==================== cic_interp_integrator_flat
cic_interp_integrator_flat/cell_classes.png
Bar = 50 um.
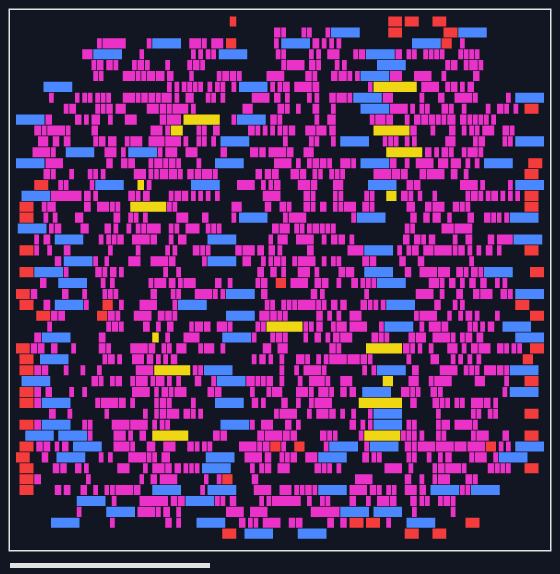

--- src/rtl/cic_interp_integrator_pkg.sv ---
// Shared CIC definitions: ratio/stage defaults used by both the comb chain and
// the integrator half, plus the accumulator width rule.
package cic_pkg;

    localparam int CIC_R_DEFAULT = 8;
    localparam int CIC_N_DEFAULT = 3;

    // Phase counter for the default ratio; a filter built with another R
    // derives its own counter width from that R.
    typedef logic [$clog2(CIC_R_DEFAULT)-1:0] cic_phase_t;

    // Bit growth of an N-stage, ratio-R CIC is N*log2(R) on top of the input.
    function automatic int cic_acc_width(input int in_w, input int n, input int r);
        return in_w + n * $clog2(r);
    endfunction

endpackage

--- src/rtl/cic_interp_integrator_if.sv ---
// Low-rate sample handshake in, high-rate sample stream out, for the CIC
// interpolation integrator section.
interface cic_interp_integrator_if #(
    parameter int IN_W  = 16,
    parameter int OUT_W = 24
);
    logic                    ena;
    logic signed [IN_W-1:0]  in_data;
    logic                    in_valid;
    logic                    in_ready;
    logic signed [OUT_W-1:0] out_data;
    logic                    out_valid;
    logic                    underrun;

    modport master (
        output ena, in_data, in_valid,
        input  in_ready, out_data, out_valid, underrun
    );

    modport slave (
        input  ena, in_data, in_valid,
        output in_ready, out_data, out_valid, underrun
    );
endinterface

--- src/rtl/cic_interp_integrator_integrator.sv ---
// One CIC integrator stage: modular ACC_W accumulator advanced on ena.
module cic_integrator #(
    parameter int ACC_W = 16
) (
    input  logic                    clk,
    input  logic                    rst,
    input  logic                    ena,
    input  logic signed [ACC_W-1:0] din,
    output logic signed [ACC_W-1:0] acc
);

    // NOTE: state registers use non-blocking assignment so every stage samples
    // its neighbour's previous-cycle value, which is what the cascade requires.
    always_ff @(posedge clk) begin
        if (rst) begin
            acc <= '0;
        end else if (ena) begin
            acc <= acc + din;
        end
    end

endmodule

--- src/rtl/cic_interp_integrator.sv ---
// CIC interpolator back half: one-entry input buffer, zero-stuffing by R,
// N integrators, truncated output. Define CIC_INTERP_ROUND_EN for half-up rounding.
module cic_interp_integrator
    import cic_pkg::*;
#(
    parameter int IN_W  = 16,
    parameter int OUT_W = 24,
    parameter int R     = CIC_R_DEFAULT,
    parameter int N     = CIC_N_DEFAULT
) (
    input  logic                     clk,
    input  logic                     rst,
    cic_interp_integrator_if.slave   bus
);

    localparam int ACC_W = cic_acc_width(IN_W, N, R);
    localparam int PH_W  = $clog2(R);
    localparam logic [PH_W-1:0] PH_LAST = PH_W'(R - 1);

    logic [PH_W-1:0]         phase;
    logic signed [IN_W-1:0]  buf_data;
    logic                    buf_full;
    logic                    underrun_q;
    logic signed [OUT_W-1:0] out_data_q;
    logic                    out_valid_q;

    logic signed [ACC_W-1:0] inject;
    logic signed [ACC_W-1:0] stage_in [N];
    logic signed [ACC_W-1:0] acc      [N];
    logic signed [ACC_W-1:0] last_nxt;
    logic signed [OUT_W-1:0] out_nxt;

    // Only phase 0 carries a real sample; every other phase is a stuffed zero.
    always_comb begin
        inject = '0;
        if (phase == '0 && buf_full) begin
            inject = ACC_W'(buf_data);
        end
    end

    for (genvar k = 0; k < N; k++) begin : g_stage
        if (k == 0) begin : g_first
            assign stage_in[k] = inject;
        end else begin : g_chain
            assign stage_in[k] = acc[k-1];
        end

        cic_integrator #(.ACC_W(ACC_W)) u_int (
            .clk (clk),
            .rst (rst),
            .ena (bus.ena),
            .din (stage_in[k]),
            .acc (acc[k])
        );
    end

    // The output register takes the value the last stage is about to hold,
    // so out_data reflects this tick's update one clk later alongside out_valid.
    assign last_nxt = acc[N-1] + stage_in[N-1];

    if (OUT_W >= ACC_W) begin : g_sext
        assign out_nxt = OUT_W'(last_nxt);
    end else begin : g_trunc
        logic signed [ACC_W-1:0] rounded;
`ifdef CIC_INTERP_ROUND_EN
        localparam logic signed [ACC_W-1:0] HALF = ACC_W'(1) << (ACC_W - OUT_W - 1);
        assign rounded = last_nxt + HALF;
`else
        assign rounded = last_nxt;
`endif
        assign out_nxt = OUT_W'(rounded >>> (ACC_W - OUT_W));
    end

    always_ff @(posedge clk) begin
        if (rst) begin
            phase       <= '0;
            buf_data    <= '0;
            buf_full    <= 1'b0;
            underrun_q  <= 1'b0;
            out_data_q  <= '0;
            out_valid_q <= 1'b0;
        end else begin
            out_valid_q <= bus.ena;

            // A load and a consume never coincide: loads need buf_full low.
            if (bus.in_valid && !buf_full) begin
                buf_data <= bus.in_data;
                buf_full <= 1'b1;
            end

            if (bus.ena) begin
                phase      <= (phase == PH_LAST) ? '0 : phase + 1'b1;
                out_data_q <= out_nxt;
                if (phase == '0) begin
                    if (buf_full) begin
                        buf_full <= 1'b0;
                    end else begin
                        underrun_q <= 1'b1;
                    end
                end
            end
        end
    end

    assign bus.in_ready  = !buf_full;
    assign bus.out_data  = out_data_q;
    assign bus.out_valid = out_valid_q;
    assign bus.underrun  = underrun_q;

endmodule

--- src/flat_wrapper.sv ---
// flat-port wrapper written by rule: the top's interface ports become plain ports
module cic_interp_integrator_flat import cic_pkg::*;
#(
    parameter int IN_W  = 16,
    parameter int OUT_W = 24,
    parameter int R     = CIC_R_DEFAULT,
    parameter int N     = CIC_N_DEFAULT
)
  (clk, rst, bus_ena, bus_in_data, bus_in_valid, bus_in_ready, bus_out_data, bus_out_valid, bus_underrun);
  cic_interp_integrator_if #(.IN_W(IN_W), .OUT_W(OUT_W)) bus_i ();
  input  logic clk;
  input  logic rst;
  input wire logic [$bits(bus_i.ena)-1:0] bus_ena;
  input wire logic [$bits(bus_i.in_data)-1:0] bus_in_data;
  input wire logic [$bits(bus_i.in_valid)-1:0] bus_in_valid;
  output wire logic [$bits(bus_i.in_ready)-1:0] bus_in_ready;
  output wire logic [$bits(bus_i.out_data)-1:0] bus_out_data;
  output wire logic [$bits(bus_i.out_valid)-1:0] bus_out_valid;
  output wire logic [$bits(bus_i.underrun)-1:0] bus_underrun;
  assign bus_i.ena = bus_ena;
  assign bus_i.in_data = bus_in_data;
  assign bus_i.in_valid = bus_in_valid;
  assign bus_in_ready = bus_i.in_ready;
  assign bus_out_data = bus_i.out_data;
  assign bus_out_valid = bus_i.out_valid;
  assign bus_underrun = bus_i.underrun;
  cic_interp_integrator #(.IN_W(IN_W), .OUT_W(OUT_W), .R(R), .N(N)) u_core (.clk(clk), .rst(rst), .bus(bus_i));
endmodule
--- config.mk ---
export PLATFORM = sky130hd
export DESIGN_NAME = cic_interp_integrator_flat
export DESIGN_NICKNAME = d
export VERILOG_FILES = /design/src/rtl/cic_interp_integrator_pkg.sv /design/src/rtl/cic_interp_integrator_if.sv /design/src/rtl/cic_interp_integrator_integrator.sv /design/src/rtl/cic_interp_integrator.sv /design/src/flat_wrapper.sv
export SDC_FILE = /design/constraint.sdc
export NUM_CORES = 1
export LEC_CHECK = 0
export ABC_AREA = 1
export ABC_CLOCK_PERIOD_IN_PS = 3300
export CAP_MARGIN = 20
export CORE_UTILIZATION = 45
export DETAILED_ROUTE_END_ITERATION = 8
export PLACE_DENSITY_LB_ADDON = 0.08
export SLEW_MARGIN = 20
export SYNTH_ARGS = -nofsm -noshare
export SYNTH_HDL_FRONTEND = slang
export SYNTH_SLANG_ARGS = --single-unit
--- constraint.sdc ---
create_clock -name clk -period 3.3 [get_ports clk]
set_input_delay 0.66 -clock clk [delete_from_list [all_inputs] [get_ports clk]]
set_output_delay 0.66 -clock clk [all_outputs]
set_load 0.05 [all_outputs]
==================== mac_array
==> src/rtl/mac_array.sv <==
`default_nettype none
// ============================================================================
// Module   : mac_array
// Brief    : LANES-wide unsigned-feature x signed-weight multiply array with
//            an adder tree and a per-vector accumulator. Beats are summed
//            until in_last, then one dot-product result is emitted over a
//            valid/ready port together with its beat count.
//            Optional saturating accumulation and out_sat flag: define
//            MAC_ARRAY_SAT_EN.
// Revision : 1.0 - initial release
// ============================================================================
module mac_array #(
    parameter int LANES = 4,
    parameter int IN_W  = 8,
    parameter int W_W   = 8,
    parameter int ACC_W = 24,
    parameter int CNT_W = 16
) (
    input  logic                  clk,
    input  logic                  rst,
    input  logic                  in_valid,
    output logic                  in_ready,
    input  logic                  in_last,
    input  logic [LANES*IN_W-1:0] in_feature,
    input  logic [LANES*W_W-1:0]  in_weight,
    output logic                  out_valid,
    input  logic                  out_ready,
    output logic [ACC_W-1:0]      out_data,
    output logic [CNT_W-1:0]      out_beats
`ifdef MAC_ARRAY_SAT_EN
    ,
    output logic                  out_sat
`endif
);

    // Product width: 9-bit zero-extended feature times signed weight.
    localparam int c_P_W   = IN_W + W_W + 1;
    // Lane-sum width: enough headroom for LANES products without overflow.
    localparam int c_SUM_W = c_P_W + $clog2(LANES);
    // Accumulate add width: one bit wider than the wider of acc and lane sum,
    // so both the wrap result and the clamp decision are exact.
    localparam int c_EXT_W = ((c_SUM_W > ACC_W) ? c_SUM_W : ACC_W) + 1;

    // Global advance: the whole pipeline moves unless a result is stuck.
    logic w_adv;
    assign w_adv    = !(out_valid && !out_ready);
    assign in_ready = w_adv;

    // ------------------------------------------------------------------
    // S0: input capture
    // ------------------------------------------------------------------
    logic                  r_s0_valid;
    logic                  r_s0_last;
    logic [LANES*IN_W-1:0] r_s0_feat;
    logic [LANES*W_W-1:0]  r_s0_wt;

    // Register an accepted beat; a non-accepted cycle becomes a zeroed bubble.
    always_ff @(posedge clk) begin
        if (rst) begin
            r_s0_valid <= 1'b0;
            r_s0_last  <= 1'b0;
            r_s0_feat  <= '0;
            r_s0_wt    <= '0;
        end else if (w_adv) begin
            r_s0_valid <= in_valid;
            r_s0_last  <= in_valid & in_last;
            r_s0_feat  <= in_valid ? in_feature : '0;
            r_s0_wt    <= in_valid ? in_weight  : '0;
        end
    end

    // ------------------------------------------------------------------
    // S1: per-lane signed products
    // ------------------------------------------------------------------
    logic [LANES*c_P_W-1:0] w_prod;

    generate
        for (genvar gi = 0; gi < LANES; gi++) begin : g_lane
            logic [c_P_W-1:0] w_f_ext;
            logic [c_P_W-1:0] w_w_ext;
            // Feature is zero-extended, weight sign-extended, to product width.
            assign w_f_ext = {{(W_W + 1){1'b0}}, r_s0_feat[gi*IN_W +: IN_W]};
            assign w_w_ext = {{(IN_W + 1){r_s0_wt[gi*W_W + W_W - 1]}},
                              r_s0_wt[gi*W_W +: W_W]};
            assign w_prod[gi*c_P_W +: c_P_W] = $signed(w_f_ext) * $signed(w_w_ext);
        end
    endgenerate

    logic                   r_s1_valid;
    logic                   r_s1_last;
    logic [LANES*c_P_W-1:0] r_s1_prod;

    // Register lane products; bubbles carry zero products.
    always_ff @(posedge clk) begin
        if (rst) begin
            r_s1_valid <= 1'b0;
            r_s1_last  <= 1'b0;
            r_s1_prod  <= '0;
        end else if (w_adv) begin
            r_s1_valid <= r_s0_valid;
            r_s1_last  <= r_s0_last;
            r_s1_prod  <= r_s0_valid ? w_prod : '0;
        end
    end

    // ------------------------------------------------------------------
    // S2: lane sum
    // ------------------------------------------------------------------
    logic signed [c_SUM_W-1:0] w_tree;

    // Sign-extend every product to the tree width and add them up.
    always_comb begin
        w_tree = '0;
        for (int i = 0; i < LANES; i++) begin
            w_tree = w_tree + c_SUM_W'($signed(r_s1_prod[i*c_P_W +: c_P_W]));
        end
    end

    logic                      r_s2_valid;
    logic                      r_s2_last;
    logic signed [c_SUM_W-1:0] r_s2_sum;

    // Register the beat sum alongside its valid/last flags.
    always_ff @(posedge clk) begin
        if (rst) begin
            r_s2_valid <= 1'b0;
            r_s2_last  <= 1'b0;
            r_s2_sum   <= '0;
        end else if (w_adv) begin
            r_s2_valid <= r_s1_valid;
            r_s2_last  <= r_s1_valid & r_s1_last;
            r_s2_sum   <= r_s1_valid ? w_tree : '0;
        end
    end

    // ------------------------------------------------------------------
    // Accumulator and beat counter
    // ------------------------------------------------------------------
    logic signed [ACC_W-1:0]   r_acc;
    logic                      r_acc_empty;
    logic [CNT_W-1:0]          r_cnt;
    logic signed [ACC_W-1:0]   w_acc_base;
    logic signed [c_EXT_W-1:0] w_full;
    logic [ACC_W-1:0]          w_acc_next;
    logic [CNT_W-1:0]          w_cnt_next;

    // A first beat starts from zero so the previous vector never leaks in.
    assign w_acc_base = r_acc_empty ? '0 : r_acc;
    assign w_full     = c_EXT_W'(w_acc_base) + c_EXT_W'(r_s2_sum);
    assign w_cnt_next = r_cnt + CNT_W'(1);

`ifdef MAC_ARRAY_SAT_EN
    localparam logic signed [c_EXT_W-1:0] c_ACC_MAX =
        {{(c_EXT_W - ACC_W + 1){1'b0}}, {(ACC_W - 1){1'b1}}};
    localparam logic signed [c_EXT_W-1:0] c_ACC_MIN =
        {{(c_EXT_W - ACC_W + 1){1'b1}}, {(ACC_W - 1){1'b0}}};

    logic w_clamp;
    logic r_sat_any;

    // Clamp the exact sum into the signed ACC_W range and flag when it hits.
    always_comb begin
        w_clamp    = 1'b0;
        w_acc_next = w_full[ACC_W-1:0];
        if (w_full > c_ACC_MAX) begin
            w_clamp    = 1'b1;
            w_acc_next = c_ACC_MAX[ACC_W-1:0];
        end else if (w_full < c_ACC_MIN) begin
            w_clamp    = 1'b1;
            w_acc_next = c_ACC_MIN[ACC_W-1:0];
        end
    end

    // Remember whether any beat of the current vector saturated.
    always_ff @(posedge clk) begin
        if (rst) begin
            r_sat_any <= 1'b0;
        end else if (w_adv && r_s2_valid) begin
            r_sat_any <= r_s2_last ? 1'b0 : (r_sat_any | w_clamp);
        end
    end
`else
    // Plain two's-complement wrap: keep the low ACC_W bits.
    assign w_acc_next = w_full[ACC_W-1:0];
`endif

    // Fold each valid beat into the accumulator; a last beat re-arms it.
    always_ff @(posedge clk) begin
        if (rst) begin
            r_acc       <= '0;
            r_acc_empty <= 1'b1;
            r_cnt       <= '0;
        end else if (w_adv && r_s2_valid) begin
            r_acc <= w_acc_next;
            if (r_s2_last) begin
                r_acc_empty <= 1'b1;
                r_cnt       <= '0;
            end else begin
                r_acc_empty <= 1'b0;
                r_cnt       <= w_cnt_next;
            end
        end
    end

    // ------------------------------------------------------------------
    // Result register
    // ------------------------------------------------------------------
    // Load a finished vector; otherwise drop valid once it was taken.
    always_ff @(posedge clk) begin
        if (rst) begin
            out_valid <= 1'b0;
            out_data  <= '0;
            out_beats <= '0;
`ifdef MAC_ARRAY_SAT_EN
            out_sat   <= 1'b0;
`endif
        end else if (w_adv) begin
            if (r_s2_valid && r_s2_last) begin
                out_valid <= 1'b1;
                out_data  <= w_acc_next;
                out_beats <= w_cnt_next;
`ifdef MAC_ARRAY_SAT_EN
                out_sat   <= r_sat_any | w_clamp;
`endif
            end else begin
                out_valid <= 1'b0;
            end
        end
    end

endmodule
`default_nettype wire

==> config.mk <==
export PLATFORM = sky130hd
export DESIGN_NAME = mac_array
export DESIGN_NICKNAME = d
export VERILOG_FILES = /design/src/rtl/mac_array.sv
export SDC_FILE = /design/constraint.sdc
export NUM_CORES = 1
export LEC_CHECK = 0
export CAP_MARGIN = 15
export CORE_ASPECT_RATIO = 0.75
export CORE_MARGIN = 2
export CORE_UTILIZATION = 35
export CTS_CLUSTER_DIAMETER = 50
export DETAILED_ROUTE_END_ITERATION = 16
export SLEW_MARGIN = 30
export SYNTH_ARGS = -nofsm -noshare
export SYNTH_HDL_FRONTEND = slang
export SYNTH_SLANG_ARGS = --single-unit
==> constraint.sdc <==
create_clock -name clk -period 6.4 [get_ports clk]
set_clock_uncertainty 0.2 [all_clocks]
set_input_delay 0.96 -clock clk [delete_from_list [all_inputs] [get_ports clk]]
set_output_delay 0.96 -clock clk [all_outputs]
set_load 0.03 [all_outputs]
==================== gf8_mul_arbiter
**config.mk**
```make
export PLATFORM = sky130hd
export DESIGN_NAME = gf8_mul_arbiter
export DESIGN_NICKNAME = d
export VERILOG_FILES = /design/src/rtl/gf8_mul_arbiter.sv
export SDC_FILE = /design/constraint.sdc
export NUM_CORES = 1
export LEC_CHECK = 0
export CORE_MARGIN = 1
export CORE_UTILIZATION = 25
export DETAILED_ROUTE_END_ITERATION = 8
export HOLD_SLACK_MARGIN = 0.12
export PLACE_DENSITY = 0.48
export SETUP_SLACK_MARGIN = 0.1
export SLEW_MARGIN = 20
export SYNTH_ARGS = -nofsm -noshare
export SYNTH_HDL_FRONTEND = slang
export SYNTH_SLANG_ARGS = --single-unit
```
**constraint.sdc**
```tcl
create_clock -name clk -period 5.1 [get_ports clk]
set_clock_uncertainty 0.1 [all_clocks]
set_input_delay 1.02 -clock clk [delete_from_list [all_inputs] [get_ports clk]]
set_output_delay 1.02 -clock clk [all_outputs]
set_load 0.05 [all_outputs]
```
**src/rtl/gf8_mul_arbiter.sv**
```systemverilog
// Round-robin arbiter sharing one GF(2^8) multiplier (poly 0x11B) between NREQ requesters.
// Products land in a single-entry, id-tagged response slot drained by valid/ready.
module gf8_mul_arbiter #(
    parameter int unsigned NREQ = 4,
    parameter int unsigned IDW  = $clog2(NREQ)
) (
    input  logic                clk,
    input  logic                rst,
    input  logic [NREQ-1:0]     req_valid,
    output logic [NREQ-1:0]     req_ready,
    input  logic [8*NREQ-1:0]   req_x,
    input  logic [8*NREQ-1:0]   req_y,
    output logic                rsp_valid,
    input  logic                rsp_ready,
    output logic [7:0]          rsp_xy,
    output logic [IDW-1:0]      rsp_id
);

    logic            rsp_valid_q, rsp_valid_d;
    logic [7:0]      rsp_xy_q, rsp_xy_d;
    logic [IDW-1:0]  rsp_id_q, rsp_id_d;
    logic [IDW-1:0]  ptr_q, ptr_d;

    logic            slot_free;
    logic            found;
    logic            gnt_vld;
    logic [IDW-1:0]  gnt_idx;
    logic [IDW-1:0]  cand;
    logic [7:0]      op_x [NREQ];
    logic [7:0]      op_y [NREQ];

    function automatic logic [7:0] gmul(input logic [7:0] a, input logic [7:0] b);
        logic [7:0] acc;
        logic [7:0] sh;
        acc = 8'h00;
        sh  = a;
        for (int i = 0; i < 8; i++) begin
            if (b[i]) acc = acc ^ sh;
            // Multiply by x and fold the overflowing x^8 term back in as 0x1B.
            sh = {sh[6:0], 1'b0} ^ (sh[7] ? 8'h1B : 8'h00);
        end
        return acc;
    endfunction

    assign slot_free = !rsp_valid_q || rsp_ready;

    always_comb begin
        for (int unsigned i = 0; i < NREQ; i++) begin
            op_x[i] = req_x[8*i +: 8];
            op_y[i] = req_y[8*i +: 8];
        end
    end

    // Search starts at ptr and wraps, so the last winner has lowest priority next time.
    always_comb begin
        found   = 1'b0;
        gnt_idx = '0;
        cand    = '0;
        for (int unsigned k = 0; k < NREQ; k++) begin
            cand = IDW'((32'(ptr_q) + k) % NREQ);
            if (!found && req_valid[cand]) begin
                found   = 1'b1;
                gnt_idx = cand;
            end
        end
        gnt_vld = found && slot_free && !rst;
    end

    always_comb begin
        req_ready = '0;
        if (gnt_vld) req_ready[gnt_idx] = 1'b1;
    end

    always_comb begin
        rsp_valid_d = rsp_valid_q;
        rsp_xy_d    = rsp_xy_q;
        rsp_id_d    = rsp_id_q;
        ptr_d       = ptr_q;
        if (gnt_vld) begin
            rsp_valid_d = 1'b1;
            rsp_xy_d    = gmul(op_x[gnt_idx], op_y[gnt_idx]);
            rsp_id_d    = gnt_idx;
            ptr_d       = IDW'((32'(gnt_idx) + 1) % NREQ);
        end else if (rsp_ready) begin
            rsp_valid_d = 1'b0;
        end
    end

    always_ff @(posedge clk) begin
        if (rst) begin
            rsp_valid_q <= 1'b0;
            rsp_xy_q    <= 8'h00;
            rsp_id_q    <= '0;
            ptr_q       <= '0;
        end else begin
            rsp_valid_q <= rsp_valid_d;
            rsp_xy_q    <= rsp_xy_d;
            rsp_id_q    <= rsp_id_d;
            ptr_q       <= ptr_d;
        end
    end

    assign rsp_valid = rsp_valid_q;
    assign rsp_xy    = rsp_xy_q;
    assign rsp_id    = rsp_id_q;

endmodule

```
gf8_mul_arbiter/cell_classes.png
Bar = 20 um.
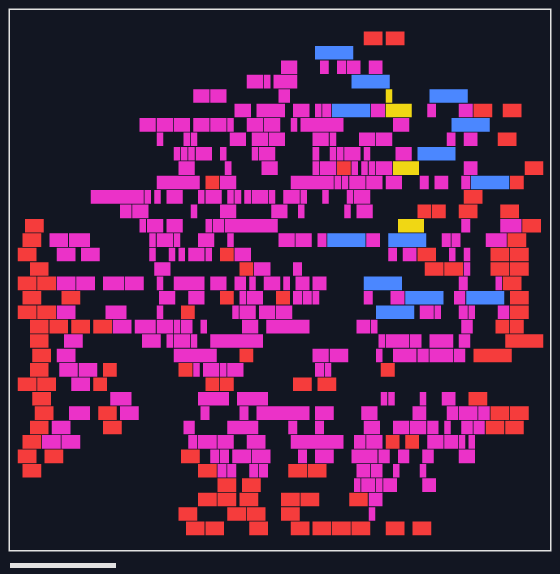
[yellow] clock drivers and dummy loads | cells: 4 | share of their area: 1.3%
[blue] flip-flops | cells: 13 | share of their area: 7.5%
[red] other buffers and delay cells | cells: 104 | share of their area: 29%
[magenta] all other logic | cells: 284 | share of their area: 62%

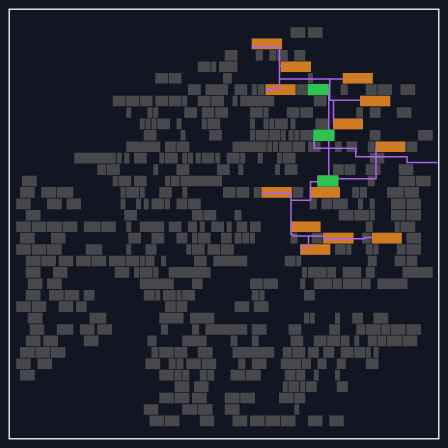
gf8_mul_arbiter/clock_map.png
[orange] flip-flops | count: 13
[green] cells driving clock nets | count: 3
[purple] clock wires | length: 197 um
routed clock nets: 4

==> flow_metrics.tcl, gf8_mul_arbiter <==
# collected from the flow reports
set metrics [dict create \
    grt_first_pass_wirelength_mm 11.8 \
    fmax_mhz 218 \
    synth.area.top_cells "xnor2_1 20%, dfxtp_1 10%, mux2i_1 7.6%" \
    status "finished clean" \
    maxUsedRoutingLayer "met4" \
    finalHoldViolCount 0 \
    top_cells_by_count "56 x xnor2_1, 45 x nor2_1, 33 x nand2_1, 19 x mux2i_1, 14 x nand3_1" \
    synth-edff-count 0 \
    fp_nets 387 \
    initCoreUtil_pct 25.7 \
    busiest_layer "met2" \
    max_cap_violations 0 \
    syn2layout_area_growth_pct 45.9 \
    total_power_mw 2.41 \
    postCtsResizedCells 0 \
    async_flop_share_pct 0 \
    ff_latch_area_um2 260 \
    ys_sh_xor_pct 30.9 \
    cts_tree "built" \
    drt_iter0_drc 100 \
    grt_pass1_vias 2426 \
    r2r-start "ptr_q[1]$_SDFFE_PP0P_" \
    fp.dieH_um 102 \
    die_width_um 102 \
    drc 0 \
]
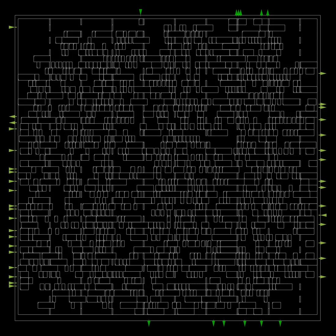
cic_interp_integrator_flat/final_placement.png
non-filler cells, final: 1,477
Core Rows: 48
TAP cells: 225
FILL cells: 1,859
sequential cells: 97

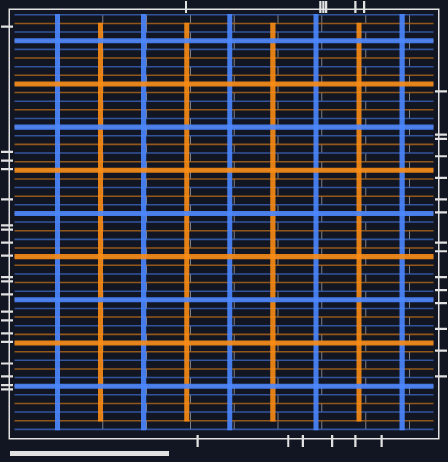
cic_interp_integrator_flat/pdn.png
Bar = 50 um. Pins as bars on the die edge. Tap cells in grey.
[blue] VSS
[orange] VDD
tap cells: 225
met4 straps: 9

## Picture notes: cic_interp_integrator_flat/cell_classes.png
[yellow] clock drivers and dummy loads | cells: 16 | share of their area: 3.8%
[red] other buffers and delay cells | cells: 55 | share of their area: 6.2%
[magenta] all other logic | cells: 1,084 | share of their area: 67%
[blue] flip-flops | cells: 97 | share of their area: 23%

==> flow_metrics.tcl, cic_interp_integrator_flat <==
# collected from the flow reports
set metrics [dict create \
    status "finished clean" \
    synth.area.top_cells "dfxtp_1 24%, nand2_1 11%, ha_1 10%" \
    detail_route.wl_per_cell_um 13.7 \
    place.gp.congestion 0.910 \
    crit_slowest_cell "dfxtp_1" \
    clockBufferDepth 2 \
    die_width_um 135 \
    most_common_cell "nand2_1" \
    ys_sh_xor_pct 5.17 \
    finalHoldViolCount 0 \
    path_buffers 5 \
    syn_area_per_cell_um2 6.42 \
    top_logic_kind "simple AND/OR/NAND/NOR gates" \
    synthFlopType "dfxtp_1" \
    reg2reg_depth 17 \
    max_slew_margin_pct 52.7 \
    start_kind "flip-flop" \
    synth-edff-count 0 \
    regMostFlops "u_core.g_stage.u_int.acc" \
    die_area_um2 18200 \
    largest_area_cell "dfxtp_1" \
    ctsRootBufferMaster "clkbuf_16" \
    combPwrFrac_pct 27.8 \
    drt_iter0_drc 367 \
]
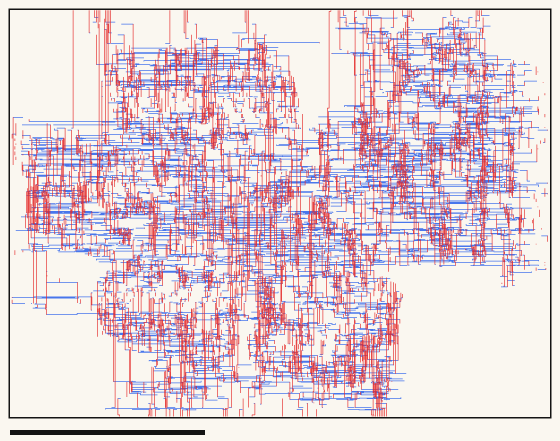
mac_array/metal_stack.png
Bar = 100 um. Only two layers are drawn.
[blue] met1 | wire length: 22.9 mm
[red] met2 | wire length: 20.8 mm

==> flow_metrics.tcl, mac_array <==
# collected from the flow reports
set metrics [dict create \
    r2r_setup_slack_ps 1160 \
    drt-vias-per-instance 5.00 \
    initCoreUtil_pct 35.3 \
    drc 0 \
    ir_drop_v 0.000135 \
    r2r_end "r_s1_prod[33]$_SDFFE_PP0N_" \
    internal_power_mw 2.88 \
    critPathTopFamily "adder cells" \
    syn_area_per_cell_um2 8.91 \
    log.warning_count 28 \
    ys_seq_share_pct 24.4 \
    p_seq_mw 1.57 \
    hold_start "r_acc[13]$_SDFFE_PP0P_" \
    h-tree-depth 2 \
    dp_slack_ps 1210 \
    clk_latency_ps 540 \
    comb_cells 1616 \
    final_cell_mix "265 x inv_1, 239 x dfxtp_1, 231 x nand2_1" \
    ff_latch_area_um2 4780 \
    fin_crit_sh_pct 81.8 \
    fmax_mhz 191 \
    status "finished clean" \
    path_buffers 3 \
    swShare_pct 26.2 \
]

==================== cmp
cmp/metal_stack.png
Bar = 20 um. Only two layers are drawn.
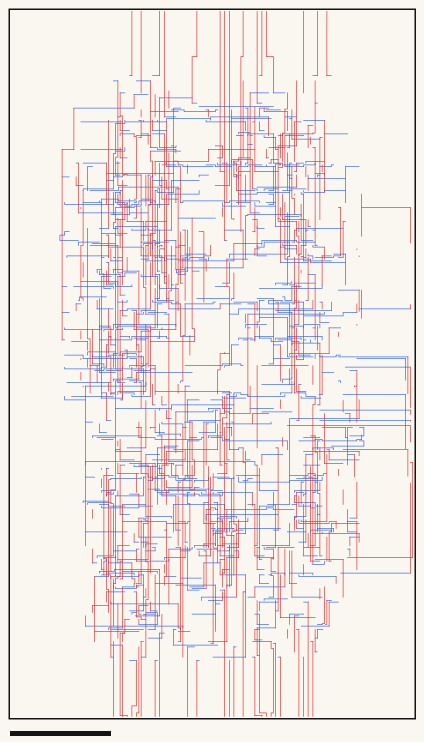

## config.mk

```make
export PLATFORM = sky130hd
export DESIGN_NAME = cmp
export DESIGN_NICKNAME = d
export VERILOG_FILES = /design/src/rtl/cmp_pkg.sv /design/src/rtl/cmp_slice.sv /design/src/rtl/cmp.sv
export SDC_FILE = /design/constraint.sdc
export NUM_CORES = 1
export LEC_CHECK = 0
export CAP_MARGIN = 20
export CORE_ASPECT_RATIO = 2
export CORE_MARGIN = 10
export CORE_UTILIZATION = 41
export CTS_CLUSTER_SIZE = 12
export DETAILED_ROUTE_END_ITERATION = 8
export GPL_TIMING_DRIVEN = 1
export PLACE_DENSITY = 0.68
export REMOVE_ABC_BUFFERS = 1
export SYNTH_ARGS = -nofsm -noshare
export SYNTH_HDL_FRONTEND = slang
export SYNTH_SLANG_ARGS = --single-unit
```

## constraint.sdc

```tcl
create_clock -name clk -period 2.1 [get_ports clk]
set_input_delay 0.42 -clock clk [delete_from_list [all_inputs] [get_ports clk]]
set_output_delay 0.42 -clock clk [all_outputs]
set_load 0.02 [all_outputs]
```

## src/rtl/cmp_pkg.sv

```systemverilog
`default_nettype none
// ============================================================================
//  Module      : cmp_pkg
//  Description : Shared definitions for the cmp magnitude comparator:
//                default operand/counter widths, the slice width used to
//                build the comparison, the enumerated result type and a
//                helper that maps slice-tree outputs onto that type.
//  Revision    : 1.0  initial release
// ============================================================================
package cmp_pkg;

    // Default operand width in bits.
    localparam int c_def_width = 8;

    // Default width of each saturating result counter.
    localparam int c_def_cnt_w = 16;

    // Width of one comparator slice; operands are padded to a multiple of it.
    localparam int c_slice_w   = 4;

    // Outcome of one comparison.
    typedef enum logic [1:0] {
        RES_LT = 2'd0,
        RES_EQ = 2'd1,
        RES_GT = 2'd2
    } res_e;

    // Map the (gt, eq) pair from the slice tree onto a single result code.
    // eq dominates so a spurious gt can never coexist with equality.
    function automatic res_e classify(input logic gt, input logic eq);
        if (eq) begin
            return RES_EQ;
        end else if (gt) begin
            return RES_GT;
        end else begin
            return RES_LT;
        end
    endfunction

endpackage : cmp_pkg
`default_nettype wire

```

## src/rtl/cmp_slice.sv

```systemverilog
`default_nettype none
// ============================================================================
//  Module      : cmp_slice
//  Description : Purely combinational 4-bit unsigned magnitude comparator.
//                Reports whether the A nibble is greater than, or equal to,
//                the B nibble. "Less than" is implied when neither is set.
//  Ports       : i_a  [3:0] in   first operand nibble
//                i_b  [3:0] in   second operand nibble
//                o_gt       out  i_a > i_b
//                o_eq       out  i_a == i_b
//  Revision    : 1.0  initial release
// ============================================================================
module cmp_slice
    import cmp_pkg::*;
(
    input  logic [c_slice_w-1:0] i_a,
    input  logic [c_slice_w-1:0] i_b,
    output logic                 o_gt,
    output logic                 o_eq
);

    assign o_gt = (i_a > i_b);
    assign o_eq = (i_a == i_b);

endmodule : cmp_slice
`default_nettype wire

```

## src/rtl/cmp.sv

```systemverilog
`default_nettype none
// ============================================================================
//  Module      : cmp
//  Description : Registered WIDTH-bit magnitude comparator with selectable
//                unsigned / two's-complement mode and three saturating
//                result counters. One result per cycle, latency one cycle,
//                no backpressure.
//  Ports       : clk        in   clock, rising-edge active
//                rst_n      in   asynchronous active-low reset
//                a, b       in   WIDTH-bit operands
//                in_valid   in   operands valid this cycle
//                signed_en  in   1 = two's-complement compare, 0 = unsigned
//                cnt_clr    in   synchronous clear of all counters
//                gt/lt/eq   out  registered, one-hot after any valid result
//                out_valid  out  one-cycle pulse marking a new result
//                gt_cnt, lt_cnt, eq_cnt  out  saturating CNT_W-bit counts
//  Revision    : 1.0  initial release
// ============================================================================
module cmp
    import cmp_pkg::*;
#(
    parameter int WIDTH = c_def_width,
    parameter int CNT_W = c_def_cnt_w
) (
    input  logic             clk,
    input  logic             rst_n,
    input  logic [WIDTH-1:0] a,
    input  logic [WIDTH-1:0] b,
    input  logic             in_valid,
    input  logic             signed_en,
    input  logic             cnt_clr,
    output logic             gt,
    output logic             lt,
    output logic             eq,
    output logic             out_valid,
    output logic [CNT_W-1:0] gt_cnt,
    output logic [CNT_W-1:0] lt_cnt,
    output logic [CNT_W-1:0] eq_cnt
);

    // ------------------------------------------------------------------------
    // Padded width and number of slices
    // ------------------------------------------------------------------------
    localparam int c_num_slices = (WIDTH + c_slice_w - 1) / c_slice_w;
    localparam int c_pad_w      = c_num_slices * c_slice_w;

    // Saturating increment: a counter at all-ones stays there.
    function automatic logic [CNT_W-1:0] sat_inc(input logic [CNT_W-1:0] v);
        if (v == {CNT_W{1'b1}}) begin
            return v;
        end else begin
            return v + CNT_W'(1);
        end
    endfunction

    // ------------------------------------------------------------------------
    // Operand conditioning
    // Operands are zero-extended to the padded width. The padding bits are
    // identical in both operands, so they never influence the outcome.
    // For a signed compare, flipping the sign bit of both operands maps
    // two's-complement ordering onto unsigned ordering (offset binary), so
    // the same unsigned slice tree serves both modes. Equality is unchanged
    // by the flip, which keeps eq independent of signed_en.
    // ------------------------------------------------------------------------
    logic [c_pad_w-1:0] w_a_ext;
    logic [c_pad_w-1:0] w_b_ext;

    always_comb begin
        w_a_ext            = '0;
        w_b_ext            = '0;
        w_a_ext[WIDTH-1:0] = a;
        w_b_ext[WIDTH-1:0] = b;
        w_a_ext[WIDTH-1]   = a[WIDTH-1] ^ signed_en;
        w_b_ext[WIDTH-1]   = b[WIDTH-1] ^ signed_en;
    end

    // ------------------------------------------------------------------------
    // Slice array
    // ------------------------------------------------------------------------
    logic [c_num_slices-1:0] w_sl_gt;
    logic [c_num_slices-1:0] w_sl_eq;

    generate
        for (genvar gi = 0; gi < c_num_slices; gi++) begin : g_slice
            cmp_slice u_slice (
                .i_a  (w_a_ext[gi*c_slice_w +: c_slice_w]),
                .i_b  (w_b_ext[gi*c_slice_w +: c_slice_w]),
                .o_gt (w_sl_gt[gi]),
                .o_eq (w_sl_eq[gi])
            );
        end
    endgenerate

    // ------------------------------------------------------------------------
    // MSB-first priority combine: the most significant slice that differs
    // alone decides gt; if every slice is equal the operands are equal.
    // ------------------------------------------------------------------------
    logic w_gt;
    logic w_found;
    logic w_eq;
    res_e w_res;

    always_comb begin
        w_gt    = 1'b0;
        w_found = 1'b0;
        for (int i = c_num_slices - 1; i >= 0; i--) begin
            if (!w_found && !w_sl_eq[i]) begin
                w_gt    = w_sl_gt[i];
                w_found = 1'b1;
            end
        end
    end

    assign w_eq  = ~w_found;
    assign w_res = classify(w_gt, w_eq);

    // ------------------------------------------------------------------------
    // Result register and valid pulse
    // Results only load on a valid cycle so they hold otherwise. Reset
    // clears the valid flag asynchronously, which discards any result that
    // was about to be presented.
    // ------------------------------------------------------------------------
    logic r_gt;
    logic r_lt;
    logic r_eq;
    logic r_valid;

    always_ff @(posedge clk or negedge rst_n) begin
        if (!rst_n) begin
            r_gt    <= 1'b0;
            r_lt    <= 1'b0;
            r_eq    <= 1'b0;
            r_valid <= 1'b0;
        end else begin
            r_valid <= in_valid;
            if (in_valid) begin
                r_gt <= (w_res == RES_GT);
                r_lt <= (w_res == RES_LT);
                r_eq <= (w_res == RES_EQ);
            end
        end
    end

    // ------------------------------------------------------------------------
    // Result counters
    // They update on the same edge as the result register, so the new count
    // is visible in the cycle out_valid is high. A clear takes priority over
    // a coincident valid result, which is then not counted.
    // ------------------------------------------------------------------------
    logic [CNT_W-1:0] r_gt_cnt;
    logic [CNT_W-1:0] r_lt_cnt;
    logic [CNT_W-1:0] r_eq_cnt;

    always_ff @(posedge clk or negedge rst_n) begin
        if (!rst_n) begin
            r_gt_cnt <= '0;
            r_lt_cnt <= '0;
            r_eq_cnt <= '0;
        end else if (cnt_clr) begin
            r_gt_cnt <= '0;
            r_lt_cnt <= '0;
            r_eq_cnt <= '0;
        end else if (in_valid) begin
            case (w_res)
                RES_GT:  r_gt_cnt <= sat_inc(r_gt_cnt);
                RES_LT:  r_lt_cnt <= sat_inc(r_lt_cnt);
                RES_EQ:  r_eq_cnt <= sat_inc(r_eq_cnt);
                default: ;
            endcase
        end
    end

    // ------------------------------------------------------------------------
    // Outputs
    // ------------------------------------------------------------------------
    assign gt        = r_gt;
    assign lt        = r_lt;
    assign eq        = r_eq;
    assign out_valid = r_valid;
    assign gt_cnt    = r_gt_cnt;
    assign lt_cnt    = r_lt_cnt;
    assign eq_cnt    = r_eq_cnt;

endmodule : cmp
`default_nettype wire

```

==================== oled_frame_streamer_flat
--- config.mk ---
export PLATFORM = sky130hd
export DESIGN_NAME = oled_frame_streamer_flat
export DESIGN_NICKNAME = d
export VERILOG_FILES = /design/src/rtl/oled_frame_streamer_if.sv /design/src/rtl/oled_frame_streamer.sv /design/src/flat_wrapper.sv
export SDC_FILE = /design/constraint.sdc
export NUM_CORES = 1
export LEC_CHECK = 0
export ABC_AREA = 1
export ABC_CLOCK_PERIOD_IN_PS = 4100
export CAP_MARGIN = 20
export CORE_MARGIN = 3
export CORE_UTILIZATION = 30
export DETAILED_ROUTE_END_ITERATION = 16
export SLEW_MARGIN = 20
export SYNTH_ARGS = -nofsm -noshare
export SYNTH_HDL_FRONTEND = slang
export SYNTH_SLANG_ARGS = --single-unit
export TNS_END_PERCENT = 50
--- constraint.sdc ---
create_clock -name clk -period 4.1 [get_ports clk]
set_input_delay 0.82 -clock clk [delete_from_list [all_inputs] [get_ports clk]]
set_output_delay 0.82 -clock clk [all_outputs]
set_load 0.01 [all_outputs]
--- src/rtl/oled_frame_streamer_if.sv ---
// Bundle between the OLED frame streamer and its image source / SSD1306 panel.
// The master side is the streamer; the slave side is the image source plus panel.
interface oled_frame_streamer_if;
    logic [7:0] data_in;
    logic [9:0] byte_counter;
    logic       sclk;
    logic       mosi;
    logic       cs_n;
    logic       dc;
    logic       res_n;
    logic       init_done;
    logic       frame_done;

    modport master (
        input  data_in,
        output byte_counter, sclk, mosi, cs_n, dc, res_n, init_done, frame_done
    );

    modport slave (
        output data_in,
        input  byte_counter, sclk, mosi, cs_n, dc, res_n, init_done, frame_done
    );
endinterface

--- src/rtl/oled_frame_streamer.sv ---
// SSD1306 128x64 bring-up and continuous frame streaming over 4-wire SPI (mode 0).
// state      | meaning
// RST_LOW    | res_n held low for RESET_CYCLES
// RST_WAIT   | res_n released, settle for RESET_CYCLES
// INIT       | sending the 25-byte init command list
// ADDR       | sending the 6-byte column/page window set
// FETCH      | byte_counter stable, waiting for the image source read
// SEND       | shifting one pixel byte out with dc=1
// GAP        | idle between frames
module oled_frame_streamer #(
    parameter int CLK_DIV      = 4,
    parameter int RESET_CYCLES = 1000,
    parameter int FRAME_GAP    = 16
) (
    input  logic                  clk,
    input  logic                  reset,
    oled_frame_streamer_if.master disp
);
    localparam int CNT_MAX = (RESET_CYCLES > FRAME_GAP) ? RESET_CYCLES : FRAME_GAP;
    localparam int CNT_W   = $clog2(CNT_MAX + 1);
    localparam int DIV_W   = $clog2(CLK_DIV + 1);

    localparam logic [CNT_W-1:0] RST_LOAD   = CNT_W'(RESET_CYCLES - 1);
    localparam logic [CNT_W-1:0] GAP_LOAD   = CNT_W'(FRAME_GAP - 1);
    localparam logic [CNT_W-1:0] FETCH_LOAD = CNT_W'(1);
    localparam logic [DIV_W-1:0] DIV_LOAD   = DIV_W'(CLK_DIV - 1);

    // Entries 0..24 are the init list, 25..30 the address-window sequence.
    localparam logic [7:0] CMD_ROM [31] = '{
        8'hAE, 8'hD5, 8'h80, 8'hA8, 8'h3F, 8'hD3, 8'h00, 8'h40,
        8'h8D, 8'h14, 8'h20, 8'h00, 8'hA1, 8'hC8, 8'hDA, 8'h12,
        8'h81, 8'hCF, 8'hD9, 8'hF1, 8'hDB, 8'h40, 8'hA4, 8'hA6,
        8'hAF, 8'h21, 8'h00, 8'h7F, 8'h22, 8'h00, 8'h07
    };

    typedef enum logic [2:0] {
        S_RST_LOW, S_RST_WAIT, S_INIT, S_ADDR, S_FETCH, S_SEND, S_GAP
    } state_t;

    typedef enum logic [2:0] {
        X_IDLE, X_SETUP, X_LOW, X_HIGH, X_END
    } xfer_t;

    state_t           state;
    xfer_t            xph;
    logic [CNT_W-1:0] cnt;
    logic [DIV_W-1:0] div_cnt;
    logic [2:0]       bit_cnt;
    logic [7:0]       shreg;
    logic [4:0]       idx;

    logic       start_req;
    logic [7:0] start_byte;
    logic       start_dc;
    logic       xfer_end;

    // Decides whether a new byte begins on this edge; the next byte follows the
    // cs_n-high cycle of the previous one without any extra idle time.
    always_comb begin
        start_req  = 1'b0;
        start_byte = 8'h00;
        start_dc   = 1'b0;
        xfer_end   = (xph == X_END);
        case (state)
            S_RST_WAIT: if (cnt == '0) begin
                start_req  = 1'b1;
                start_byte = CMD_ROM[0];
            end
            S_INIT, S_ADDR: if (xfer_end && idx != 5'd30) begin
                start_req  = 1'b1;
                start_byte = CMD_ROM[idx + 5'd1];
            end
            S_FETCH: if (cnt == '0) begin
                start_req  = 1'b1;
                start_byte = disp.data_in;
                start_dc   = 1'b1;
            end
            S_GAP: if (cnt == '0) begin
                start_req  = 1'b1;
                start_byte = CMD_ROM[25];
            end
            default: ;
        endcase
    end

    always_ff @(posedge clk or posedge reset) begin
        if (reset) begin
            state             <= S_RST_LOW;
            xph               <= X_IDLE;
            cnt               <= RST_LOAD;
            div_cnt           <= '0;
            bit_cnt           <= '0;
            shreg             <= '0;
            idx               <= '0;
            disp.byte_counter <= '0;
            disp.sclk         <= 1'b0;
            disp.mosi         <= 1'b0;
            disp.cs_n         <= 1'b1;
            disp.dc           <= 1'b0;
            disp.res_n        <= 1'b0;
            disp.init_done    <= 1'b0;
            disp.frame_done   <= 1'b0;
        end else begin
            disp.frame_done <= 1'b0;

            if (start_req) begin
                shreg     <= start_byte;
                disp.mosi <= start_byte[7];
                disp.dc   <= start_dc;
                disp.cs_n <= 1'b0;
                disp.sclk <= 1'b0;
                bit_cnt   <= 3'd7;
                xph       <= X_SETUP;
            end else begin
                case (xph)
                    X_SETUP: begin
                        xph     <= X_LOW;
                        div_cnt <= DIV_LOAD;
                    end
                    X_LOW: begin
                        if (div_cnt == '0) begin
                            disp.sclk <= 1'b1;
                            xph       <= X_HIGH;
                            div_cnt   <= DIV_LOAD;
                        end else begin
                            div_cnt <= div_cnt - 1'b1;
                        end
                    end
                    X_HIGH: begin
                        if (div_cnt == '0) begin
                            disp.sclk <= 1'b0;
                            if (bit_cnt == 3'd0) begin
                                disp.cs_n <= 1'b1;
                                xph       <= X_END;
                            end else begin
                                bit_cnt   <= bit_cnt - 1'b1;
                                shreg     <= {shreg[6:0], 1'b0};
                                disp.mosi <= shreg[6];
                                xph       <= X_LOW;
                                div_cnt   <= DIV_LOAD;
                            end
                        end else begin
                            div_cnt <= div_cnt - 1'b1;
                        end
                    end
                    X_END: begin
                        disp.mosi <= 1'b0;
                        xph       <= X_IDLE;
                    end
                    default: ;
                endcase
            end

            case (state)
                S_RST_LOW: begin
                    if (cnt == '0) begin
                        disp.res_n <= 1'b1;
                        cnt        <= RST_LOAD;
                        state      <= S_RST_WAIT;
                    end else begin
                        cnt <= cnt - 1'b1;
                    end
                end
                S_RST_WAIT: begin
                    if (cnt == '0) begin
                        idx   <= '0;
                        state <= S_INIT;
                    end else begin
                        cnt <= cnt - 1'b1;
                    end
                end
                S_INIT: begin
                    if (xfer_end) begin
                        idx <= idx + 5'd1;
                        if (idx == 5'd24) begin
                            disp.init_done <= 1'b1;
                            state          <= S_ADDR;
                        end
                    end
                end
                S_ADDR: begin
                    if (xfer_end) begin
                        if (idx == 5'd30) begin
                            disp.byte_counter <= '0;
                            cnt               <= FETCH_LOAD;
                            state             <= S_FETCH;
                        end else begin
                            idx <= idx + 5'd1;
                        end
                    end
                end
                S_FETCH: begin
                    if (cnt == '0) state <= S_SEND;
                    else           cnt   <= cnt - 1'b1;
                end
                S_SEND: begin
                    if (xfer_end) begin
                        if (disp.byte_counter == 10'd1023) begin
                            disp.byte_counter <= '0;
                            disp.frame_done   <= 1'b1;
                            cnt               <= GAP_LOAD;
                            state             <= S_GAP;
                        end else begin
                            disp.byte_counter <= disp.byte_counter + 10'd1;
                            cnt               <= FETCH_LOAD;
                            state             <= S_FETCH;
                        end
                    end
                end
                S_GAP: begin
                    if (cnt == '0) begin
                        idx   <= 5'd25;
                        state <= S_ADDR;
                    end else begin
                        cnt <= cnt - 1'b1;
                    end
                end
                default: state <= S_RST_LOW;
            endcase
        end
    end
endmodule
--- src/flat_wrapper.sv ---
// flat-port wrapper written by rule: the top's interface ports become plain ports
module oled_frame_streamer_flat 
#(
    parameter int CLK_DIV      = 4,
    parameter int RESET_CYCLES = 1000,
    parameter int FRAME_GAP    = 16
)
  (clk, reset, disp_data_in, disp_byte_counter, disp_sclk, disp_mosi, disp_cs_n, disp_dc, disp_res_n, disp_init_done, disp_frame_done);
  oled_frame_streamer_if disp_i ();
  input  logic clk;
  input  logic reset;
  input wire logic [$bits(disp_i.data_in)-1:0] disp_data_in;
  output wire logic [$bits(disp_i.byte_counter)-1:0] disp_byte_counter;
  output wire logic [$bits(disp_i.sclk)-1:0] disp_sclk;
  output wire logic [$bits(disp_i.mosi)-1:0] disp_mosi;
  output wire logic [$bits(disp_i.cs_n)-1:0] disp_cs_n;
  output wire logic [$bits(disp_i.dc)-1:0] disp_dc;
  output wire logic [$bits(disp_i.res_n)-1:0] disp_res_n;
  output wire logic [$bits(disp_i.init_done)-1:0] disp_init_done;
  output wire logic [$bits(disp_i.frame_done)-1:0] disp_frame_done;
  assign disp_i.data_in = disp_data_in;
  assign disp_byte_counter = disp_i.byte_counter;
  assign disp_sclk = disp_i.sclk;
  assign disp_mosi = disp_i.mosi;
  assign disp_cs_n = disp_i.cs_n;
  assign disp_dc = disp_i.dc;
  assign disp_res_n = disp_i.res_n;
  assign disp_init_done = disp_i.init_done;
  assign disp_frame_done = disp_i.frame_done;
  oled_frame_streamer #(.CLK_DIV(CLK_DIV), .RESET_CYCLES(RESET_CYCLES), .FRAME_GAP(FRAME_GAP)) u_core (.clk(clk), .reset(reset), .disp(disp_i));
endmodule
==================== m1_ready_issuer
===== config.mk =====
export PLATFORM = sky130hd
export DESIGN_NAME = m1_ready_issuer
export DESIGN_NICKNAME = d
export VERILOG_FILES = /design/src/rtl/m1m2_pkg.sv /design/src/rtl/m1_cmd_fifo.sv /design/src/rtl/m1_ready_issuer.sv
export SDC_FILE = /design/constraint.sdc
export NUM_CORES = 1
export LEC_CHECK = 0
export CAP_MARGIN = 0
export CORE_ASPECT_RATIO = 0.7
export CORE_MARGIN = 8
export CORE_UTILIZATION = 50
export CTS_BUF_LIST = sky130_fd_sc_hd__clkbuf_8
export CTS_CLUSTER_DIAMETER = 150
export DETAILED_ROUTE_END_ITERATION = 8
export GPL_TIMING_DRIVEN = 0
export PLACE_DENSITY = 0.81
export REMOVE_ABC_BUFFERS = 1
export SETUP_SLACK_MARGIN = 0.15
export SKIP_LAST_GASP = 1
export SLEW_MARGIN = 10
export SYNTH_ARGS = -nofsm -noshare
export SYNTH_HDL_FRONTEND = slang
export SYNTH_SLANG_ARGS = --single-unit

===== constraint.sdc =====
create_clock -name ck -period 2.35 [get_ports ck]
set_input_delay 0.705 -clock ck [delete_from_list [all_inputs] [get_ports ck]]
set_output_delay 0.705 -clock ck [all_outputs]
set_load 0.01 [all_outputs]

===== src/rtl/m1m2_pkg.sv =====
// m1m2_pkg: shared types and defaults for the m1->m2 ready/execute link.
package m1m2_pkg;
    localparam int TAG_W_DEF   = 4;
    localparam int TIMEOUT_DEF = 16;
    typedef logic [TAG_W_DEF-1:0] tag_t;
    typedef enum logic [1:0] {IDLE, ARM, HOLD, RELEASE} state_t;
endpackage


===== src/rtl/m1_cmd_fifo.sv =====
// m1_cmd_fifo: synchronous tag FIFO with full/empty flags; DEPTH must be a power of 2.
module m1_cmd_fifo #(
    parameter int DEPTH = 4,
    parameter int TAG_W = 4
) (
    input  logic             ck,
    input  logic             arst,
    input  logic             push,
    input  logic [TAG_W-1:0] din,
    input  logic             pop,
    output logic [TAG_W-1:0] dout,
    output logic             full,
    output logic             empty
);
    localparam int PW = $clog2(DEPTH);
    localparam int CW = PW + 1;

    logic [TAG_W-1:0] mem_q [DEPTH];
    logic [TAG_W-1:0] mem_d [DEPTH];
    logic [PW-1:0]    wr_q, wr_d, rd_q, rd_d;
    logic [CW-1:0]    cnt_q, cnt_d;
    logic             wr_en, rd_en;

    assign full  = cnt_q == CW'(DEPTH);
    assign empty = cnt_q == '0;
    assign dout  = mem_q[rd_q];
    assign wr_en = push & ~full;
    assign rd_en = pop & ~empty;

    always_comb begin
        mem_d = mem_q;
        if (wr_en) mem_d[wr_q] = din;
        wr_d  = wr_en ? wr_q + PW'(1) : wr_q;
        rd_d  = rd_en ? rd_q + PW'(1) : rd_q;
        cnt_d = cnt_q + CW'(wr_en) - CW'(rd_en);
    end

    always_ff @(posedge ck or posedge arst) begin
        if (arst) begin
            mem_q <= '{default: '0};
            wr_q  <= '0;
            rd_q  <= '0;
            cnt_q <= '0;
        end else begin
            mem_q <= mem_d;
            wr_q  <= wr_d;
            rd_q  <= rd_d;
            cnt_q <= cnt_d;
        end
    end
endmodule


===== src/rtl/m1_ready_issuer.sv =====
// m1_ready_issuer: buffers tagged commands and issues them over the ready/execute link.
// Define M1_ISSUE_CNT_EN to implement the completion counter; otherwise issue_cnt is tied to 0.
module m1_ready_issuer
    import m1m2_pkg::*;
#(
    parameter int DEPTH   = 4,
    parameter int TAG_W   = TAG_W_DEF,
    parameter int TIMEOUT = TIMEOUT_DEF,
    parameter int CNT_W   = 8
) (
    input  logic             ck,
    input  logic             arst,
    input  logic             isolateM1M2,
    input  logic             cmd_valid,
    input  logic [TAG_W-1:0] cmd_tag,
    output logic             cmd_ready,
    output logic             ready,
    input  logic             execute,
    output logic             done_valid,
    output logic [TAG_W-1:0] done_tag,
    output logic             timeout_err,
    output logic [CNT_W-1:0] issue_cnt
);
    localparam int TW = $clog2(TIMEOUT);

    state_t           state_q, state_d;
    logic [TAG_W-1:0] tag_q, tag_d, done_tag_q, done_tag_d, head;
    logic [TW-1:0]    timer_q, timer_d;
    logic             ready_q, ready_d, done_valid_q, done_valid_d;
    logic             timeout_err_q, timeout_err_d;
    logic             fifo_full, fifo_empty, pop, exe, can_issue;

    assign cmd_ready   = ~fifo_full;
    assign exe         = execute & ~isolateM1M2;
    assign can_issue   = ~fifo_empty & ~isolateM1M2;
    assign ready       = ready_q;
    assign done_valid  = done_valid_q;
    assign done_tag    = done_tag_q;
    assign timeout_err = timeout_err_q;

    m1_cmd_fifo #(.DEPTH(DEPTH), .TAG_W(TAG_W)) u_fifo (
        .ck    (ck),
        .arst  (arst),
        .push  (cmd_valid & ~fifo_full),
        .din   (cmd_tag),
        .pop   (pop),
        .dout  (head),
        .full  (fifo_full),
        .empty (fifo_empty)
    );

    always_comb begin
        state_d       = state_q;
        tag_d         = tag_q;
        timer_d       = timer_q;
        ready_d       = 1'b0;
        done_valid_d  = 1'b0;
        timeout_err_d = 1'b0;
        done_tag_d    = done_tag_q;
        pop           = 1'b0;
        case (state_q)
            IDLE, RELEASE: begin
                // RELEASE waits for the echo to drop so one ready pulse maps to one execute pulse
                if (state_q == IDLE || !exe) begin
                    state_d = IDLE;
                    if (can_issue) begin
                        pop     = 1'b1;
                        tag_d   = head;
                        ready_d = 1'b1;
                        timer_d = '0;
                        state_d = ARM;
                    end
                end
            end
            ARM: begin
                if (isolateM1M2) begin
                    state_d = HOLD;
                end else if (exe) begin
                    done_valid_d = 1'b1;
                    done_tag_d   = tag_q;
                    state_d      = RELEASE;
                end else if (timer_q == TW'(TIMEOUT - 1)) begin
                    timeout_err_d = 1'b1;
                    done_tag_d    = tag_q;
                    state_d       = RELEASE;
                end else begin
                    ready_d = 1'b1;
                    timer_d = timer_q + TW'(1);
                end
            end
            HOLD: begin
                if (!isolateM1M2) begin
                    ready_d = 1'b1;
                    timer_d = '0;
                    state_d = ARM;
                end
            end
            default: state_d = IDLE;
        endcase
    end

    always_ff @(posedge ck or posedge arst) begin
        if (arst) begin
            state_q       <= IDLE;
            tag_q         <= '0;
            timer_q       <= '0;
            ready_q       <= 1'b0;
            done_valid_q  <= 1'b0;
            timeout_err_q <= 1'b0;
            done_tag_q    <= '0;
        end else begin
            state_q       <= state_d;
            tag_q         <= tag_d;
            timer_q       <= timer_d;
            ready_q       <= ready_d;
            done_valid_q  <= done_valid_d;
            timeout_err_q <= timeout_err_d;
            done_tag_q    <= done_tag_d;
        end
    end

`ifdef M1_ISSUE_CNT_EN
    logic [CNT_W-1:0] issue_cnt_q, issue_cnt_d;

    always_comb begin
        issue_cnt_d = issue_cnt_q + CNT_W'(done_valid_d);
    end

    always_ff @(posedge ck or posedge arst) begin
        if (arst) issue_cnt_q <= '0;
        else      issue_cnt_q <= issue_cnt_d;
    end

    assign issue_cnt = issue_cnt_q;
`else
    assign issue_cnt = '0;
`endif
endmodule


oled_frame_streamer_flat/metal_stack.png
Bar = 20 um. Only two layers are drawn.
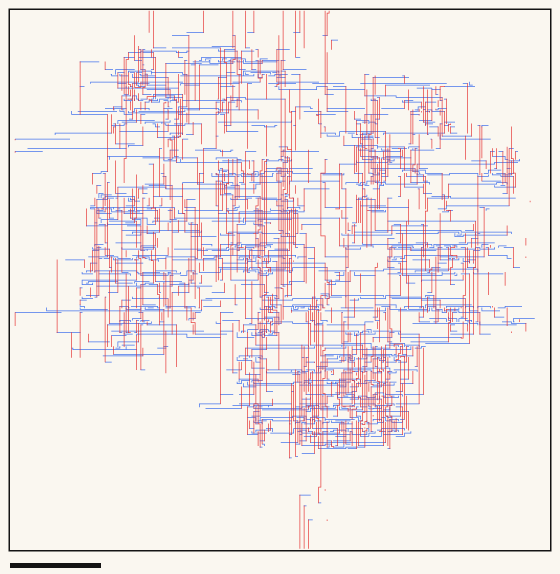
[blue] met1 | wire length: 4,250 um
[red] met2 | wire length: 4,190 um

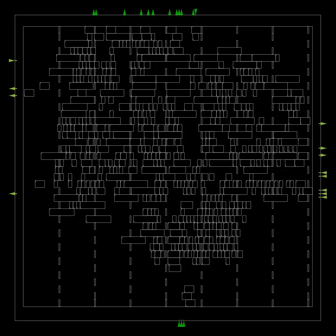
oled_frame_streamer_flat/final_placement.png
sequential cells: 51
FILL cells: 1,312

==> flow_metrics.tcl, oled_frame_streamer_flat <==
# collected from the flow reports
set metrics [dict create \
    m1WireLength_mm 4.25 \
    most_common_cell "nand2_1" \
    max_slew_margin_pct 57.3 \
    busiest_layer "met2" \
    crit_top_cell "nand2_2" \
    power_switching_uw 193 \
    postCtsSetupRepairBufs 0 \
    setup_ws_ps 1840 \
    crit_path_end_kind "flip-flop" \
    synth-edff-count 0 \
    logic_area_um2 2200 \
    synthesis.area_um2 3810 \
    yosysUniqueCellTypes 41 \
    ys_sh_simple_pct 42.4 \
    hold_buffers 0 \
    die_width_um 119 \
    cts_tree "built" \
    whs_path_depth 2 \
    postCtsResizedCells 0 \
    status "finished clean" \
]
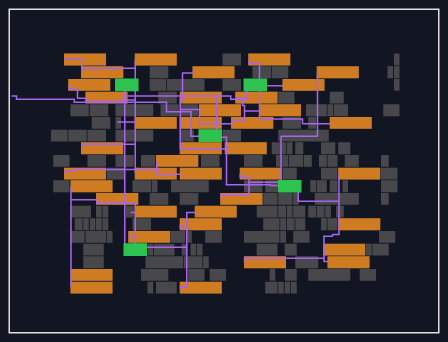
m1_ready_issuer/clock_map.png
[orange] flip-flops | count: 40
[purple] clock wires | length: 534 um
[green] cells driving clock nets | count: 5
routed clock nets: 6

==> flow_metrics.tcl, m1_ready_issuer <==
# collected from the flow reports
set metrics [dict create \
    status "finished clean" \
    dpl.hpwl_mm 2.79 \
    synth.area.top_cells "dfrtp_1 50%, mux2_2 13%, ha_1 6.2%" \
    route.met3.wl_um 193 \
    syn2layout_area_growth_pct 16.4 \
    most_common_cell "dfrtp_1" \
    syn_area_per_cell_um2 12.8 \
    r2r_setup_slack_ps 190 \
    ys_sh_aoi_pct 8.81 \
    regMostFlops "u_fifo.mem_q" \
    critPathMaxStageDelay_ps 350 \
    cts_buffers 5 \
    min_path_type "flip-flop to flip-flop" \
    comb_area_share_pct 40.6 \
    post_dp_cell_area_um2 2180 \
    synth-edff-count 0 \
    netlist_instances 157 \
    ctsRootBufferMaster "clkbuf_8" \
    tap_cells 52 \
    n_antenna_cell 0 \
    ys_sh_xor_pct 2.17 \
    top_logic_kind "multiplexers" \
    whs_path_depth 1 \
]
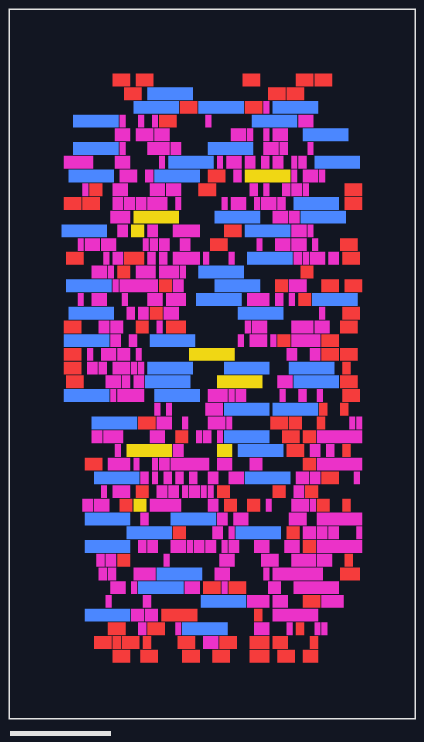
cmp/cell_classes.png
Bar = 20 um.
[blue] flip-flops | cells: 52 | share of their area: 31%
[yellow] clock drivers and dummy loads | cells: 8 | share of their area: 3.6%
[red] other buffers and delay cells | cells: 100 | share of their area: 21%
[magenta] all other logic | cells: 251 | share of their area: 44%

## Picture notes: cmp/metal_stack.png
[blue] met1 | wire length: 2,950 um
[red] met2 | wire length: 4,320 um

==> flow_metrics.tcl, cmp <==
# collected from the flow reports
set metrics [dict create \
    status "finished clean" \
    cts_tree "built" \
    p_comb_uw 360 \
    dp_slack_ps -861 \
    ys_sh_xor_pct 11.5 \
    cp_num_cells 8 \
    fillers 633 \
    seqPwrFrac_pct 46.5 \
    tap_cells 90 \
    finalHoldViolCount 0 \
    dpl.hpwl_mm 5.77 \
    cp-endpoint "lt_cnt[5]$_DFFE_PN0P_" \
    internal_power_mw 1.64 \
    fmax_mhz 479 \
    crit_type "input pin to flip-flop" \
    min_path_type "input pin to async pin" \
    report.final.slew_viol_count 0 \
]

==> gallery <==
PDN straps and rails.
Bar = 20 um. Pins as bars on the die edge. Tap cells in grey.
shot_01.png
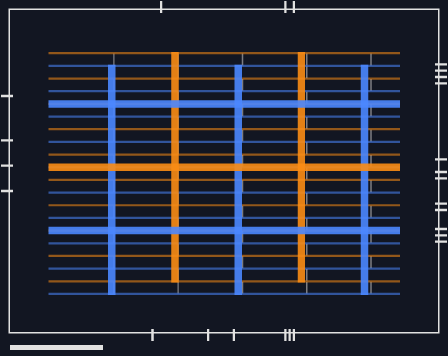
shot_02.png
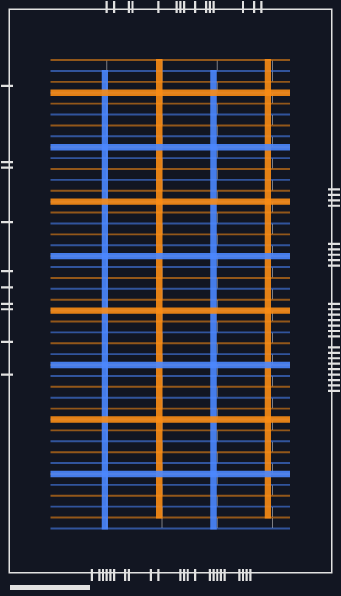
shot_03.png
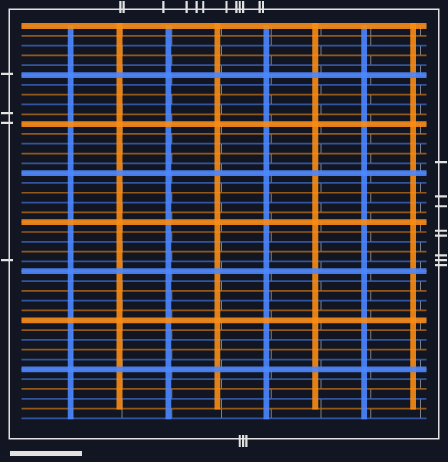
shot_01.png is m1_ready_issuer.
shot_03.png is oled_frame_streamer_flat.
shot_02.png is cmp.
- smallest die: shot_01.png
- most pins: shot_02.png

Key to shot_01.png:
[orange] VDD
[blue] VSS
met1 rails: 20
signal pins: 25


==================== baud_gen_multi
baud_gen_multi/final_placement.png
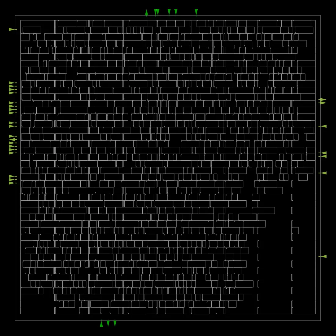

## src/rtl/baud_pkg.sv

```systemverilog
// Shared types and constants for the multi-channel fractional baud generator.
package baud_pkg;

    // Smallest integer divisor a channel may run with.
    localparam int MIN_DIV    = 2;

    // Default field widths for configuration records.
    localparam int CFG_INT_W  = 16;
    localparam int CFG_FRAC_W = 8;

    // One divisor setting: period = div_int + div_frac / 2^CFG_FRAC_W cycles.
    typedef struct packed {
        logic [CFG_INT_W-1:0]  div_int;
        logic [CFG_FRAC_W-1:0] div_frac;
    } baud_cfg_t;

    // Running state of one channel's divider.
    typedef struct packed {
        logic [CFG_INT_W:0]    cnt;
        logic [CFG_FRAC_W-1:0] frac_acc;
        logic                  carry;
        logic [7:0]            os_cnt;
    } chan_state_t;

endpackage

```

## src/rtl/baud_chan.sv

```systemverilog
// One baud channel: fractional divider, oversample counter and a shadow
// divisor register that is committed on a period boundary.
module baud_chan
    import baud_pkg::*;
#(
    parameter int INT_W        = 16,
    parameter int FRAC_W       = 8,
    parameter int OVERSAMPLE   = 16,
    parameter int DEF_DIV_INT  = 54,
    parameter int DEF_DIV_FRAC = 64
) (
    input  logic              clk,
    input  logic              reset,
    input  logic              en,
    input  logic              wr,
    input  logic [INT_W-1:0]  wr_int,
    input  logic [FRAC_W-1:0] wr_frac,
    output logic              pending,
    output logic              os_tick,
    output logic              bit_tick
);

    localparam int                  OS_W    = $clog2(OVERSAMPLE);
    localparam logic [OS_W-1:0]     OS_LAST = OS_W'(OVERSAMPLE - 1);
    localparam logic [OS_W-1:0]     OS_ONE  = OS_W'(1);
    localparam logic [INT_W:0]      CNT_ONE = (INT_W+1)'(1);

    logic [INT_W:0]    cnt;
    logic [INT_W:0]    period;
    logic [FRAC_W-1:0] frac_acc;
    logic [FRAC_W:0]   frac_sum;
    logic              carry;
    logic [OS_W-1:0]   os_cnt;
    logic [INT_W-1:0]  act_int;
    logic [FRAC_W-1:0] act_frac;
    logic [INT_W-1:0]  sh_int;
    logic [FRAC_W-1:0] sh_frac;
    logic              tick_now;

    // The carry from the previous period stretches the current one by a cycle.
    assign period   = {1'b0, act_int} + {{INT_W{1'b0}}, carry};
    assign frac_sum = {1'b0, frac_acc} + {1'b0, act_frac};
    assign tick_now = en && (cnt == period - CNT_ONE);

    // Period counter, fraction accumulator and oversample counter; strobes are registered.
    always_ff @(posedge clk) begin
        if (reset) begin
            cnt      <= '0;
            frac_acc <= '0;
            carry    <= 1'b0;
            os_cnt   <= '0;
            os_tick  <= 1'b0;
            bit_tick <= 1'b0;
        end else begin
            os_tick  <= tick_now;
            bit_tick <= tick_now && (os_cnt == OS_LAST);
            if (!en) begin
                cnt      <= '0;
                frac_acc <= '0;
                carry    <= 1'b0;
                os_cnt   <= '0;
            end else if (tick_now) begin
                cnt      <= '0;
                frac_acc <= frac_sum[FRAC_W-1:0];
                carry    <= frac_sum[FRAC_W];
                os_cnt   <= (os_cnt == OS_LAST) ? '0 : os_cnt + OS_ONE;
            end else begin
                cnt <= cnt + CNT_ONE;
            end
        end
    end

    // Shadow capture on write; commit when the period in flight ends, or at once when idle.
    always_ff @(posedge clk) begin
        if (reset) begin
            act_int  <= INT_W'(DEF_DIV_INT);
            act_frac <= FRAC_W'(DEF_DIV_FRAC);
            sh_int   <= '0;
            sh_frac  <= '0;
            pending  <= 1'b0;
        end else if (wr) begin
            sh_int   <= wr_int;
            sh_frac  <= wr_frac;
            pending  <= 1'b1;
        end else if (pending && (tick_now || !en)) begin
            act_int  <= sh_int;
            act_frac <= sh_frac;
            pending  <= 1'b0;
        end
    end

endmodule

```

## src/rtl/baud_gen_multi.sv

```systemverilog
// Multi-channel fractional UART baud generator: configuration decode and
// error reporting around NUM_CH independent baud_chan instances.
module baud_gen_multi
    import baud_pkg::*;
#(
    parameter int NUM_CH       = 2,
    parameter int INT_W        = 16,
    parameter int FRAC_W       = 8,
    parameter int OVERSAMPLE   = 16,
    parameter int DEF_DIV_INT  = 54,
    parameter int DEF_DIV_FRAC = 64,
    localparam int CH_W        = (NUM_CH > 1) ? $clog2(NUM_CH) : 1
) (
    input  logic              clk,
    input  logic              reset,
    input  logic [NUM_CH-1:0] en,
    input  logic              cfg_valid,
    output logic              cfg_ready,
    input  logic [CH_W-1:0]   cfg_ch,
    input  logic [INT_W-1:0]  cfg_div_int,
    input  logic [FRAC_W-1:0] cfg_div_frac,
    output logic              cfg_err,
    output logic [NUM_CH-1:0] os_tick,
    output logic [NUM_CH-1:0] bit_tick
);

    logic [NUM_CH-1:0] pending;
    logic [NUM_CH-1:0] wr;
    logic              ch_ok;
    logic              div_ok;

    // Decode a write: ready follows the addressed channel's pending flag.
    always_comb begin
        ch_ok     = (32'(cfg_ch) < NUM_CH);
        div_ok    = (cfg_div_int >= INT_W'(MIN_DIV));
        cfg_ready = 1'b1;
        wr        = '0;
        if (ch_ok) begin
            cfg_ready = !pending[cfg_ch];
        end
        for (int i = 0; i < NUM_CH; i++) begin
            wr[i] = cfg_valid && cfg_ready && ch_ok && div_ok && (32'(cfg_ch) == i);
        end
    end

    // Rejected writes are still accepted, and flagged for one cycle.
    always_ff @(posedge clk) begin
        if (reset) begin
            cfg_err <= 1'b0;
        end else begin
            cfg_err <= cfg_valid && cfg_ready && !(ch_ok && div_ok);
        end
    end

    for (genvar g = 0; g < NUM_CH; g++) begin : g_ch
        baud_chan #(
            .INT_W        (INT_W),
            .FRAC_W       (FRAC_W),
            .OVERSAMPLE   (OVERSAMPLE),
            .DEF_DIV_INT  (DEF_DIV_INT),
            .DEF_DIV_FRAC (DEF_DIV_FRAC)
        ) u_chan (
            .clk      (clk),
            .reset    (reset),
            .en       (en[g]),
            .wr       (wr[g]),
            .wr_int   (cfg_div_int),
            .wr_frac  (cfg_div_frac),
            .pending  (pending[g]),
            .os_tick  (os_tick[g]),
            .bit_tick (bit_tick[g])
        );
    end

endmodule

```

## config.mk

```make
export PLATFORM = sky130hd
export DESIGN_NAME = baud_gen_multi
export DESIGN_NICKNAME = d
export VERILOG_FILES = /design/src/rtl/baud_pkg.sv /design/src/rtl/baud_chan.sv /design/src/rtl/baud_gen_multi.sv
export SDC_FILE = /design/constraint.sdc
export NUM_CORES = 1
export LEC_CHECK = 0
export CORE_MARGIN = 2
export CORE_UTILIZATION = 60
export CTS_CLUSTER_SIZE = 8
export DETAILED_ROUTE_END_ITERATION = 16
export GPL_ROUTABILITY_DRIVEN = 0
export PLACE_DENSITY_LB_ADDON = 0.25
export SLEW_MARGIN = 20
export SYNTH_ARGS = -nofsm -noshare
export SYNTH_HDL_FRONTEND = slang
export SYNTH_HIERARCHICAL = 1
export SYNTH_SLANG_ARGS = --single-unit
```

## constraint.sdc

```tcl
create_clock -name clk -period 8.36 [get_ports clk]
set_input_delay 1.672 -clock clk [delete_from_list [all_inputs] [get_ports clk]]
set_output_delay 1.672 -clock clk [all_outputs]
set_load 0.02 [all_outputs]
```

==================== display_tx_flat
`src/rtl/tiny16_pkg.sv`:
```
// Shared definitions for the tiny16 display path: transmitter state encoding
// and UART frame geometry.
package tiny16_pkg;

    typedef enum logic [1:0] {
        IDLE  = 2'd0,
        START = 2'd1,
        DATA  = 2'd2,
        STOP  = 2'd3
    } tx_state_t;

    localparam int FRAME_BITS = 10;              // start + 8 data + stop
    localparam int WORD_BYTES = 2;               // high byte, then low byte
    localparam int DATA_BITS  = FRAME_BITS - 2;

endpackage

```
`src/rtl/display_tx_if.sv`:
```
// Capture-side bus bundle: the shared data bus and the controller's display strobe.
interface display_tx_if;
    logic [15:0] in;
    logic        dsp_in_en;

    modport master (output in, output dsp_in_en);
    modport slave  (input  in, input  dsp_in_en);
endinterface

```
`src/rtl/display_tx_sync_fifo.sv`:
```
// Small synchronous FIFO with first-word fall-through read; push and pop may
// coincide in any state, including full.
module sync_fifo #(
    parameter int WIDTH = 16,
    parameter int DEPTH = 4
) (
    input  logic             clk,
    input  logic             rst,
    input  logic             push,
    input  logic             pop,
    input  logic [WIDTH-1:0] din,
    output logic [WIDTH-1:0] dout,
    output logic             full,
    output logic             empty
);
    localparam int AW = $clog2(DEPTH);
    localparam int CW = AW + 1;

    logic [WIDTH-1:0] mem [DEPTH];
    logic [AW-1:0]    wr_ptr_reg;
    logic [AW-1:0]    rd_ptr_reg;
    logic [CW-1:0]    count_reg;
    logic             do_push;
    logic             do_pop;

    assign empty   = (count_reg == '0);
    assign full    = (count_reg == CW'(DEPTH));
    assign do_pop  = pop && !empty;
    // A full FIFO still takes a word when the head leaves on the same edge.
    assign do_push = push && (!full || do_pop);
    assign dout    = mem[rd_ptr_reg];

    always_ff @(posedge clk) begin
        if (do_push) begin
            mem[wr_ptr_reg] <= din;
        end
    end

    always_ff @(posedge clk) begin
        if (rst) begin
            wr_ptr_reg <= '0;
            rd_ptr_reg <= '0;
            count_reg  <= '0;
        end else begin
            if (do_push) wr_ptr_reg <= wr_ptr_reg + AW'(1);
            if (do_pop)  rd_ptr_reg <= rd_ptr_reg + AW'(1);
            case ({do_push, do_pop})
                2'b10:   count_reg <= count_reg + CW'(1);
                2'b01:   count_reg <= count_reg - CW'(1);
                default: count_reg <= count_reg;
            endcase
        end
    end
endmodule

```
`src/rtl/display_tx.sv`:
```
// Display strobe sink: queues captured bus words and sends each as two 8N1
// UART bytes, high byte first, on a registered tx line.
module display_tx
    import tiny16_pkg::*;
#(
    parameter int CLKS_PER_BIT = 16,
    parameter int FIFO_DEPTH   = 4
) (
    input  logic         clk,
    input  logic         rst,
    display_tx_if.slave  bus,
    output logic         tx,
    output logic         busy,
    output logic         full,
    output logic         overflow
);
    localparam int CW = (CLKS_PER_BIT > 1) ? $clog2(CLKS_PER_BIT) : 1;
    localparam logic [CW-1:0] CNT_MAX  = CW'(CLKS_PER_BIT - 1);
    localparam logic [2:0]    LAST_BIT = 3'(DATA_BITS - 1);

    tx_state_t     state_reg, state_next;
    logic [CW-1:0] cnt_reg, cnt_next;
    logic [2:0]    bit_idx_reg, bit_idx_next;
    logic [7:0]    shift_reg, shift_next;
    logic [15:0]   hold_reg, hold_next;
    logic          byte_sel_reg, byte_sel_next;
    logic          tx_reg, tx_next;
    logic          overflow_reg, overflow_next;

    logic [15:0]   fifo_dout;
    logic          fifo_empty;
    logic          fifo_full;
    logic          pop;
    logic          push;

    assign pop  = (state_reg == IDLE) && !fifo_empty;
    assign push = bus.dsp_in_en && (!fifo_full || pop);

    sync_fifo #(.WIDTH(16), .DEPTH(FIFO_DEPTH)) u_fifo (
        .clk   (clk),
        .rst   (rst),
        .push  (push),
        .pop   (pop),
        .din   (bus.in),
        .dout  (fifo_dout),
        .full  (fifo_full),
        .empty (fifo_empty)
    );

    always_ff @(posedge clk) begin
        if (rst) begin
            state_reg    <= IDLE;
            cnt_reg      <= '0;
            bit_idx_reg  <= '0;
            shift_reg    <= '0;
            hold_reg     <= '0;
            byte_sel_reg <= 1'b0;
            tx_reg       <= 1'b1;
            overflow_reg <= 1'b0;
        end else begin
            state_reg    <= state_next;
            cnt_reg      <= cnt_next;
            bit_idx_reg  <= bit_idx_next;
            shift_reg    <= shift_next;
            hold_reg     <= hold_next;
            byte_sel_reg <= byte_sel_next;
            tx_reg       <= tx_next;
            overflow_reg <= overflow_next;
        end
    end

    always_comb begin
        state_next    = state_reg;
        cnt_next      = cnt_reg;
        bit_idx_next  = bit_idx_reg;
        shift_next    = shift_reg;
        hold_next     = hold_reg;
        byte_sel_next = byte_sel_reg;
        tx_next       = 1'b1;
        overflow_next = overflow_reg | (bus.dsp_in_en && fifo_full && !pop);

        case (state_reg)
            IDLE: begin
                if (!fifo_empty) begin
                    hold_next     = fifo_dout;
                    shift_next    = fifo_dout[15:8];
                    byte_sel_next = 1'b0;
                    cnt_next      = '0;
                    state_next    = START;
                end
            end
            START: begin
                if (cnt_reg == CNT_MAX) begin
                    cnt_next     = '0;
                    bit_idx_next = '0;
                    state_next   = DATA;
                end else begin
                    cnt_next = cnt_reg + CW'(1);
                end
            end
            DATA: begin
                if (cnt_reg == CNT_MAX) begin
                    cnt_next = '0;
                    if (bit_idx_reg == LAST_BIT) begin
                        state_next = STOP;
                    end else begin
                        shift_next   = shift_reg >> 1;
                        bit_idx_next = bit_idx_reg + 3'd1;
                    end
                end else begin
                    cnt_next = cnt_reg + CW'(1);
                end
            end
            STOP: begin
                if (cnt_reg == CNT_MAX) begin
                    cnt_next = '0;
                    // Low byte follows the high byte back-to-back.
                    if (!byte_sel_reg) begin
                        shift_next    = hold_reg[7:0];
                        byte_sel_next = 1'b1;
                        state_next    = START;
                    end else begin
                        state_next = IDLE;
                    end
                end else begin
                    cnt_next = cnt_reg + CW'(1);
                end
            end
            default: state_next = IDLE;
        endcase

        // tx is registered from the state being entered, so it changes on the transition edge.
        case (state_next)
            START:   tx_next = 1'b0;
            DATA:    tx_next = shift_next[0];
            default: tx_next = 1'b1;
        endcase
    end

    assign tx       = tx_reg;
    assign busy     = (state_reg != IDLE) || !fifo_empty;
    assign full     = fifo_full;
    assign overflow = overflow_reg;
endmodule

```
`src/flat_wrapper.sv`:
```
// flat-port wrapper written by rule: the top's interface ports become plain ports
module display_tx_flat import tiny16_pkg::*;
#(
    parameter int CLKS_PER_BIT = 16,
    parameter int FIFO_DEPTH   = 4
)
  (clk, rst, tx, busy, full, overflow, bus_in, bus_dsp_in_en);
  display_tx_if bus_i ();
  input  logic clk;
  input  logic rst;
  output logic tx;
  output logic busy;
  output logic full;
  output logic overflow;
  input wire logic [$bits(bus_i.in)-1:0] bus_in;
  input wire logic [$bits(bus_i.dsp_in_en)-1:0] bus_dsp_in_en;
  assign bus_i.in = bus_in;
  assign bus_i.dsp_in_en = bus_dsp_in_en;
  display_tx #(.CLKS_PER_BIT(CLKS_PER_BIT), .FIFO_DEPTH(FIFO_DEPTH)) u_core (.clk(clk), .rst(rst), .bus(bus_i), .tx(tx), .busy(busy), .full(full), .overflow(overflow));
endmodule
```
`config.mk`:
```
export PLATFORM = sky130hd
export DESIGN_NAME = display_tx_flat
export DESIGN_NICKNAME = d
export VERILOG_FILES = /design/src/rtl/tiny16_pkg.sv /design/src/rtl/display_tx_if.sv /design/src/rtl/display_tx_sync_fifo.sv /design/src/rtl/display_tx.sv /design/src/flat_wrapper.sv
export SDC_FILE = /design/constraint.sdc
export NUM_CORES = 1
export LEC_CHECK = 0
export ABC_AREA = 1
export CAP_MARGIN = 20
export CORE_MARGIN = 4
export CORE_UTILIZATION = 59
export DETAILED_ROUTE_END_ITERATION = 10
export GPL_TIMING_DRIVEN = 0
export PLACE_DENSITY_LB_ADDON = 0.1
export SLEW_MARGIN = 20
export SYNTH_ARGS = -nofsm -noshare
export SYNTH_HDL_FRONTEND = slang
export SYNTH_SLANG_ARGS = --single-unit
```
`constraint.sdc`:
```
create_clock -name clk -period 2.72 [get_ports clk]
set_input_delay 0.816 -clock clk [delete_from_list [all_inputs] [get_ports clk]]
set_output_delay 0.816 -clock clk [all_outputs]
set_load 0.02 [all_outputs]
```
==================== ctrl_encoder
[src/rtl/ctrl_encoder.sv]
// Encodes R-format/ld/sd/beq requests into 32-bit instruction words and
// queues them with a PC tag in a small FIFO; a redirect flushes the queue.
module ctrl_encoder #(
   parameter int          FIFO_DEPTH = 4,
   parameter logic [31:0] PC_RESET   = 32'h0000_0000
) (
   input  logic        clk,
   input  logic        rst_n,
   input  logic        req_valid,
   output logic        req_ready,
   input  logic [1:0]  req_op,
   input  logic        req_sub,
   input  logic [4:0]  req_rd,
   input  logic [4:0]  req_rs1,
   input  logic [4:0]  req_rs2,
   input  logic [11:0] req_imm,
   output logic        out_valid,
   input  logic        out_ready,
   output logic [31:0] out_instr,
   output logic [31:0] out_pc,
   input  logic        redirect_valid,
   input  logic [31:0] redirect_pc,
   output logic [15:0] issue_cnt
);

   localparam int AW = $clog2(FIFO_DEPTH);

   logic [31:0] r_instr_mem [FIFO_DEPTH];
   logic [31:0] r_pc_mem    [FIFO_DEPTH];
   logic [AW-1:0] r_wr_ptr;
   logic [AW-1:0] r_rd_ptr;
   logic [AW:0]   r_count;
   logic [31:0]   r_pc;
   logic [15:0]   r_issue_cnt;

   logic [31:0] w_instr;
   logic        w_empty;
   logic        w_full;
   logic        w_push;
   logic        w_pop;

   always_comb begin
      w_instr = 32'h0;
      case (req_op)
         2'b00: w_instr = {(req_sub ? 7'b0100000 : 7'b0000000), req_rs2, req_rs1,
                           3'b000, req_rd, 7'b0110011};
         2'b01: w_instr = {req_imm, req_rs1, 3'b011, req_rd, 7'b0000011};
         2'b10: w_instr = {req_imm[11:5], req_rs2, req_rs1, 3'b011,
                           req_imm[4:0], 7'b0100011};
         2'b11: w_instr = {req_imm[11], req_imm[9:4], req_rs2, req_rs1, 3'b000,
                           req_imm[3:0], req_imm[10], 7'b1100011};
         default: w_instr = 32'h0;
      endcase
   end

   // Count never exceeds FIFO_DEPTH (a power of two), so its MSB marks full.
   assign w_empty   = (r_count == '0);
   assign w_full    = r_count[AW];
   assign req_ready = !w_full && !redirect_valid;
   assign out_valid = !w_empty && !redirect_valid;
   assign w_push    = req_valid && req_ready;
   assign w_pop     = out_valid && out_ready;
   assign out_instr = w_empty ? 32'h0 : r_instr_mem[r_rd_ptr];
   assign out_pc    = w_empty ? 32'h0 : r_pc_mem[r_rd_ptr];
   assign issue_cnt = r_issue_cnt;

   // Storage carries no reset; validity is tracked entirely by r_count.
   always_ff @(posedge clk) begin
      if (w_push) begin
         r_instr_mem[r_wr_ptr] <= w_instr;
         r_pc_mem[r_wr_ptr]    <= r_pc;
      end
   end

   always_ff @(posedge clk or negedge rst_n) begin
      if (!rst_n) begin
         r_wr_ptr    <= '0;
         r_rd_ptr    <= '0;
         r_count     <= '0;
         r_pc        <= PC_RESET;
         r_issue_cnt <= 16'h0;
      end else if (redirect_valid) begin
         r_wr_ptr <= '0;
         r_rd_ptr <= '0;
         r_count  <= '0;
         r_pc     <= redirect_pc & 32'hFFFF_FFFC;
      end else begin
         if (w_push) begin
            r_wr_ptr <= r_wr_ptr + AW'(1);
            r_pc     <= r_pc + 32'd4;
         end
         if (w_pop) begin
            r_rd_ptr    <= r_rd_ptr + AW'(1);
            r_issue_cnt <= r_issue_cnt + 16'd1;
         end
         case ({w_push, w_pop})
            2'b10:   r_count <= r_count + (AW+1)'(1);
            2'b01:   r_count <= r_count - (AW+1)'(1);
            default: r_count <= r_count;
         endcase
      end
   end

endmodule
[config.mk]
export PLATFORM = sky130hd
export DESIGN_NAME = ctrl_encoder
export DESIGN_NICKNAME = d
export VERILOG_FILES = /design/src/rtl/ctrl_encoder.sv
export SDC_FILE = /design/constraint.sdc
export NUM_CORES = 1
export LEC_CHECK = 0
export CAP_MARGIN = 25
export CORE_MARGIN = 5
export CORE_UTILIZATION = 55
export DETAILED_ROUTE_END_ITERATION = 6
export GPL_TIMING_DRIVEN = 0
export PLACE_DENSITY = 0.91
export SYNTH_ARGS = -nofsm -noshare
export SYNTH_HDL_FRONTEND = slang
export SYNTH_SLANG_ARGS = --single-unit
[constraint.sdc]
create_clock -name clk -period 5.9 [get_ports clk]
set_input_delay 0.885 -clock clk [delete_from_list [all_inputs] [get_ports clk]]
set_output_delay 0.885 -clock clk [all_outputs]
set_load 0.02 [all_outputs]
baud_gen_multi/pdn.png
Bar = 20 um. Pins as bars on the die edge. Tap cells in grey.
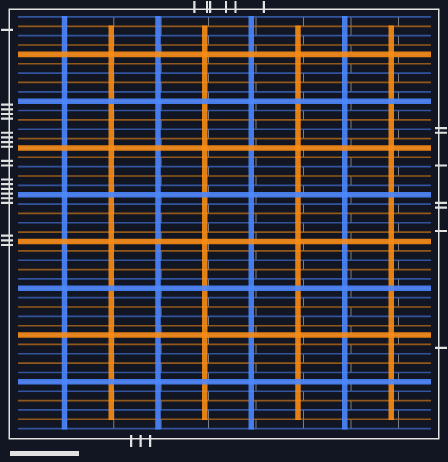
[blue] VSS
[orange] VDD
met4 straps: 8
tap cells: 184
met5 straps: 8

## Picture notes: baud_gen_multi/final_placement.png
core area: 14,400 um2
non-filler cells, final: 1,152
Core Rows: 44

==> flow_metrics.tcl, baud_gen_multi <==
# collected from the flow reports
set metrics [dict create \
    status "finished clean" \
    ys_sh_simple_pct 24.6 \
    crit_path_end_kind "output port" \
    crit_fanout 3 \
    nNonClkBuffers 46 \
    fmax_mhz 209 \
    internal_power_mw 1.42 \
    p_seq_uw 809 \
    route.met3.wl_um 798 \
    yosys_warnings 6 \
    initCoreUtil_pct 60.6 \
    log.warning_count 26 \
    dp_slack_ps 3550 \
    path_buffers 2 \
    seqPwrFrac_pct 44.3 \
    seq_share_pct 33.3 \
]
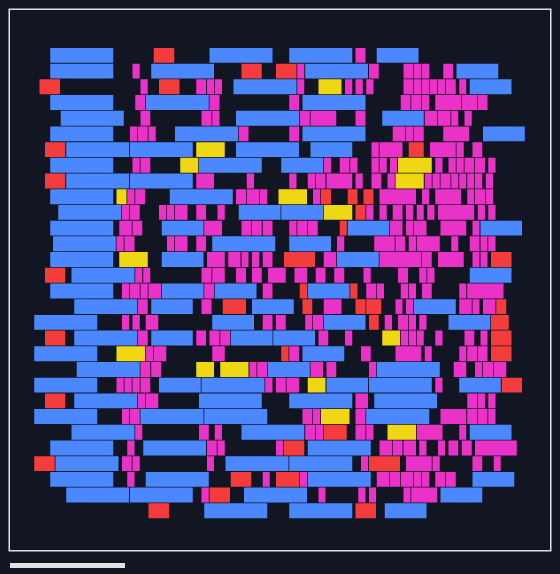
display_tx_flat/cell_classes.png
Bar = 20 um.
[magenta] all other logic | cells: 301 | share of their area: 33%
[blue] flip-flops | cells: 101 | share of their area: 56%
[red] other buffers and delay cells | cells: 40 | share of their area: 7.2%
[yellow] clock drivers and dummy loads | cells: 16 | share of their area: 4.0%

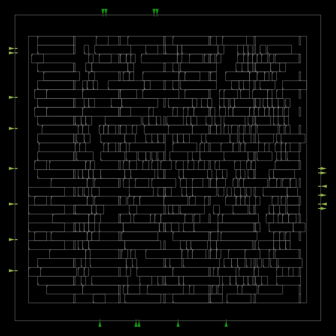
display_tx_flat/final_placement.png
sequential cells: 101
Core Rows: 30

==> flow_metrics.tcl, display_tx_flat <==
# collected from the flow reports
set metrics [dict create \
    status "finished clean" \
    fmax_mhz 396 \
    maxUsedRoutingLayer "met4" \
    tightest_slew_ps 954 \
    power_switching_mw 1.76 \
    p_seq_mw 2.01 \
    grt_usage_pct 21.0 \
    critPathTopFamily "buffers and inverters" \
    top_cell_area_share_pct 44.5 \
    fp.coreArea_um2 6940 \
    r2r-start "u_core.state_reg[1]$_SDFF_PP0_" \
    yosysUniqueCellTypes 29 \
    antenna_found_initial 0 \
    leakage_nw 1.83 \
    ys_ff 101 \
    post_dp_cell_area_um2 4700 \
    setup_ws_ps 196 \
    largest_area_cell "edfxtp_1" \
    drtAntennaViolNets 0 \
    met3_usage_pct 4.83 \
    arrival_ps 1710 \
    log.warning_count 33 \
    hold_end "u_core.overflow$_SDFF_PP0_" \
]
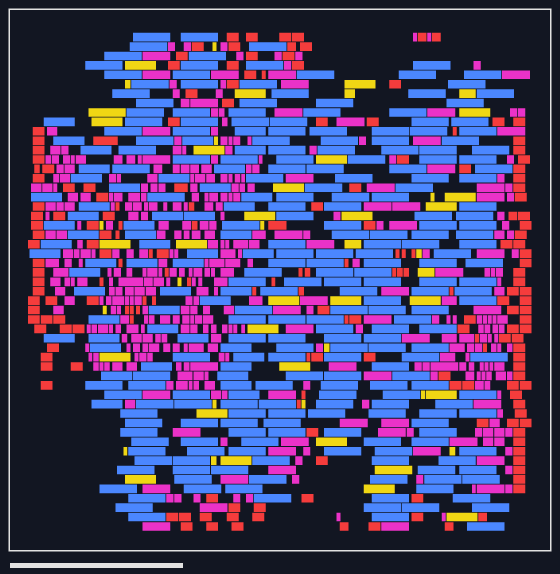
ctrl_encoder/cell_classes.png
Bar = 50 um.
[blue] flip-flops | cells: 277 | share of their area: 57%
[magenta] all other logic | cells: 410 | share of their area: 25%
[yellow] clock drivers and dummy loads | cells: 49 | share of their area: 6.1%
[red] other buffers and delay cells | cells: 188 | share of their area: 12%

==> flow_metrics.tcl, ctrl_encoder <==
# collected from the flow reports
set metrics [dict create \
    crit_type "flip-flop to output port" \
    use_met1_pct 29.8 \
    m1WireLength_mm 10.3 \
    drive_above_1_share_pct 12.8 \
    path_buffers 5 \
    ys_sh_aoi_pct 3.91 \
    tns_ps 0 \
    fillers 1351 \
    io_buffers 141 \
    h-tree-depth 1 \
    fp.dieH_um 156 \
    adder_share_pct 1.34 \
    top_logic_kind "multiplexers" \
    cts_tree "built" \
    ys_cells 728 \
    status "finished clean" \
    grt_first_pass_wirelength_mm 42.4 \
    ff_count 277 \
    clk_share_pct 5.91 \
    crit_slowest_cell "clkdlybuf4s50_1" \
    rsz0062_at_grt "no" \
]

==================== x25519_byte_frontend_flat
x25519_byte_frontend_flat/clock_map.png
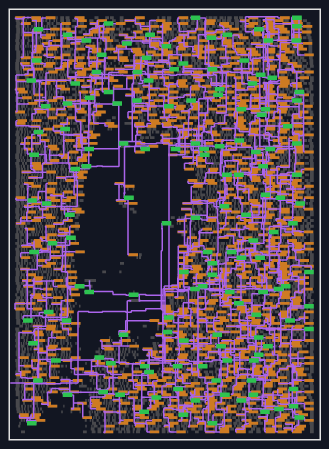

<file path="src/rtl/x25519_byte_frontend_if.sv">
// Byte-stream and core-side signals of the x25519 front end.
// slave is the front end itself; master is the transport/core side driving it.
interface x25519_byte_frontend_if;
    logic [7:0]   in_data;
    logic         in_valid;
    logic         in_ready;
    logic [7:0]   out_data;
    logic         out_valid;
    logic         out_ready;
    logic         out_last;
    logic         core_start;
    logic [254:0] core_n;
    logic [254:0] core_q;
    logic         core_done;
    logic [254:0] core_out;
    logic         busy;

    modport slave (
        input  in_data, in_valid, out_ready, core_done, core_out,
        output in_ready, out_data, out_valid, out_last, core_start, core_n, core_q, busy
    );

    modport master (
        output in_data, in_valid, out_ready, core_done, core_out,
        input  in_ready, out_data, out_valid, out_last, core_start, core_n, core_q, busy
    );
endinterface

</file>
<file path="src/rtl/x25519_byte_frontend.sv">
// Collects a 64-byte x25519 job, clamps/masks it, launches the curve25519 core
// and streams the 32-byte little-endian result back out.
//
// state | meaning
// IDLE  | one cycle after reset before accepting bytes
// LOAD  | accepting job bytes 0..63 (scalar, then u)
// START | core_start pulse, core_n/core_q valid
// WAIT  | waiting for core_done
// SEND  | streaming result bytes 0..31
module x25519_byte_frontend #(
    parameter int CLAMP = 1
) (
    input  logic                   clock,
    input  logic                   reset_n,
    x25519_byte_frontend_if.slave  bus
);

    typedef enum logic [2:0] {
        IDLE,
        LOAD,
        START,
        WAIT,
        SEND
    } state_t;

    state_t        state;
    logic [5:0]    byte_cnt;
    logic [4:0]    out_cnt;
    logic [254:0]  n_buf;
    logic [247:0]  u_buf;
    logic [247:0]  res_hi;
    logic [7:0]    in_byte;

    logic          in_ready_q;
    logic [7:0]    out_data_q;
    logic          out_valid_q;
    logic          out_last_q;
    logic          core_start_q;
    logic [254:0]  core_n_q;
    logic [254:0]  core_q_q;
    logic          busy_q;

    assign bus.in_ready   = in_ready_q;
    assign bus.out_data   = out_data_q;
    assign bus.out_valid  = out_valid_q;
    assign bus.out_last   = out_last_q;
    assign bus.core_start = core_start_q;
    assign bus.core_n     = core_n_q;
    assign bus.core_q     = core_q_q;
    assign bus.busy       = busy_q;

    // Clamping is folded into the byte write so the scalar buffer already holds core_n.
    always_comb begin
        in_byte = bus.in_data;
        if (CLAMP != 0 && byte_cnt == 6'd0) begin
            in_byte[2:0] = 3'b000;
        end
        if (CLAMP != 0 && byte_cnt == 6'd31) begin
            in_byte[6] = 1'b1;
        end
    end

    always_ff @(posedge clock or negedge reset_n) begin
        if (!reset_n) begin
            state        <= IDLE;
            byte_cnt     <= 6'd0;
            out_cnt      <= 5'd0;
            n_buf        <= '0;
            u_buf        <= '0;
            res_hi       <= '0;
            in_ready_q   <= 1'b0;
            out_data_q   <= 8'h00;
            out_valid_q  <= 1'b0;
            out_last_q   <= 1'b0;
            core_start_q <= 1'b0;
            core_n_q     <= '0;
            core_q_q     <= '0;
            busy_q       <= 1'b0;
        end else begin
            case (state)
                IDLE: begin
                    state      <= LOAD;
                    in_ready_q <= 1'b1;
                end

                LOAD: begin
                    if (bus.in_valid) begin
                        if (byte_cnt == 6'd31) begin
                            n_buf[254:248] <= in_byte[6:0];
                        end else if (!byte_cnt[5]) begin
                            n_buf[{byte_cnt[4:0], 3'b000} +: 8] <= in_byte;
                        end else if (byte_cnt != 6'd63) begin
                            u_buf[{byte_cnt[4:0], 3'b000} +: 8] <= in_byte;
                        end
                        byte_cnt <= byte_cnt + 6'd1;
                        if (byte_cnt == 6'd63) begin
                            // Last u byte arrives now; bit 255 of u is dropped here.
                            state        <= START;
                            in_ready_q   <= 1'b0;
                            core_start_q <= 1'b1;
                            busy_q       <= 1'b1;
                            core_n_q     <= n_buf;
                            core_q_q     <= {in_byte[6:0], u_buf};
                        end
                    end
                end

                START: begin
                    core_start_q <= 1'b0;
                    state        <= WAIT;
                end

                WAIT: begin
                    if (bus.core_done) begin
                        res_hi      <= {1'b0, bus.core_out[254:8]};
                        out_data_q  <= bus.core_out[7:0];
                        out_valid_q <= 1'b1;
                        out_last_q  <= 1'b0;
                        out_cnt     <= 5'd0;
                        busy_q      <= 1'b0;
                        state       <= SEND;
                    end
                end

                SEND: begin
                    if (bus.out_ready) begin
                        if (out_cnt == 5'd31) begin
                            out_valid_q <= 1'b0;
                            out_last_q  <= 1'b0;
                            in_ready_q  <= 1'b1;
                            state       <= LOAD;
                        end else begin
                            out_data_q <= res_hi[7:0];
                            res_hi     <= {8'h00, res_hi[247:8]};
                            out_cnt    <= out_cnt + 5'd1;
                            out_last_q <= (out_cnt == 5'd30);
                        end
                    end
                end

                default: begin
                    state <= IDLE;
                end
            endcase
        end
    end

endmodule

</file>
<file path="src/flat_wrapper.sv">
// flat-port wrapper written by rule: the top's interface ports become plain ports
module x25519_byte_frontend_flat 
#(
    parameter int CLAMP = 1
)
  (clock, reset_n, bus_in_data, bus_in_valid, bus_out_ready, bus_core_done, bus_core_out, bus_in_ready, bus_out_data, bus_out_valid, bus_out_last, bus_core_start, bus_core_n, bus_core_q, bus_busy);
  x25519_byte_frontend_if bus_i ();
  input  logic clock;
  input  logic reset_n;
  input wire logic [$bits(bus_i.in_data)-1:0] bus_in_data;
  input wire logic [$bits(bus_i.in_valid)-1:0] bus_in_valid;
  input wire logic [$bits(bus_i.out_ready)-1:0] bus_out_ready;
  input wire logic [$bits(bus_i.core_done)-1:0] bus_core_done;
  input wire logic [$bits(bus_i.core_out)-1:0] bus_core_out;
  output wire logic [$bits(bus_i.in_ready)-1:0] bus_in_ready;
  output wire logic [$bits(bus_i.out_data)-1:0] bus_out_data;
  output wire logic [$bits(bus_i.out_valid)-1:0] bus_out_valid;
  output wire logic [$bits(bus_i.out_last)-1:0] bus_out_last;
  output wire logic [$bits(bus_i.core_start)-1:0] bus_core_start;
  output wire logic [$bits(bus_i.core_n)-1:0] bus_core_n;
  output wire logic [$bits(bus_i.core_q)-1:0] bus_core_q;
  output wire logic [$bits(bus_i.busy)-1:0] bus_busy;
  assign bus_i.in_data = bus_in_data;
  assign bus_i.in_valid = bus_in_valid;
  assign bus_i.out_ready = bus_out_ready;
  assign bus_i.core_done = bus_core_done;
  assign bus_i.core_out = bus_core_out;
  assign bus_in_ready = bus_i.in_ready;
  assign bus_out_data = bus_i.out_data;
  assign bus_out_valid = bus_i.out_valid;
  assign bus_out_last = bus_i.out_last;
  assign bus_core_start = bus_i.core_start;
  assign bus_core_n = bus_i.core_n;
  assign bus_core_q = bus_i.core_q;
  assign bus_busy = bus_i.busy;
  x25519_byte_frontend #(.CLAMP(CLAMP)) u_core (.clock(clock), .reset_n(reset_n), .bus(bus_i));
endmodule
</file>
<file path="config.mk">
export PLATFORM = sky130hd
export DESIGN_NAME = x25519_byte_frontend_flat
export DESIGN_NICKNAME = d
export VERILOG_FILES = /design/src/rtl/x25519_byte_frontend_if.sv /design/src/rtl/x25519_byte_frontend.sv /design/src/flat_wrapper.sv
export SDC_FILE = /design/constraint.sdc
export NUM_CORES = 2
export LEC_CHECK = 0
export ABC_AREA = 1
export CAP_MARGIN = 15
export CELL_PAD_IN_SITES_DETAIL_PLACEMENT = 1
export CELL_PAD_IN_SITES_GLOBAL_PLACEMENT = 1
export CORE_ASPECT_RATIO = 1.4
export CORE_MARGIN = 5
export CORE_UTILIZATION = 45
export CTS_BUF_LIST = sky130_fd_sc_hd__clkbuf_16
export CTS_CLUSTER_SIZE = 10
export DETAILED_ROUTE_END_ITERATION = 6
export HOLD_SLACK_MARGIN = 0.12
export PLACE_DENSITY = 0.95
export RECOVER_POWER = 100
export SYNTH_ARGS = -nofsm -noshare
export SYNTH_HDL_FRONTEND = slang
export SYNTH_SLANG_ARGS = --single-unit
</file>
<file path="constraint.sdc">
create_clock -name clock -period 5.25 [get_ports clock]
set_input_delay 0.525 -clock clock [delete_from_list [all_inputs] [get_ports clock]]
set_output_delay 0.525 -clock clock [all_outputs]
set_load 0.005 [all_outputs]
</file>
==================== mem_loader
### src/rtl/mem_loader_pkg.sv
// Shared types and constants for the UART-driven memory loader.
// Data words arrive big-endian: high byte first, then low byte.
package mem_loader_pkg;

    typedef enum logic [2:0] {
        ST_IDLE,
        ST_ADDR_H,
        ST_ADDR_L,
        ST_CNT_H,
        ST_CNT_L,
        ST_DAT_H,
        ST_DAT_L,
        ST_WRITE
    } state_t;

    localparam logic [7:0] CMD_WRITE = 8'h57;

    // States that wait on the byte stream inside a command and so may time out.
    function automatic logic timeout_active(input state_t s);
        return s inside {ST_ADDR_H, ST_ADDR_L, ST_CNT_H, ST_CNT_L, ST_DAT_H, ST_DAT_L};
    endfunction

endpackage

### src/rtl/mem_loader_timeout.sv
// Inter-byte idle counter: cleared on every accepted byte, saturates at TIMEOUT.
module loader_timeout #(
    parameter int unsigned TIMEOUT = 65535
) (
    input  logic clk,
    input  logic reset_n,
    input  logic clear,
    input  logic enable,
    output logic expired
);

    localparam int unsigned   CW    = $clog2(TIMEOUT + 1);
    localparam logic [CW-1:0] LIMIT = CW'(TIMEOUT);

    logic [CW-1:0] count_q, count_d;

    always_comb begin
        count_d = count_q;
        if (clear || !enable) begin
            count_d = '0;
        end else if (count_q != LIMIT) begin
            count_d = count_q + CW'(1);
        end
    end

    always_ff @(posedge clk or negedge reset_n) begin
        if (!reset_n) begin
            count_q <= '0;
        end else begin
            count_q <= count_d;
        end
    end

    assign expired = (count_q == LIMIT);

endmodule

### src/rtl/mem_loader.sv
// Byte-stream write-command decoder feeding the 16-bit block memory; owns the
// memory bus and holds the CPU in reset while a command is in progress.
module mem_loader
    import mem_loader_pkg::*;
#(
    parameter int unsigned AW      = 12,
    parameter int unsigned TIMEOUT = 65535
) (
    input  logic          i_clk,
    input  logic          i_reset_n,
    input  logic [7:0]    i_rx_dat,
    input  logic          i_rx_valid,
    output logic          o_rx_ready,
    input  logic [15:0]   i_cpu_dat,
    input  logic [AW-1:0] i_cpu_addr,
    input  logic          i_cpu_we,
    input  logic          i_cpu_cyc,
    output logic [15:0]   o_mem_dat,
    output logic [AW-1:0] o_mem_addr,
    output logic          o_mem_we,
    output logic          o_mem_cyc,
    output logic          o_cpu_reset,
    output logic          o_busy,
    output logic          o_err
);

    state_t        state_q, state_d;
    logic [AW-1:0] addr_q, addr_d;
    logic [15:0]   cnt_q, cnt_d;
    logic [7:0]    hi_q, hi_d;
    logic [7:0]    lo_q, lo_d;
    logic          cpu_reset_q, cpu_reset_d;
    logic          err_q, err_d;
    logic          rx_take;
    logic          tmo_enable;
    logic          tmo_expired;

    assign rx_take    = i_rx_valid && o_rx_ready;
    assign tmo_enable = timeout_active(state_q);

    loader_timeout #(
        .TIMEOUT(TIMEOUT)
    ) u_timeout (
        .clk     (i_clk),
        .reset_n (i_reset_n),
        .clear   (rx_take),
        .enable  (tmo_enable),
        .expired (tmo_expired)
    );

    always_ff @(posedge i_clk or negedge i_reset_n) begin
        if (!i_reset_n) begin
            state_q     <= ST_IDLE;
            addr_q      <= '0;
            cnt_q       <= '0;
            hi_q        <= '0;
            lo_q        <= '0;
            cpu_reset_q <= 1'b0;
            err_q       <= 1'b0;
        end else begin
            state_q     <= state_d;
            addr_q      <= addr_d;
            cnt_q       <= cnt_d;
            hi_q        <= hi_d;
            lo_q        <= lo_d;
            cpu_reset_q <= cpu_reset_d;
            err_q       <= err_d;
        end
    end

    always_comb begin
        state_d = state_q;
        addr_d  = addr_q;
        cnt_d   = cnt_q;
        hi_d    = hi_q;
        lo_d    = lo_q;
        err_d   = 1'b0;
        unique case (state_q)
            ST_IDLE: begin
                if (rx_take) begin
                    if (i_rx_dat == CMD_WRITE) state_d = ST_ADDR_H;
                    else                       err_d   = 1'b1;
                end
            end
            // ADDR_H leaves the low byte zero, so ADDR_L can simply OR it in.
            ST_ADDR_H: if (rx_take) begin
                addr_d  = AW'({i_rx_dat, 8'h00});
                state_d = ST_ADDR_L;
            end
            ST_ADDR_L: if (rx_take) begin
                addr_d  = addr_q | AW'(i_rx_dat);
                state_d = ST_CNT_H;
            end
            ST_CNT_H: if (rx_take) begin
                cnt_d   = {i_rx_dat, 8'h00};
                state_d = ST_CNT_L;
            end
            ST_CNT_L: if (rx_take) begin
                cnt_d   = {cnt_q[15:8], i_rx_dat};
                state_d = ({cnt_q[15:8], i_rx_dat} == 16'h0000) ? ST_IDLE : ST_DAT_H;
            end
            ST_DAT_H: if (rx_take) begin
                hi_d    = i_rx_dat;
                state_d = ST_DAT_L;
            end
            ST_DAT_L: if (rx_take) begin
                lo_d    = i_rx_dat;
                state_d = ST_WRITE;
            end
            ST_WRITE: begin
                addr_d  = addr_q + AW'(1);
                cnt_d   = cnt_q - 16'd1;
                state_d = (cnt_q == 16'd1) ? ST_IDLE : ST_DAT_H;
            end
            default: state_d = ST_IDLE;
        endcase
        // A byte arriving in the expiry cycle takes priority over the abort.
        if (tmo_enable && tmo_expired && !rx_take) begin
            state_d = ST_IDLE;
            err_d   = 1'b1;
        end
        cpu_reset_d = (state_d != ST_IDLE);
    end

    always_comb begin
        o_rx_ready  = (state_q != ST_WRITE);
        o_busy      = (state_q != ST_IDLE);
        o_cpu_reset = cpu_reset_q;
        o_err       = err_q;
        o_mem_dat   = {hi_q, lo_q};
        o_mem_addr  = addr_q;
        o_mem_we    = 1'b0;
        o_mem_cyc   = 1'b0;
        if (state_q == ST_IDLE) begin
            o_mem_dat  = i_cpu_dat;
            o_mem_addr = i_cpu_addr;
            o_mem_we   = i_cpu_we;
            o_mem_cyc  = i_cpu_cyc;
        end else if (state_q == ST_WRITE) begin
            o_mem_we  = 1'b1;
            o_mem_cyc = 1'b1;
        end
    end

endmodule
### config.mk
export PLATFORM = sky130hd
export DESIGN_NAME = mem_loader
export DESIGN_NICKNAME = d
export VERILOG_FILES = /design/src/rtl/mem_loader_pkg.sv /design/src/rtl/mem_loader_timeout.sv /design/src/rtl/mem_loader.sv
export SDC_FILE = /design/constraint.sdc
export NUM_CORES = 1
export LEC_CHECK = 0
export CAP_MARGIN = 10
export CORE_ASPECT_RATIO = 1.4
export CORE_MARGIN = 2
export CORE_UTILIZATION = 56
export CTS_CLUSTER_DIAMETER = 200
export DETAILED_ROUTE_END_ITERATION = 7
export HOLD_SLACK_MARGIN = 0.08
export PLACE_DENSITY = 0.85
export SLEW_MARGIN = 20
export SYNTH_ARGS = -nofsm -noshare
export SYNTH_HDL_FRONTEND = slang
export SYNTH_SLANG_ARGS = --single-unit
### constraint.sdc
create_clock -name i_clk -period 2.7 [get_ports i_clk]
set_input_delay 0.54 -clock i_clk [delete_from_list [all_inputs] [get_ports i_clk]]
set_output_delay 0.54 -clock i_clk [all_outputs]
set_load 0.03 [all_outputs]
x25519_byte_frontend_flat/pdn.png
Bar = 100 um. Pins as bars on the die edge. Tap cells in grey.
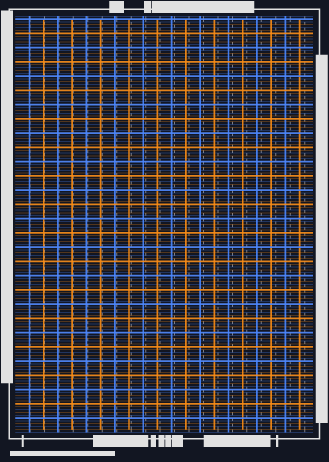
[orange] VDD
[blue] VSS
met5 straps: 29
rows: 146
tap cells: 1,480
met1 rails: 147

Notes on x25519_byte_frontend_flat/clock_map.png above:
[purple] clock wires | length: 18,100 um
[orange] flip-flops | count: 1,287
[green] cells driving clock nets | count: 149
routed clock nets: 150
flops lie: spread over the die

==> flow_metrics.tcl, x25519_byte_frontend_flat <==
# collected from the flow reports
set metrics [dict create \
    status "finished, violations left" \
    violations "DRC, capacitance limit, slew limit" \
    post_dp_cell_area_um2 60200 \
    clk_latency_ps 800 \
    p_comb_mw 6.60 \
    max_cap_violations 8 \
    drc 19 \
    required_ps 5880 \
    leakage_nw 32.3 \
    tns_ps 0 \
    inverters_excl_clock 352 \
    p_per_area_nw_per_um2 445 \
    max_slew_margin_pct -171 \
    ys_sh_simple_pct 11.0 \
    report.final.slew_viol_count 582 \
    gr-total-overflow 0 \
]
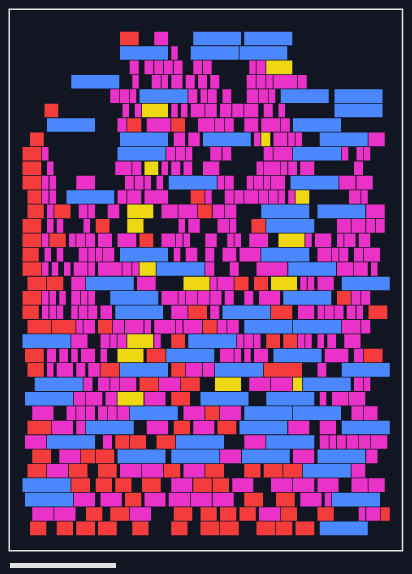
mem_loader/cell_classes.png
Bar = 20 um.
[magenta] all other logic | cells: 334 | share of their area: 44%
[blue] flip-flops | cells: 65 | share of their area: 34%
[red] other buffers and delay cells | cells: 95 | share of their area: 18%
[yellow] clock drivers and dummy loads | cells: 16 | share of their area: 3.8%

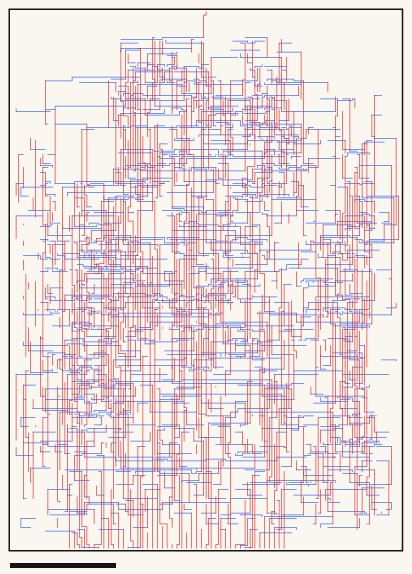
mem_loader/metal_stack.png
Bar = 20 um. Only two layers are drawn.
[red] met2 | wire length: 5,490 um
[blue] met1 | wire length: 3,970 um

==> flow_metrics.tcl, mem_loader <==
# collected from the flow reports
set metrics [dict create \
    status "finished clean" \
    p_per_area_nw_per_um2 1110 \
    clk_share_pct 3.67 \
    detail_route.wl_per_cell_um 17.6 \
    comb_cells 327 \
    required_ps 2160 \
    design_area_um2 4900 \
    use_met1_pct 34.7 \
    die_width_um 74.0 \
    syn2layout_area_growth_pct 27.8 \
    drc 0 \
    antenna_found_initial 0 \
    tns_ps 0 \
    critPathTopFamily "buffers and inverters" \
    drt-vias-per-instance 6.11 \
    ys_cells 421 \
    finalHoldViolCount 0 \
    fin_crit_sh_pct 93.4 \
    dominant_cells "multi-input combinational cells" \
]

==================== operand_memory
===== src/rtl/operand_memory.sv =====
`default_nettype none
// ============================================================================
// Module   : operand_memory
// Purpose  : Dual-read / single-write operand store. After reset the array is
//            filled with an arithmetic sequence (one entry per clock) and
//            only then are user reads and writes accepted.
//
// Ports    : clk      in   clock, all state updates on the rising edge
//            rst_n    in   asynchronous active-low reset
//            rd_en    in   read request for both read ports
//            rd_addr1 in   operand-1 read address   [ADDR_W-1:0]
//            rd_addr2 in   operand-2 read address   [ADDR_W-1:0]
//            rd_valid out  one-cycle pulse, rd_data1/rd_data2 are valid
//            rd_data1 out  operand-1 read data (registered) [DATA_W-1:0]
//            rd_data2 out  operand-2 read data (registered) [DATA_W-1:0]
//            wr_en    in   write strobe
//            wr_addr  in   write address            [ADDR_W-1:0]
//            wr_data  in   write data               [DATA_W-1:0]
//            ready    out  1 = init sequence complete, accesses accepted
//
// Config   : OPERAND_MEMORY_BYPASS_EN defined   -> read/write collision on
//            the same address returns wr_data (write-first).
//            OPERAND_MEMORY_BYPASS_EN undefined -> collision returns the
//            pre-write entry (read-first); the write still lands.
//
// Revision : 1.0 - initial release
// ============================================================================
module operand_memory #(
    parameter int DATA_W    = 16,
    parameter int ADDR_W    = 4,
    parameter     INIT_SEED = 16'hA935,
    parameter     INIT_STEP = 16'h1F3D
) (
    input  logic              clk,
    input  logic              rst_n,
    input  logic              rd_en,
    input  logic [ADDR_W-1:0] rd_addr1,
    input  logic [ADDR_W-1:0] rd_addr2,
    output logic              rd_valid,
    output logic [DATA_W-1:0] rd_data1,
    output logic [DATA_W-1:0] rd_data2,
    input  logic              wr_en,
    input  logic [ADDR_W-1:0] wr_addr,
    input  logic [DATA_W-1:0] wr_data,
    output logic              ready
);

    localparam int                DEPTH      = 2 ** ADDR_W;
    localparam logic [DATA_W-1:0] C_SEED     = DATA_W'(INIT_SEED);
    localparam logic [DATA_W-1:0] C_STEP     = DATA_W'(INIT_STEP);
    localparam logic [ADDR_W-1:0] C_PTR_ONE  = ADDR_W'(1);
    localparam logic [ADDR_W-1:0] C_LAST_PTR = ADDR_W'(DEPTH - 1);

    localparam logic [0:0] ST_INIT = 1'b0;
    localparam logic [0:0] ST_RUN  = 1'b1;

    logic [0:0]        r_state;
    logic [0:0]        w_state_nxt;
    logic [ADDR_W-1:0] r_ptr;
    // Running value of the init sequence; replaces a ptr*STEP multiplier.
    logic [DATA_W-1:0] r_init_val;

    logic              w_init_we;
    logic              w_user_we;
    logic              w_rd_accept;

    logic [DATA_W-1:0] r_mem [DEPTH];
    logic [DATA_W-1:0] w_rd_word1;
    logic [DATA_W-1:0] w_rd_word2;

    logic              r_rd_valid;
    logic [DATA_W-1:0] r_rd_data1;
    logic [DATA_W-1:0] r_rd_data2;

    // ------------------------------------------------------------------
    // FSM state register plus init pointer / sequence accumulator
    // ------------------------------------------------------------------
    always_ff @(posedge clk or negedge rst_n) begin
        if (!rst_n) begin
            r_state    <= ST_INIT;
            r_ptr      <= '0;
            r_init_val <= C_SEED;
        end else begin
            r_state <= w_state_nxt;
            if (r_state == ST_INIT) begin
                r_ptr      <= r_ptr + C_PTR_ONE;
                r_init_val <= r_init_val + C_STEP;
            end
        end
    end

    // ------------------------------------------------------------------
    // Next-state and access qualification. User strobes are gated here so
    // nothing issued during INIT can reach the array or the read pipeline.
    // ------------------------------------------------------------------
    always_comb begin
        w_state_nxt = r_state;
        w_init_we   = 1'b0;
        w_user_we   = 1'b0;
        w_rd_accept = 1'b0;
        if (r_state == ST_INIT) begin
            w_init_we = 1'b1;
            // Leave INIT on the same edge that loads the last entry.
            if (r_ptr == C_LAST_PTR) begin
                w_state_nxt = ST_RUN;
            end
        end else begin
            w_user_we   = wr_en;
            w_rd_accept = rd_en;
        end
    end

    // ------------------------------------------------------------------
    // Storage array: no reset, contents are rebuilt by the INIT sweep.
    // ------------------------------------------------------------------
    always_ff @(posedge clk) begin
        if (w_init_we) begin
            r_mem[r_ptr] <= r_init_val;
        end else if (w_user_we) begin
            r_mem[wr_addr] <= wr_data;
        end
    end

    // ------------------------------------------------------------------
    // Read word selection (collision behaviour depends on build option)
    // ------------------------------------------------------------------
`ifdef OPERAND_MEMORY_BYPASS_EN
    assign w_rd_word1 = (w_user_we && (wr_addr == rd_addr1)) ? wr_data : r_mem[rd_addr1];
    assign w_rd_word2 = (w_user_we && (wr_addr == rd_addr2)) ? wr_data : r_mem[rd_addr2];
`else
    assign w_rd_word1 = r_mem[rd_addr1];
    assign w_rd_word2 = r_mem[rd_addr2];
`endif

    // ------------------------------------------------------------------
    // Registered read port: data holds its value between accepted reads.
    // ------------------------------------------------------------------
    always_ff @(posedge clk or negedge rst_n) begin
        if (!rst_n) begin
            r_rd_valid <= 1'b0;
            r_rd_data1 <= '0;
            r_rd_data2 <= '0;
        end else begin
            r_rd_valid <= w_rd_accept;
            if (w_rd_accept) begin
                r_rd_data1 <= w_rd_word1;
                r_rd_data2 <= w_rd_word2;
            end
        end
    end

    assign rd_valid = r_rd_valid;
    assign rd_data1 = r_rd_data1;
    assign rd_data2 = r_rd_data2;
    assign ready    = (r_state == ST_RUN);

endmodule
`default_nettype wire

===== config.mk =====
export PLATFORM = sky130hd
export DESIGN_NAME = operand_memory
export DESIGN_NICKNAME = d
export VERILOG_FILES = /design/src/rtl/operand_memory.sv
export SDC_FILE = /design/constraint.sdc
export NUM_CORES = 1
export LEC_CHECK = 0
export CAP_MARGIN = 10
export CORE_MARGIN = 8
export CORE_UTILIZATION = 36
export CTS_BUF_LIST = sky130_fd_sc_hd__clkbuf_4
export DETAILED_ROUTE_END_ITERATION = 6
export PLACE_DENSITY_LB_ADDON = 0.15
export SYNTH_ARGS = -nofsm -noshare
export SYNTH_HDL_FRONTEND = slang
export SYNTH_SLANG_ARGS = --single-unit
export TNS_END_PERCENT = 1

===== constraint.sdc =====
create_clock -name clk -period 2.95 [get_ports clk]
set_input_delay 0.4425 -clock clk [delete_from_list [all_inputs] [get_ports clk]]
set_output_delay 0.4425 -clock clk [all_outputs]
set_load 0.005 [all_outputs]

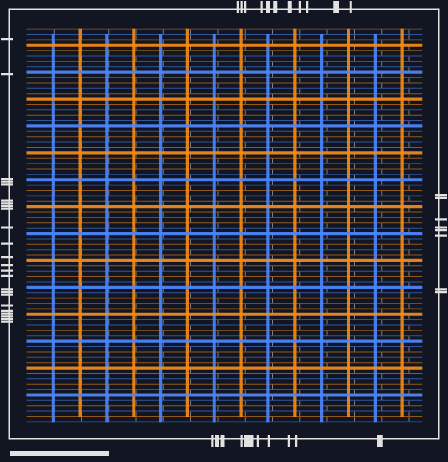
operand_memory/pdn.png
Bar = 50 um. Pins as bars on the die edge. Tap cells in grey.
[orange] VDD
[blue] VSS
tap cells: 525
met4 straps: 14
met5 straps: 14
signal pins: 66
met1 rails: 74

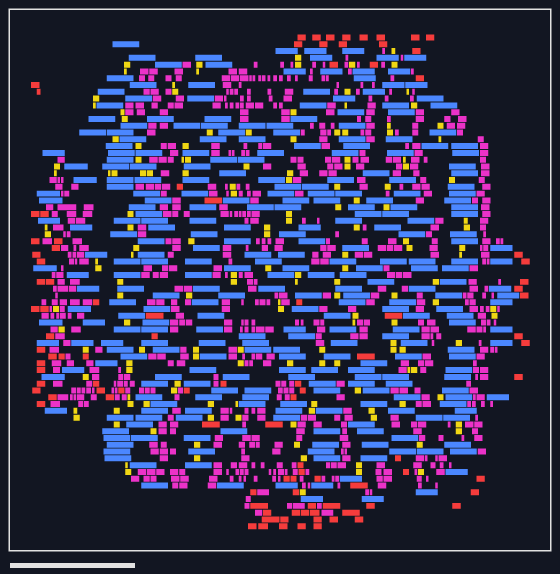
operand_memory/cell_classes.png
Bar = 50 um.
[blue] flip-flops | cells: 310 | share of their area: 56%
[magenta] all other logic | cells: 667 | share of their area: 31%
[red] other buffers and delay cells | cells: 99 | share of their area: 6.4%
[yellow] clock drivers and dummy loads | cells: 156 | share of their area: 6.6%

==> flow_metrics.tcl <==
# collected from the flow reports
set metrics [dict create \
    status "finished clean" \
    crit_slowest_cell "nor2_2" \
    seqPwrFrac_pct 51.0 \
    combPwrFrac_pct 9.6 \
    maxUsedRoutingLayer "met4" \
    cts_sinks 310 \
    r2r_setup_slack_ps 340 \
    drt-pass1-iter-count 5 \
    grt_pass1_vias 9598 \
    comb_area_share_pct 30.0 \
    ys_seq_share_pct 62.6 \
    place.gp.congestion 0.769 \
    n_antenna_cell 1 \
    report.final.slew_viol_count 0 \
    internal_power_mw 7.22 \
    fp.coreArea_um2 39700 \
]


==> layout pictures side by side <==
PDN straps and rails.
panel A
Bar = 20 um. Pins as bars on the die edge. Tap cells in grey.
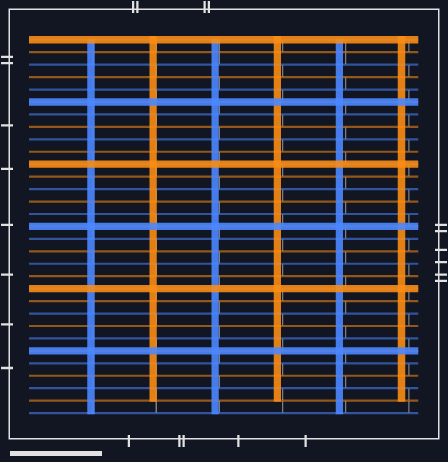
panel B
Bar = 20 um. Pins as bars on the die edge. Tap cells in grey.
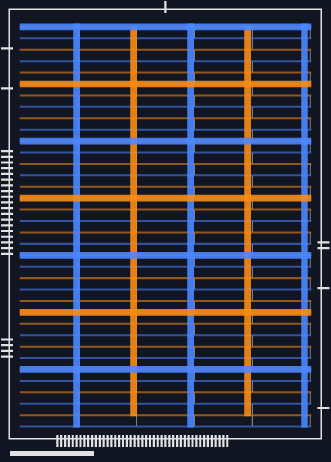
panel C
Bar = 20 um. Pins as bars on the die edge. Tap cells in grey.
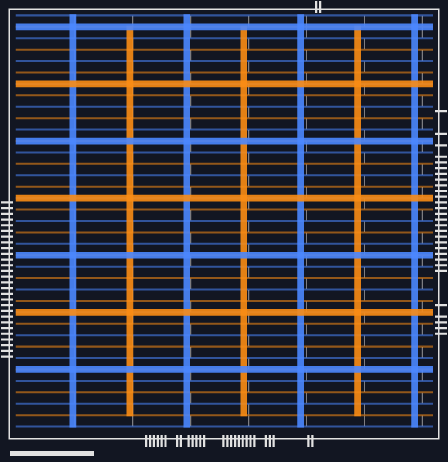
panel D
Bar = 100 um. Pins as bars on the die edge. Tap cells in grey.
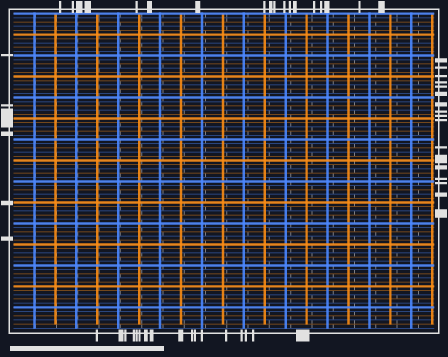
panel E
Bar = 50 um. Pins as bars on the die edge. Tap cells in grey.
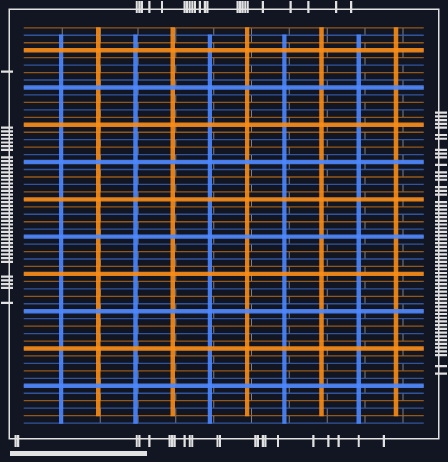
- mac_array = panel D
- display_tx_flat = panel A
- gf8_mul_arbiter = panel C
- mem_loader = panel B
- ctrl_encoder = panel E

Key to panel A:
[orange] VDD
[blue] VSS
met4 straps: 6
tap cells: 96
met1 rails: 31
signal pins: 23
rows: 30


## Gallery

Clock wires, drivers and flops.
image #1
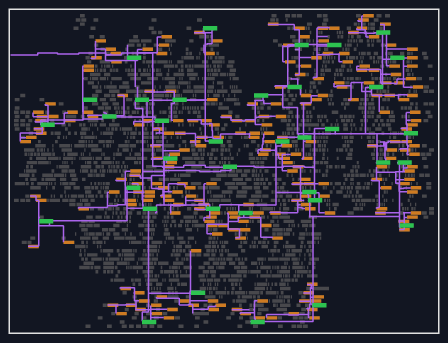
image #2
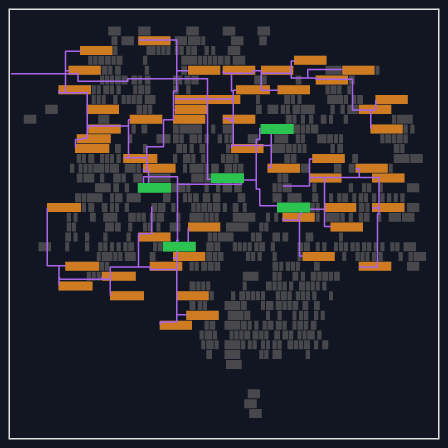
image #3
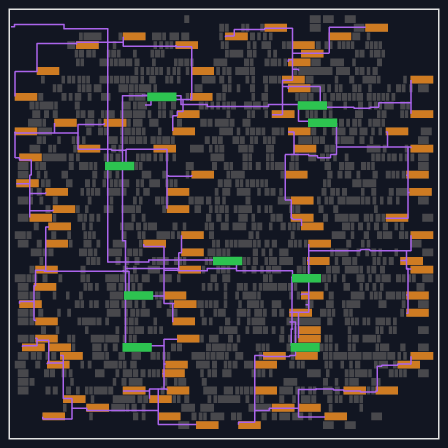
image #4
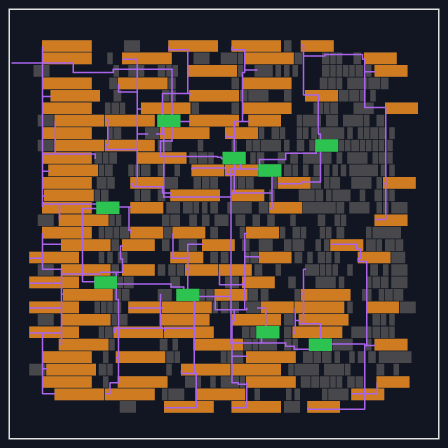
image #5
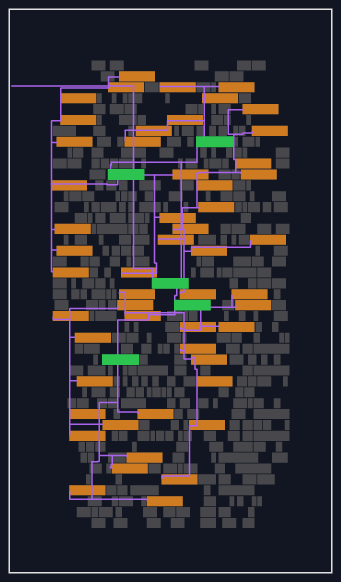
image #6
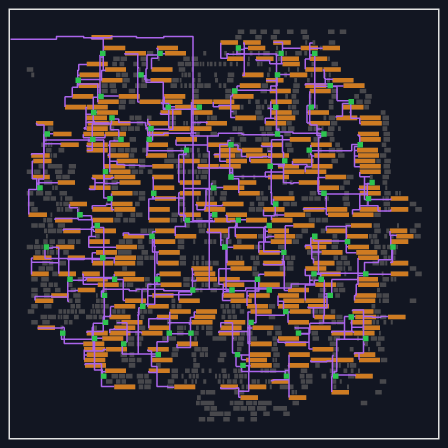
Of these, most sequential cells: image #6
- image #5 = cmp
- image #3 = cic_interp_integrator_flat
- image #2 = oled_frame_streamer_flat
- image #6 = operand_memory
- image #4 = display_tx_flat
- image #1 = mac_array

Key to image #1:
[orange] flip-flops | count: 239
[green] cells driving clock nets | count: 36
[purple] clock wires | length: 4,050 um
flops lie: spread over the die
routed clock nets: 37

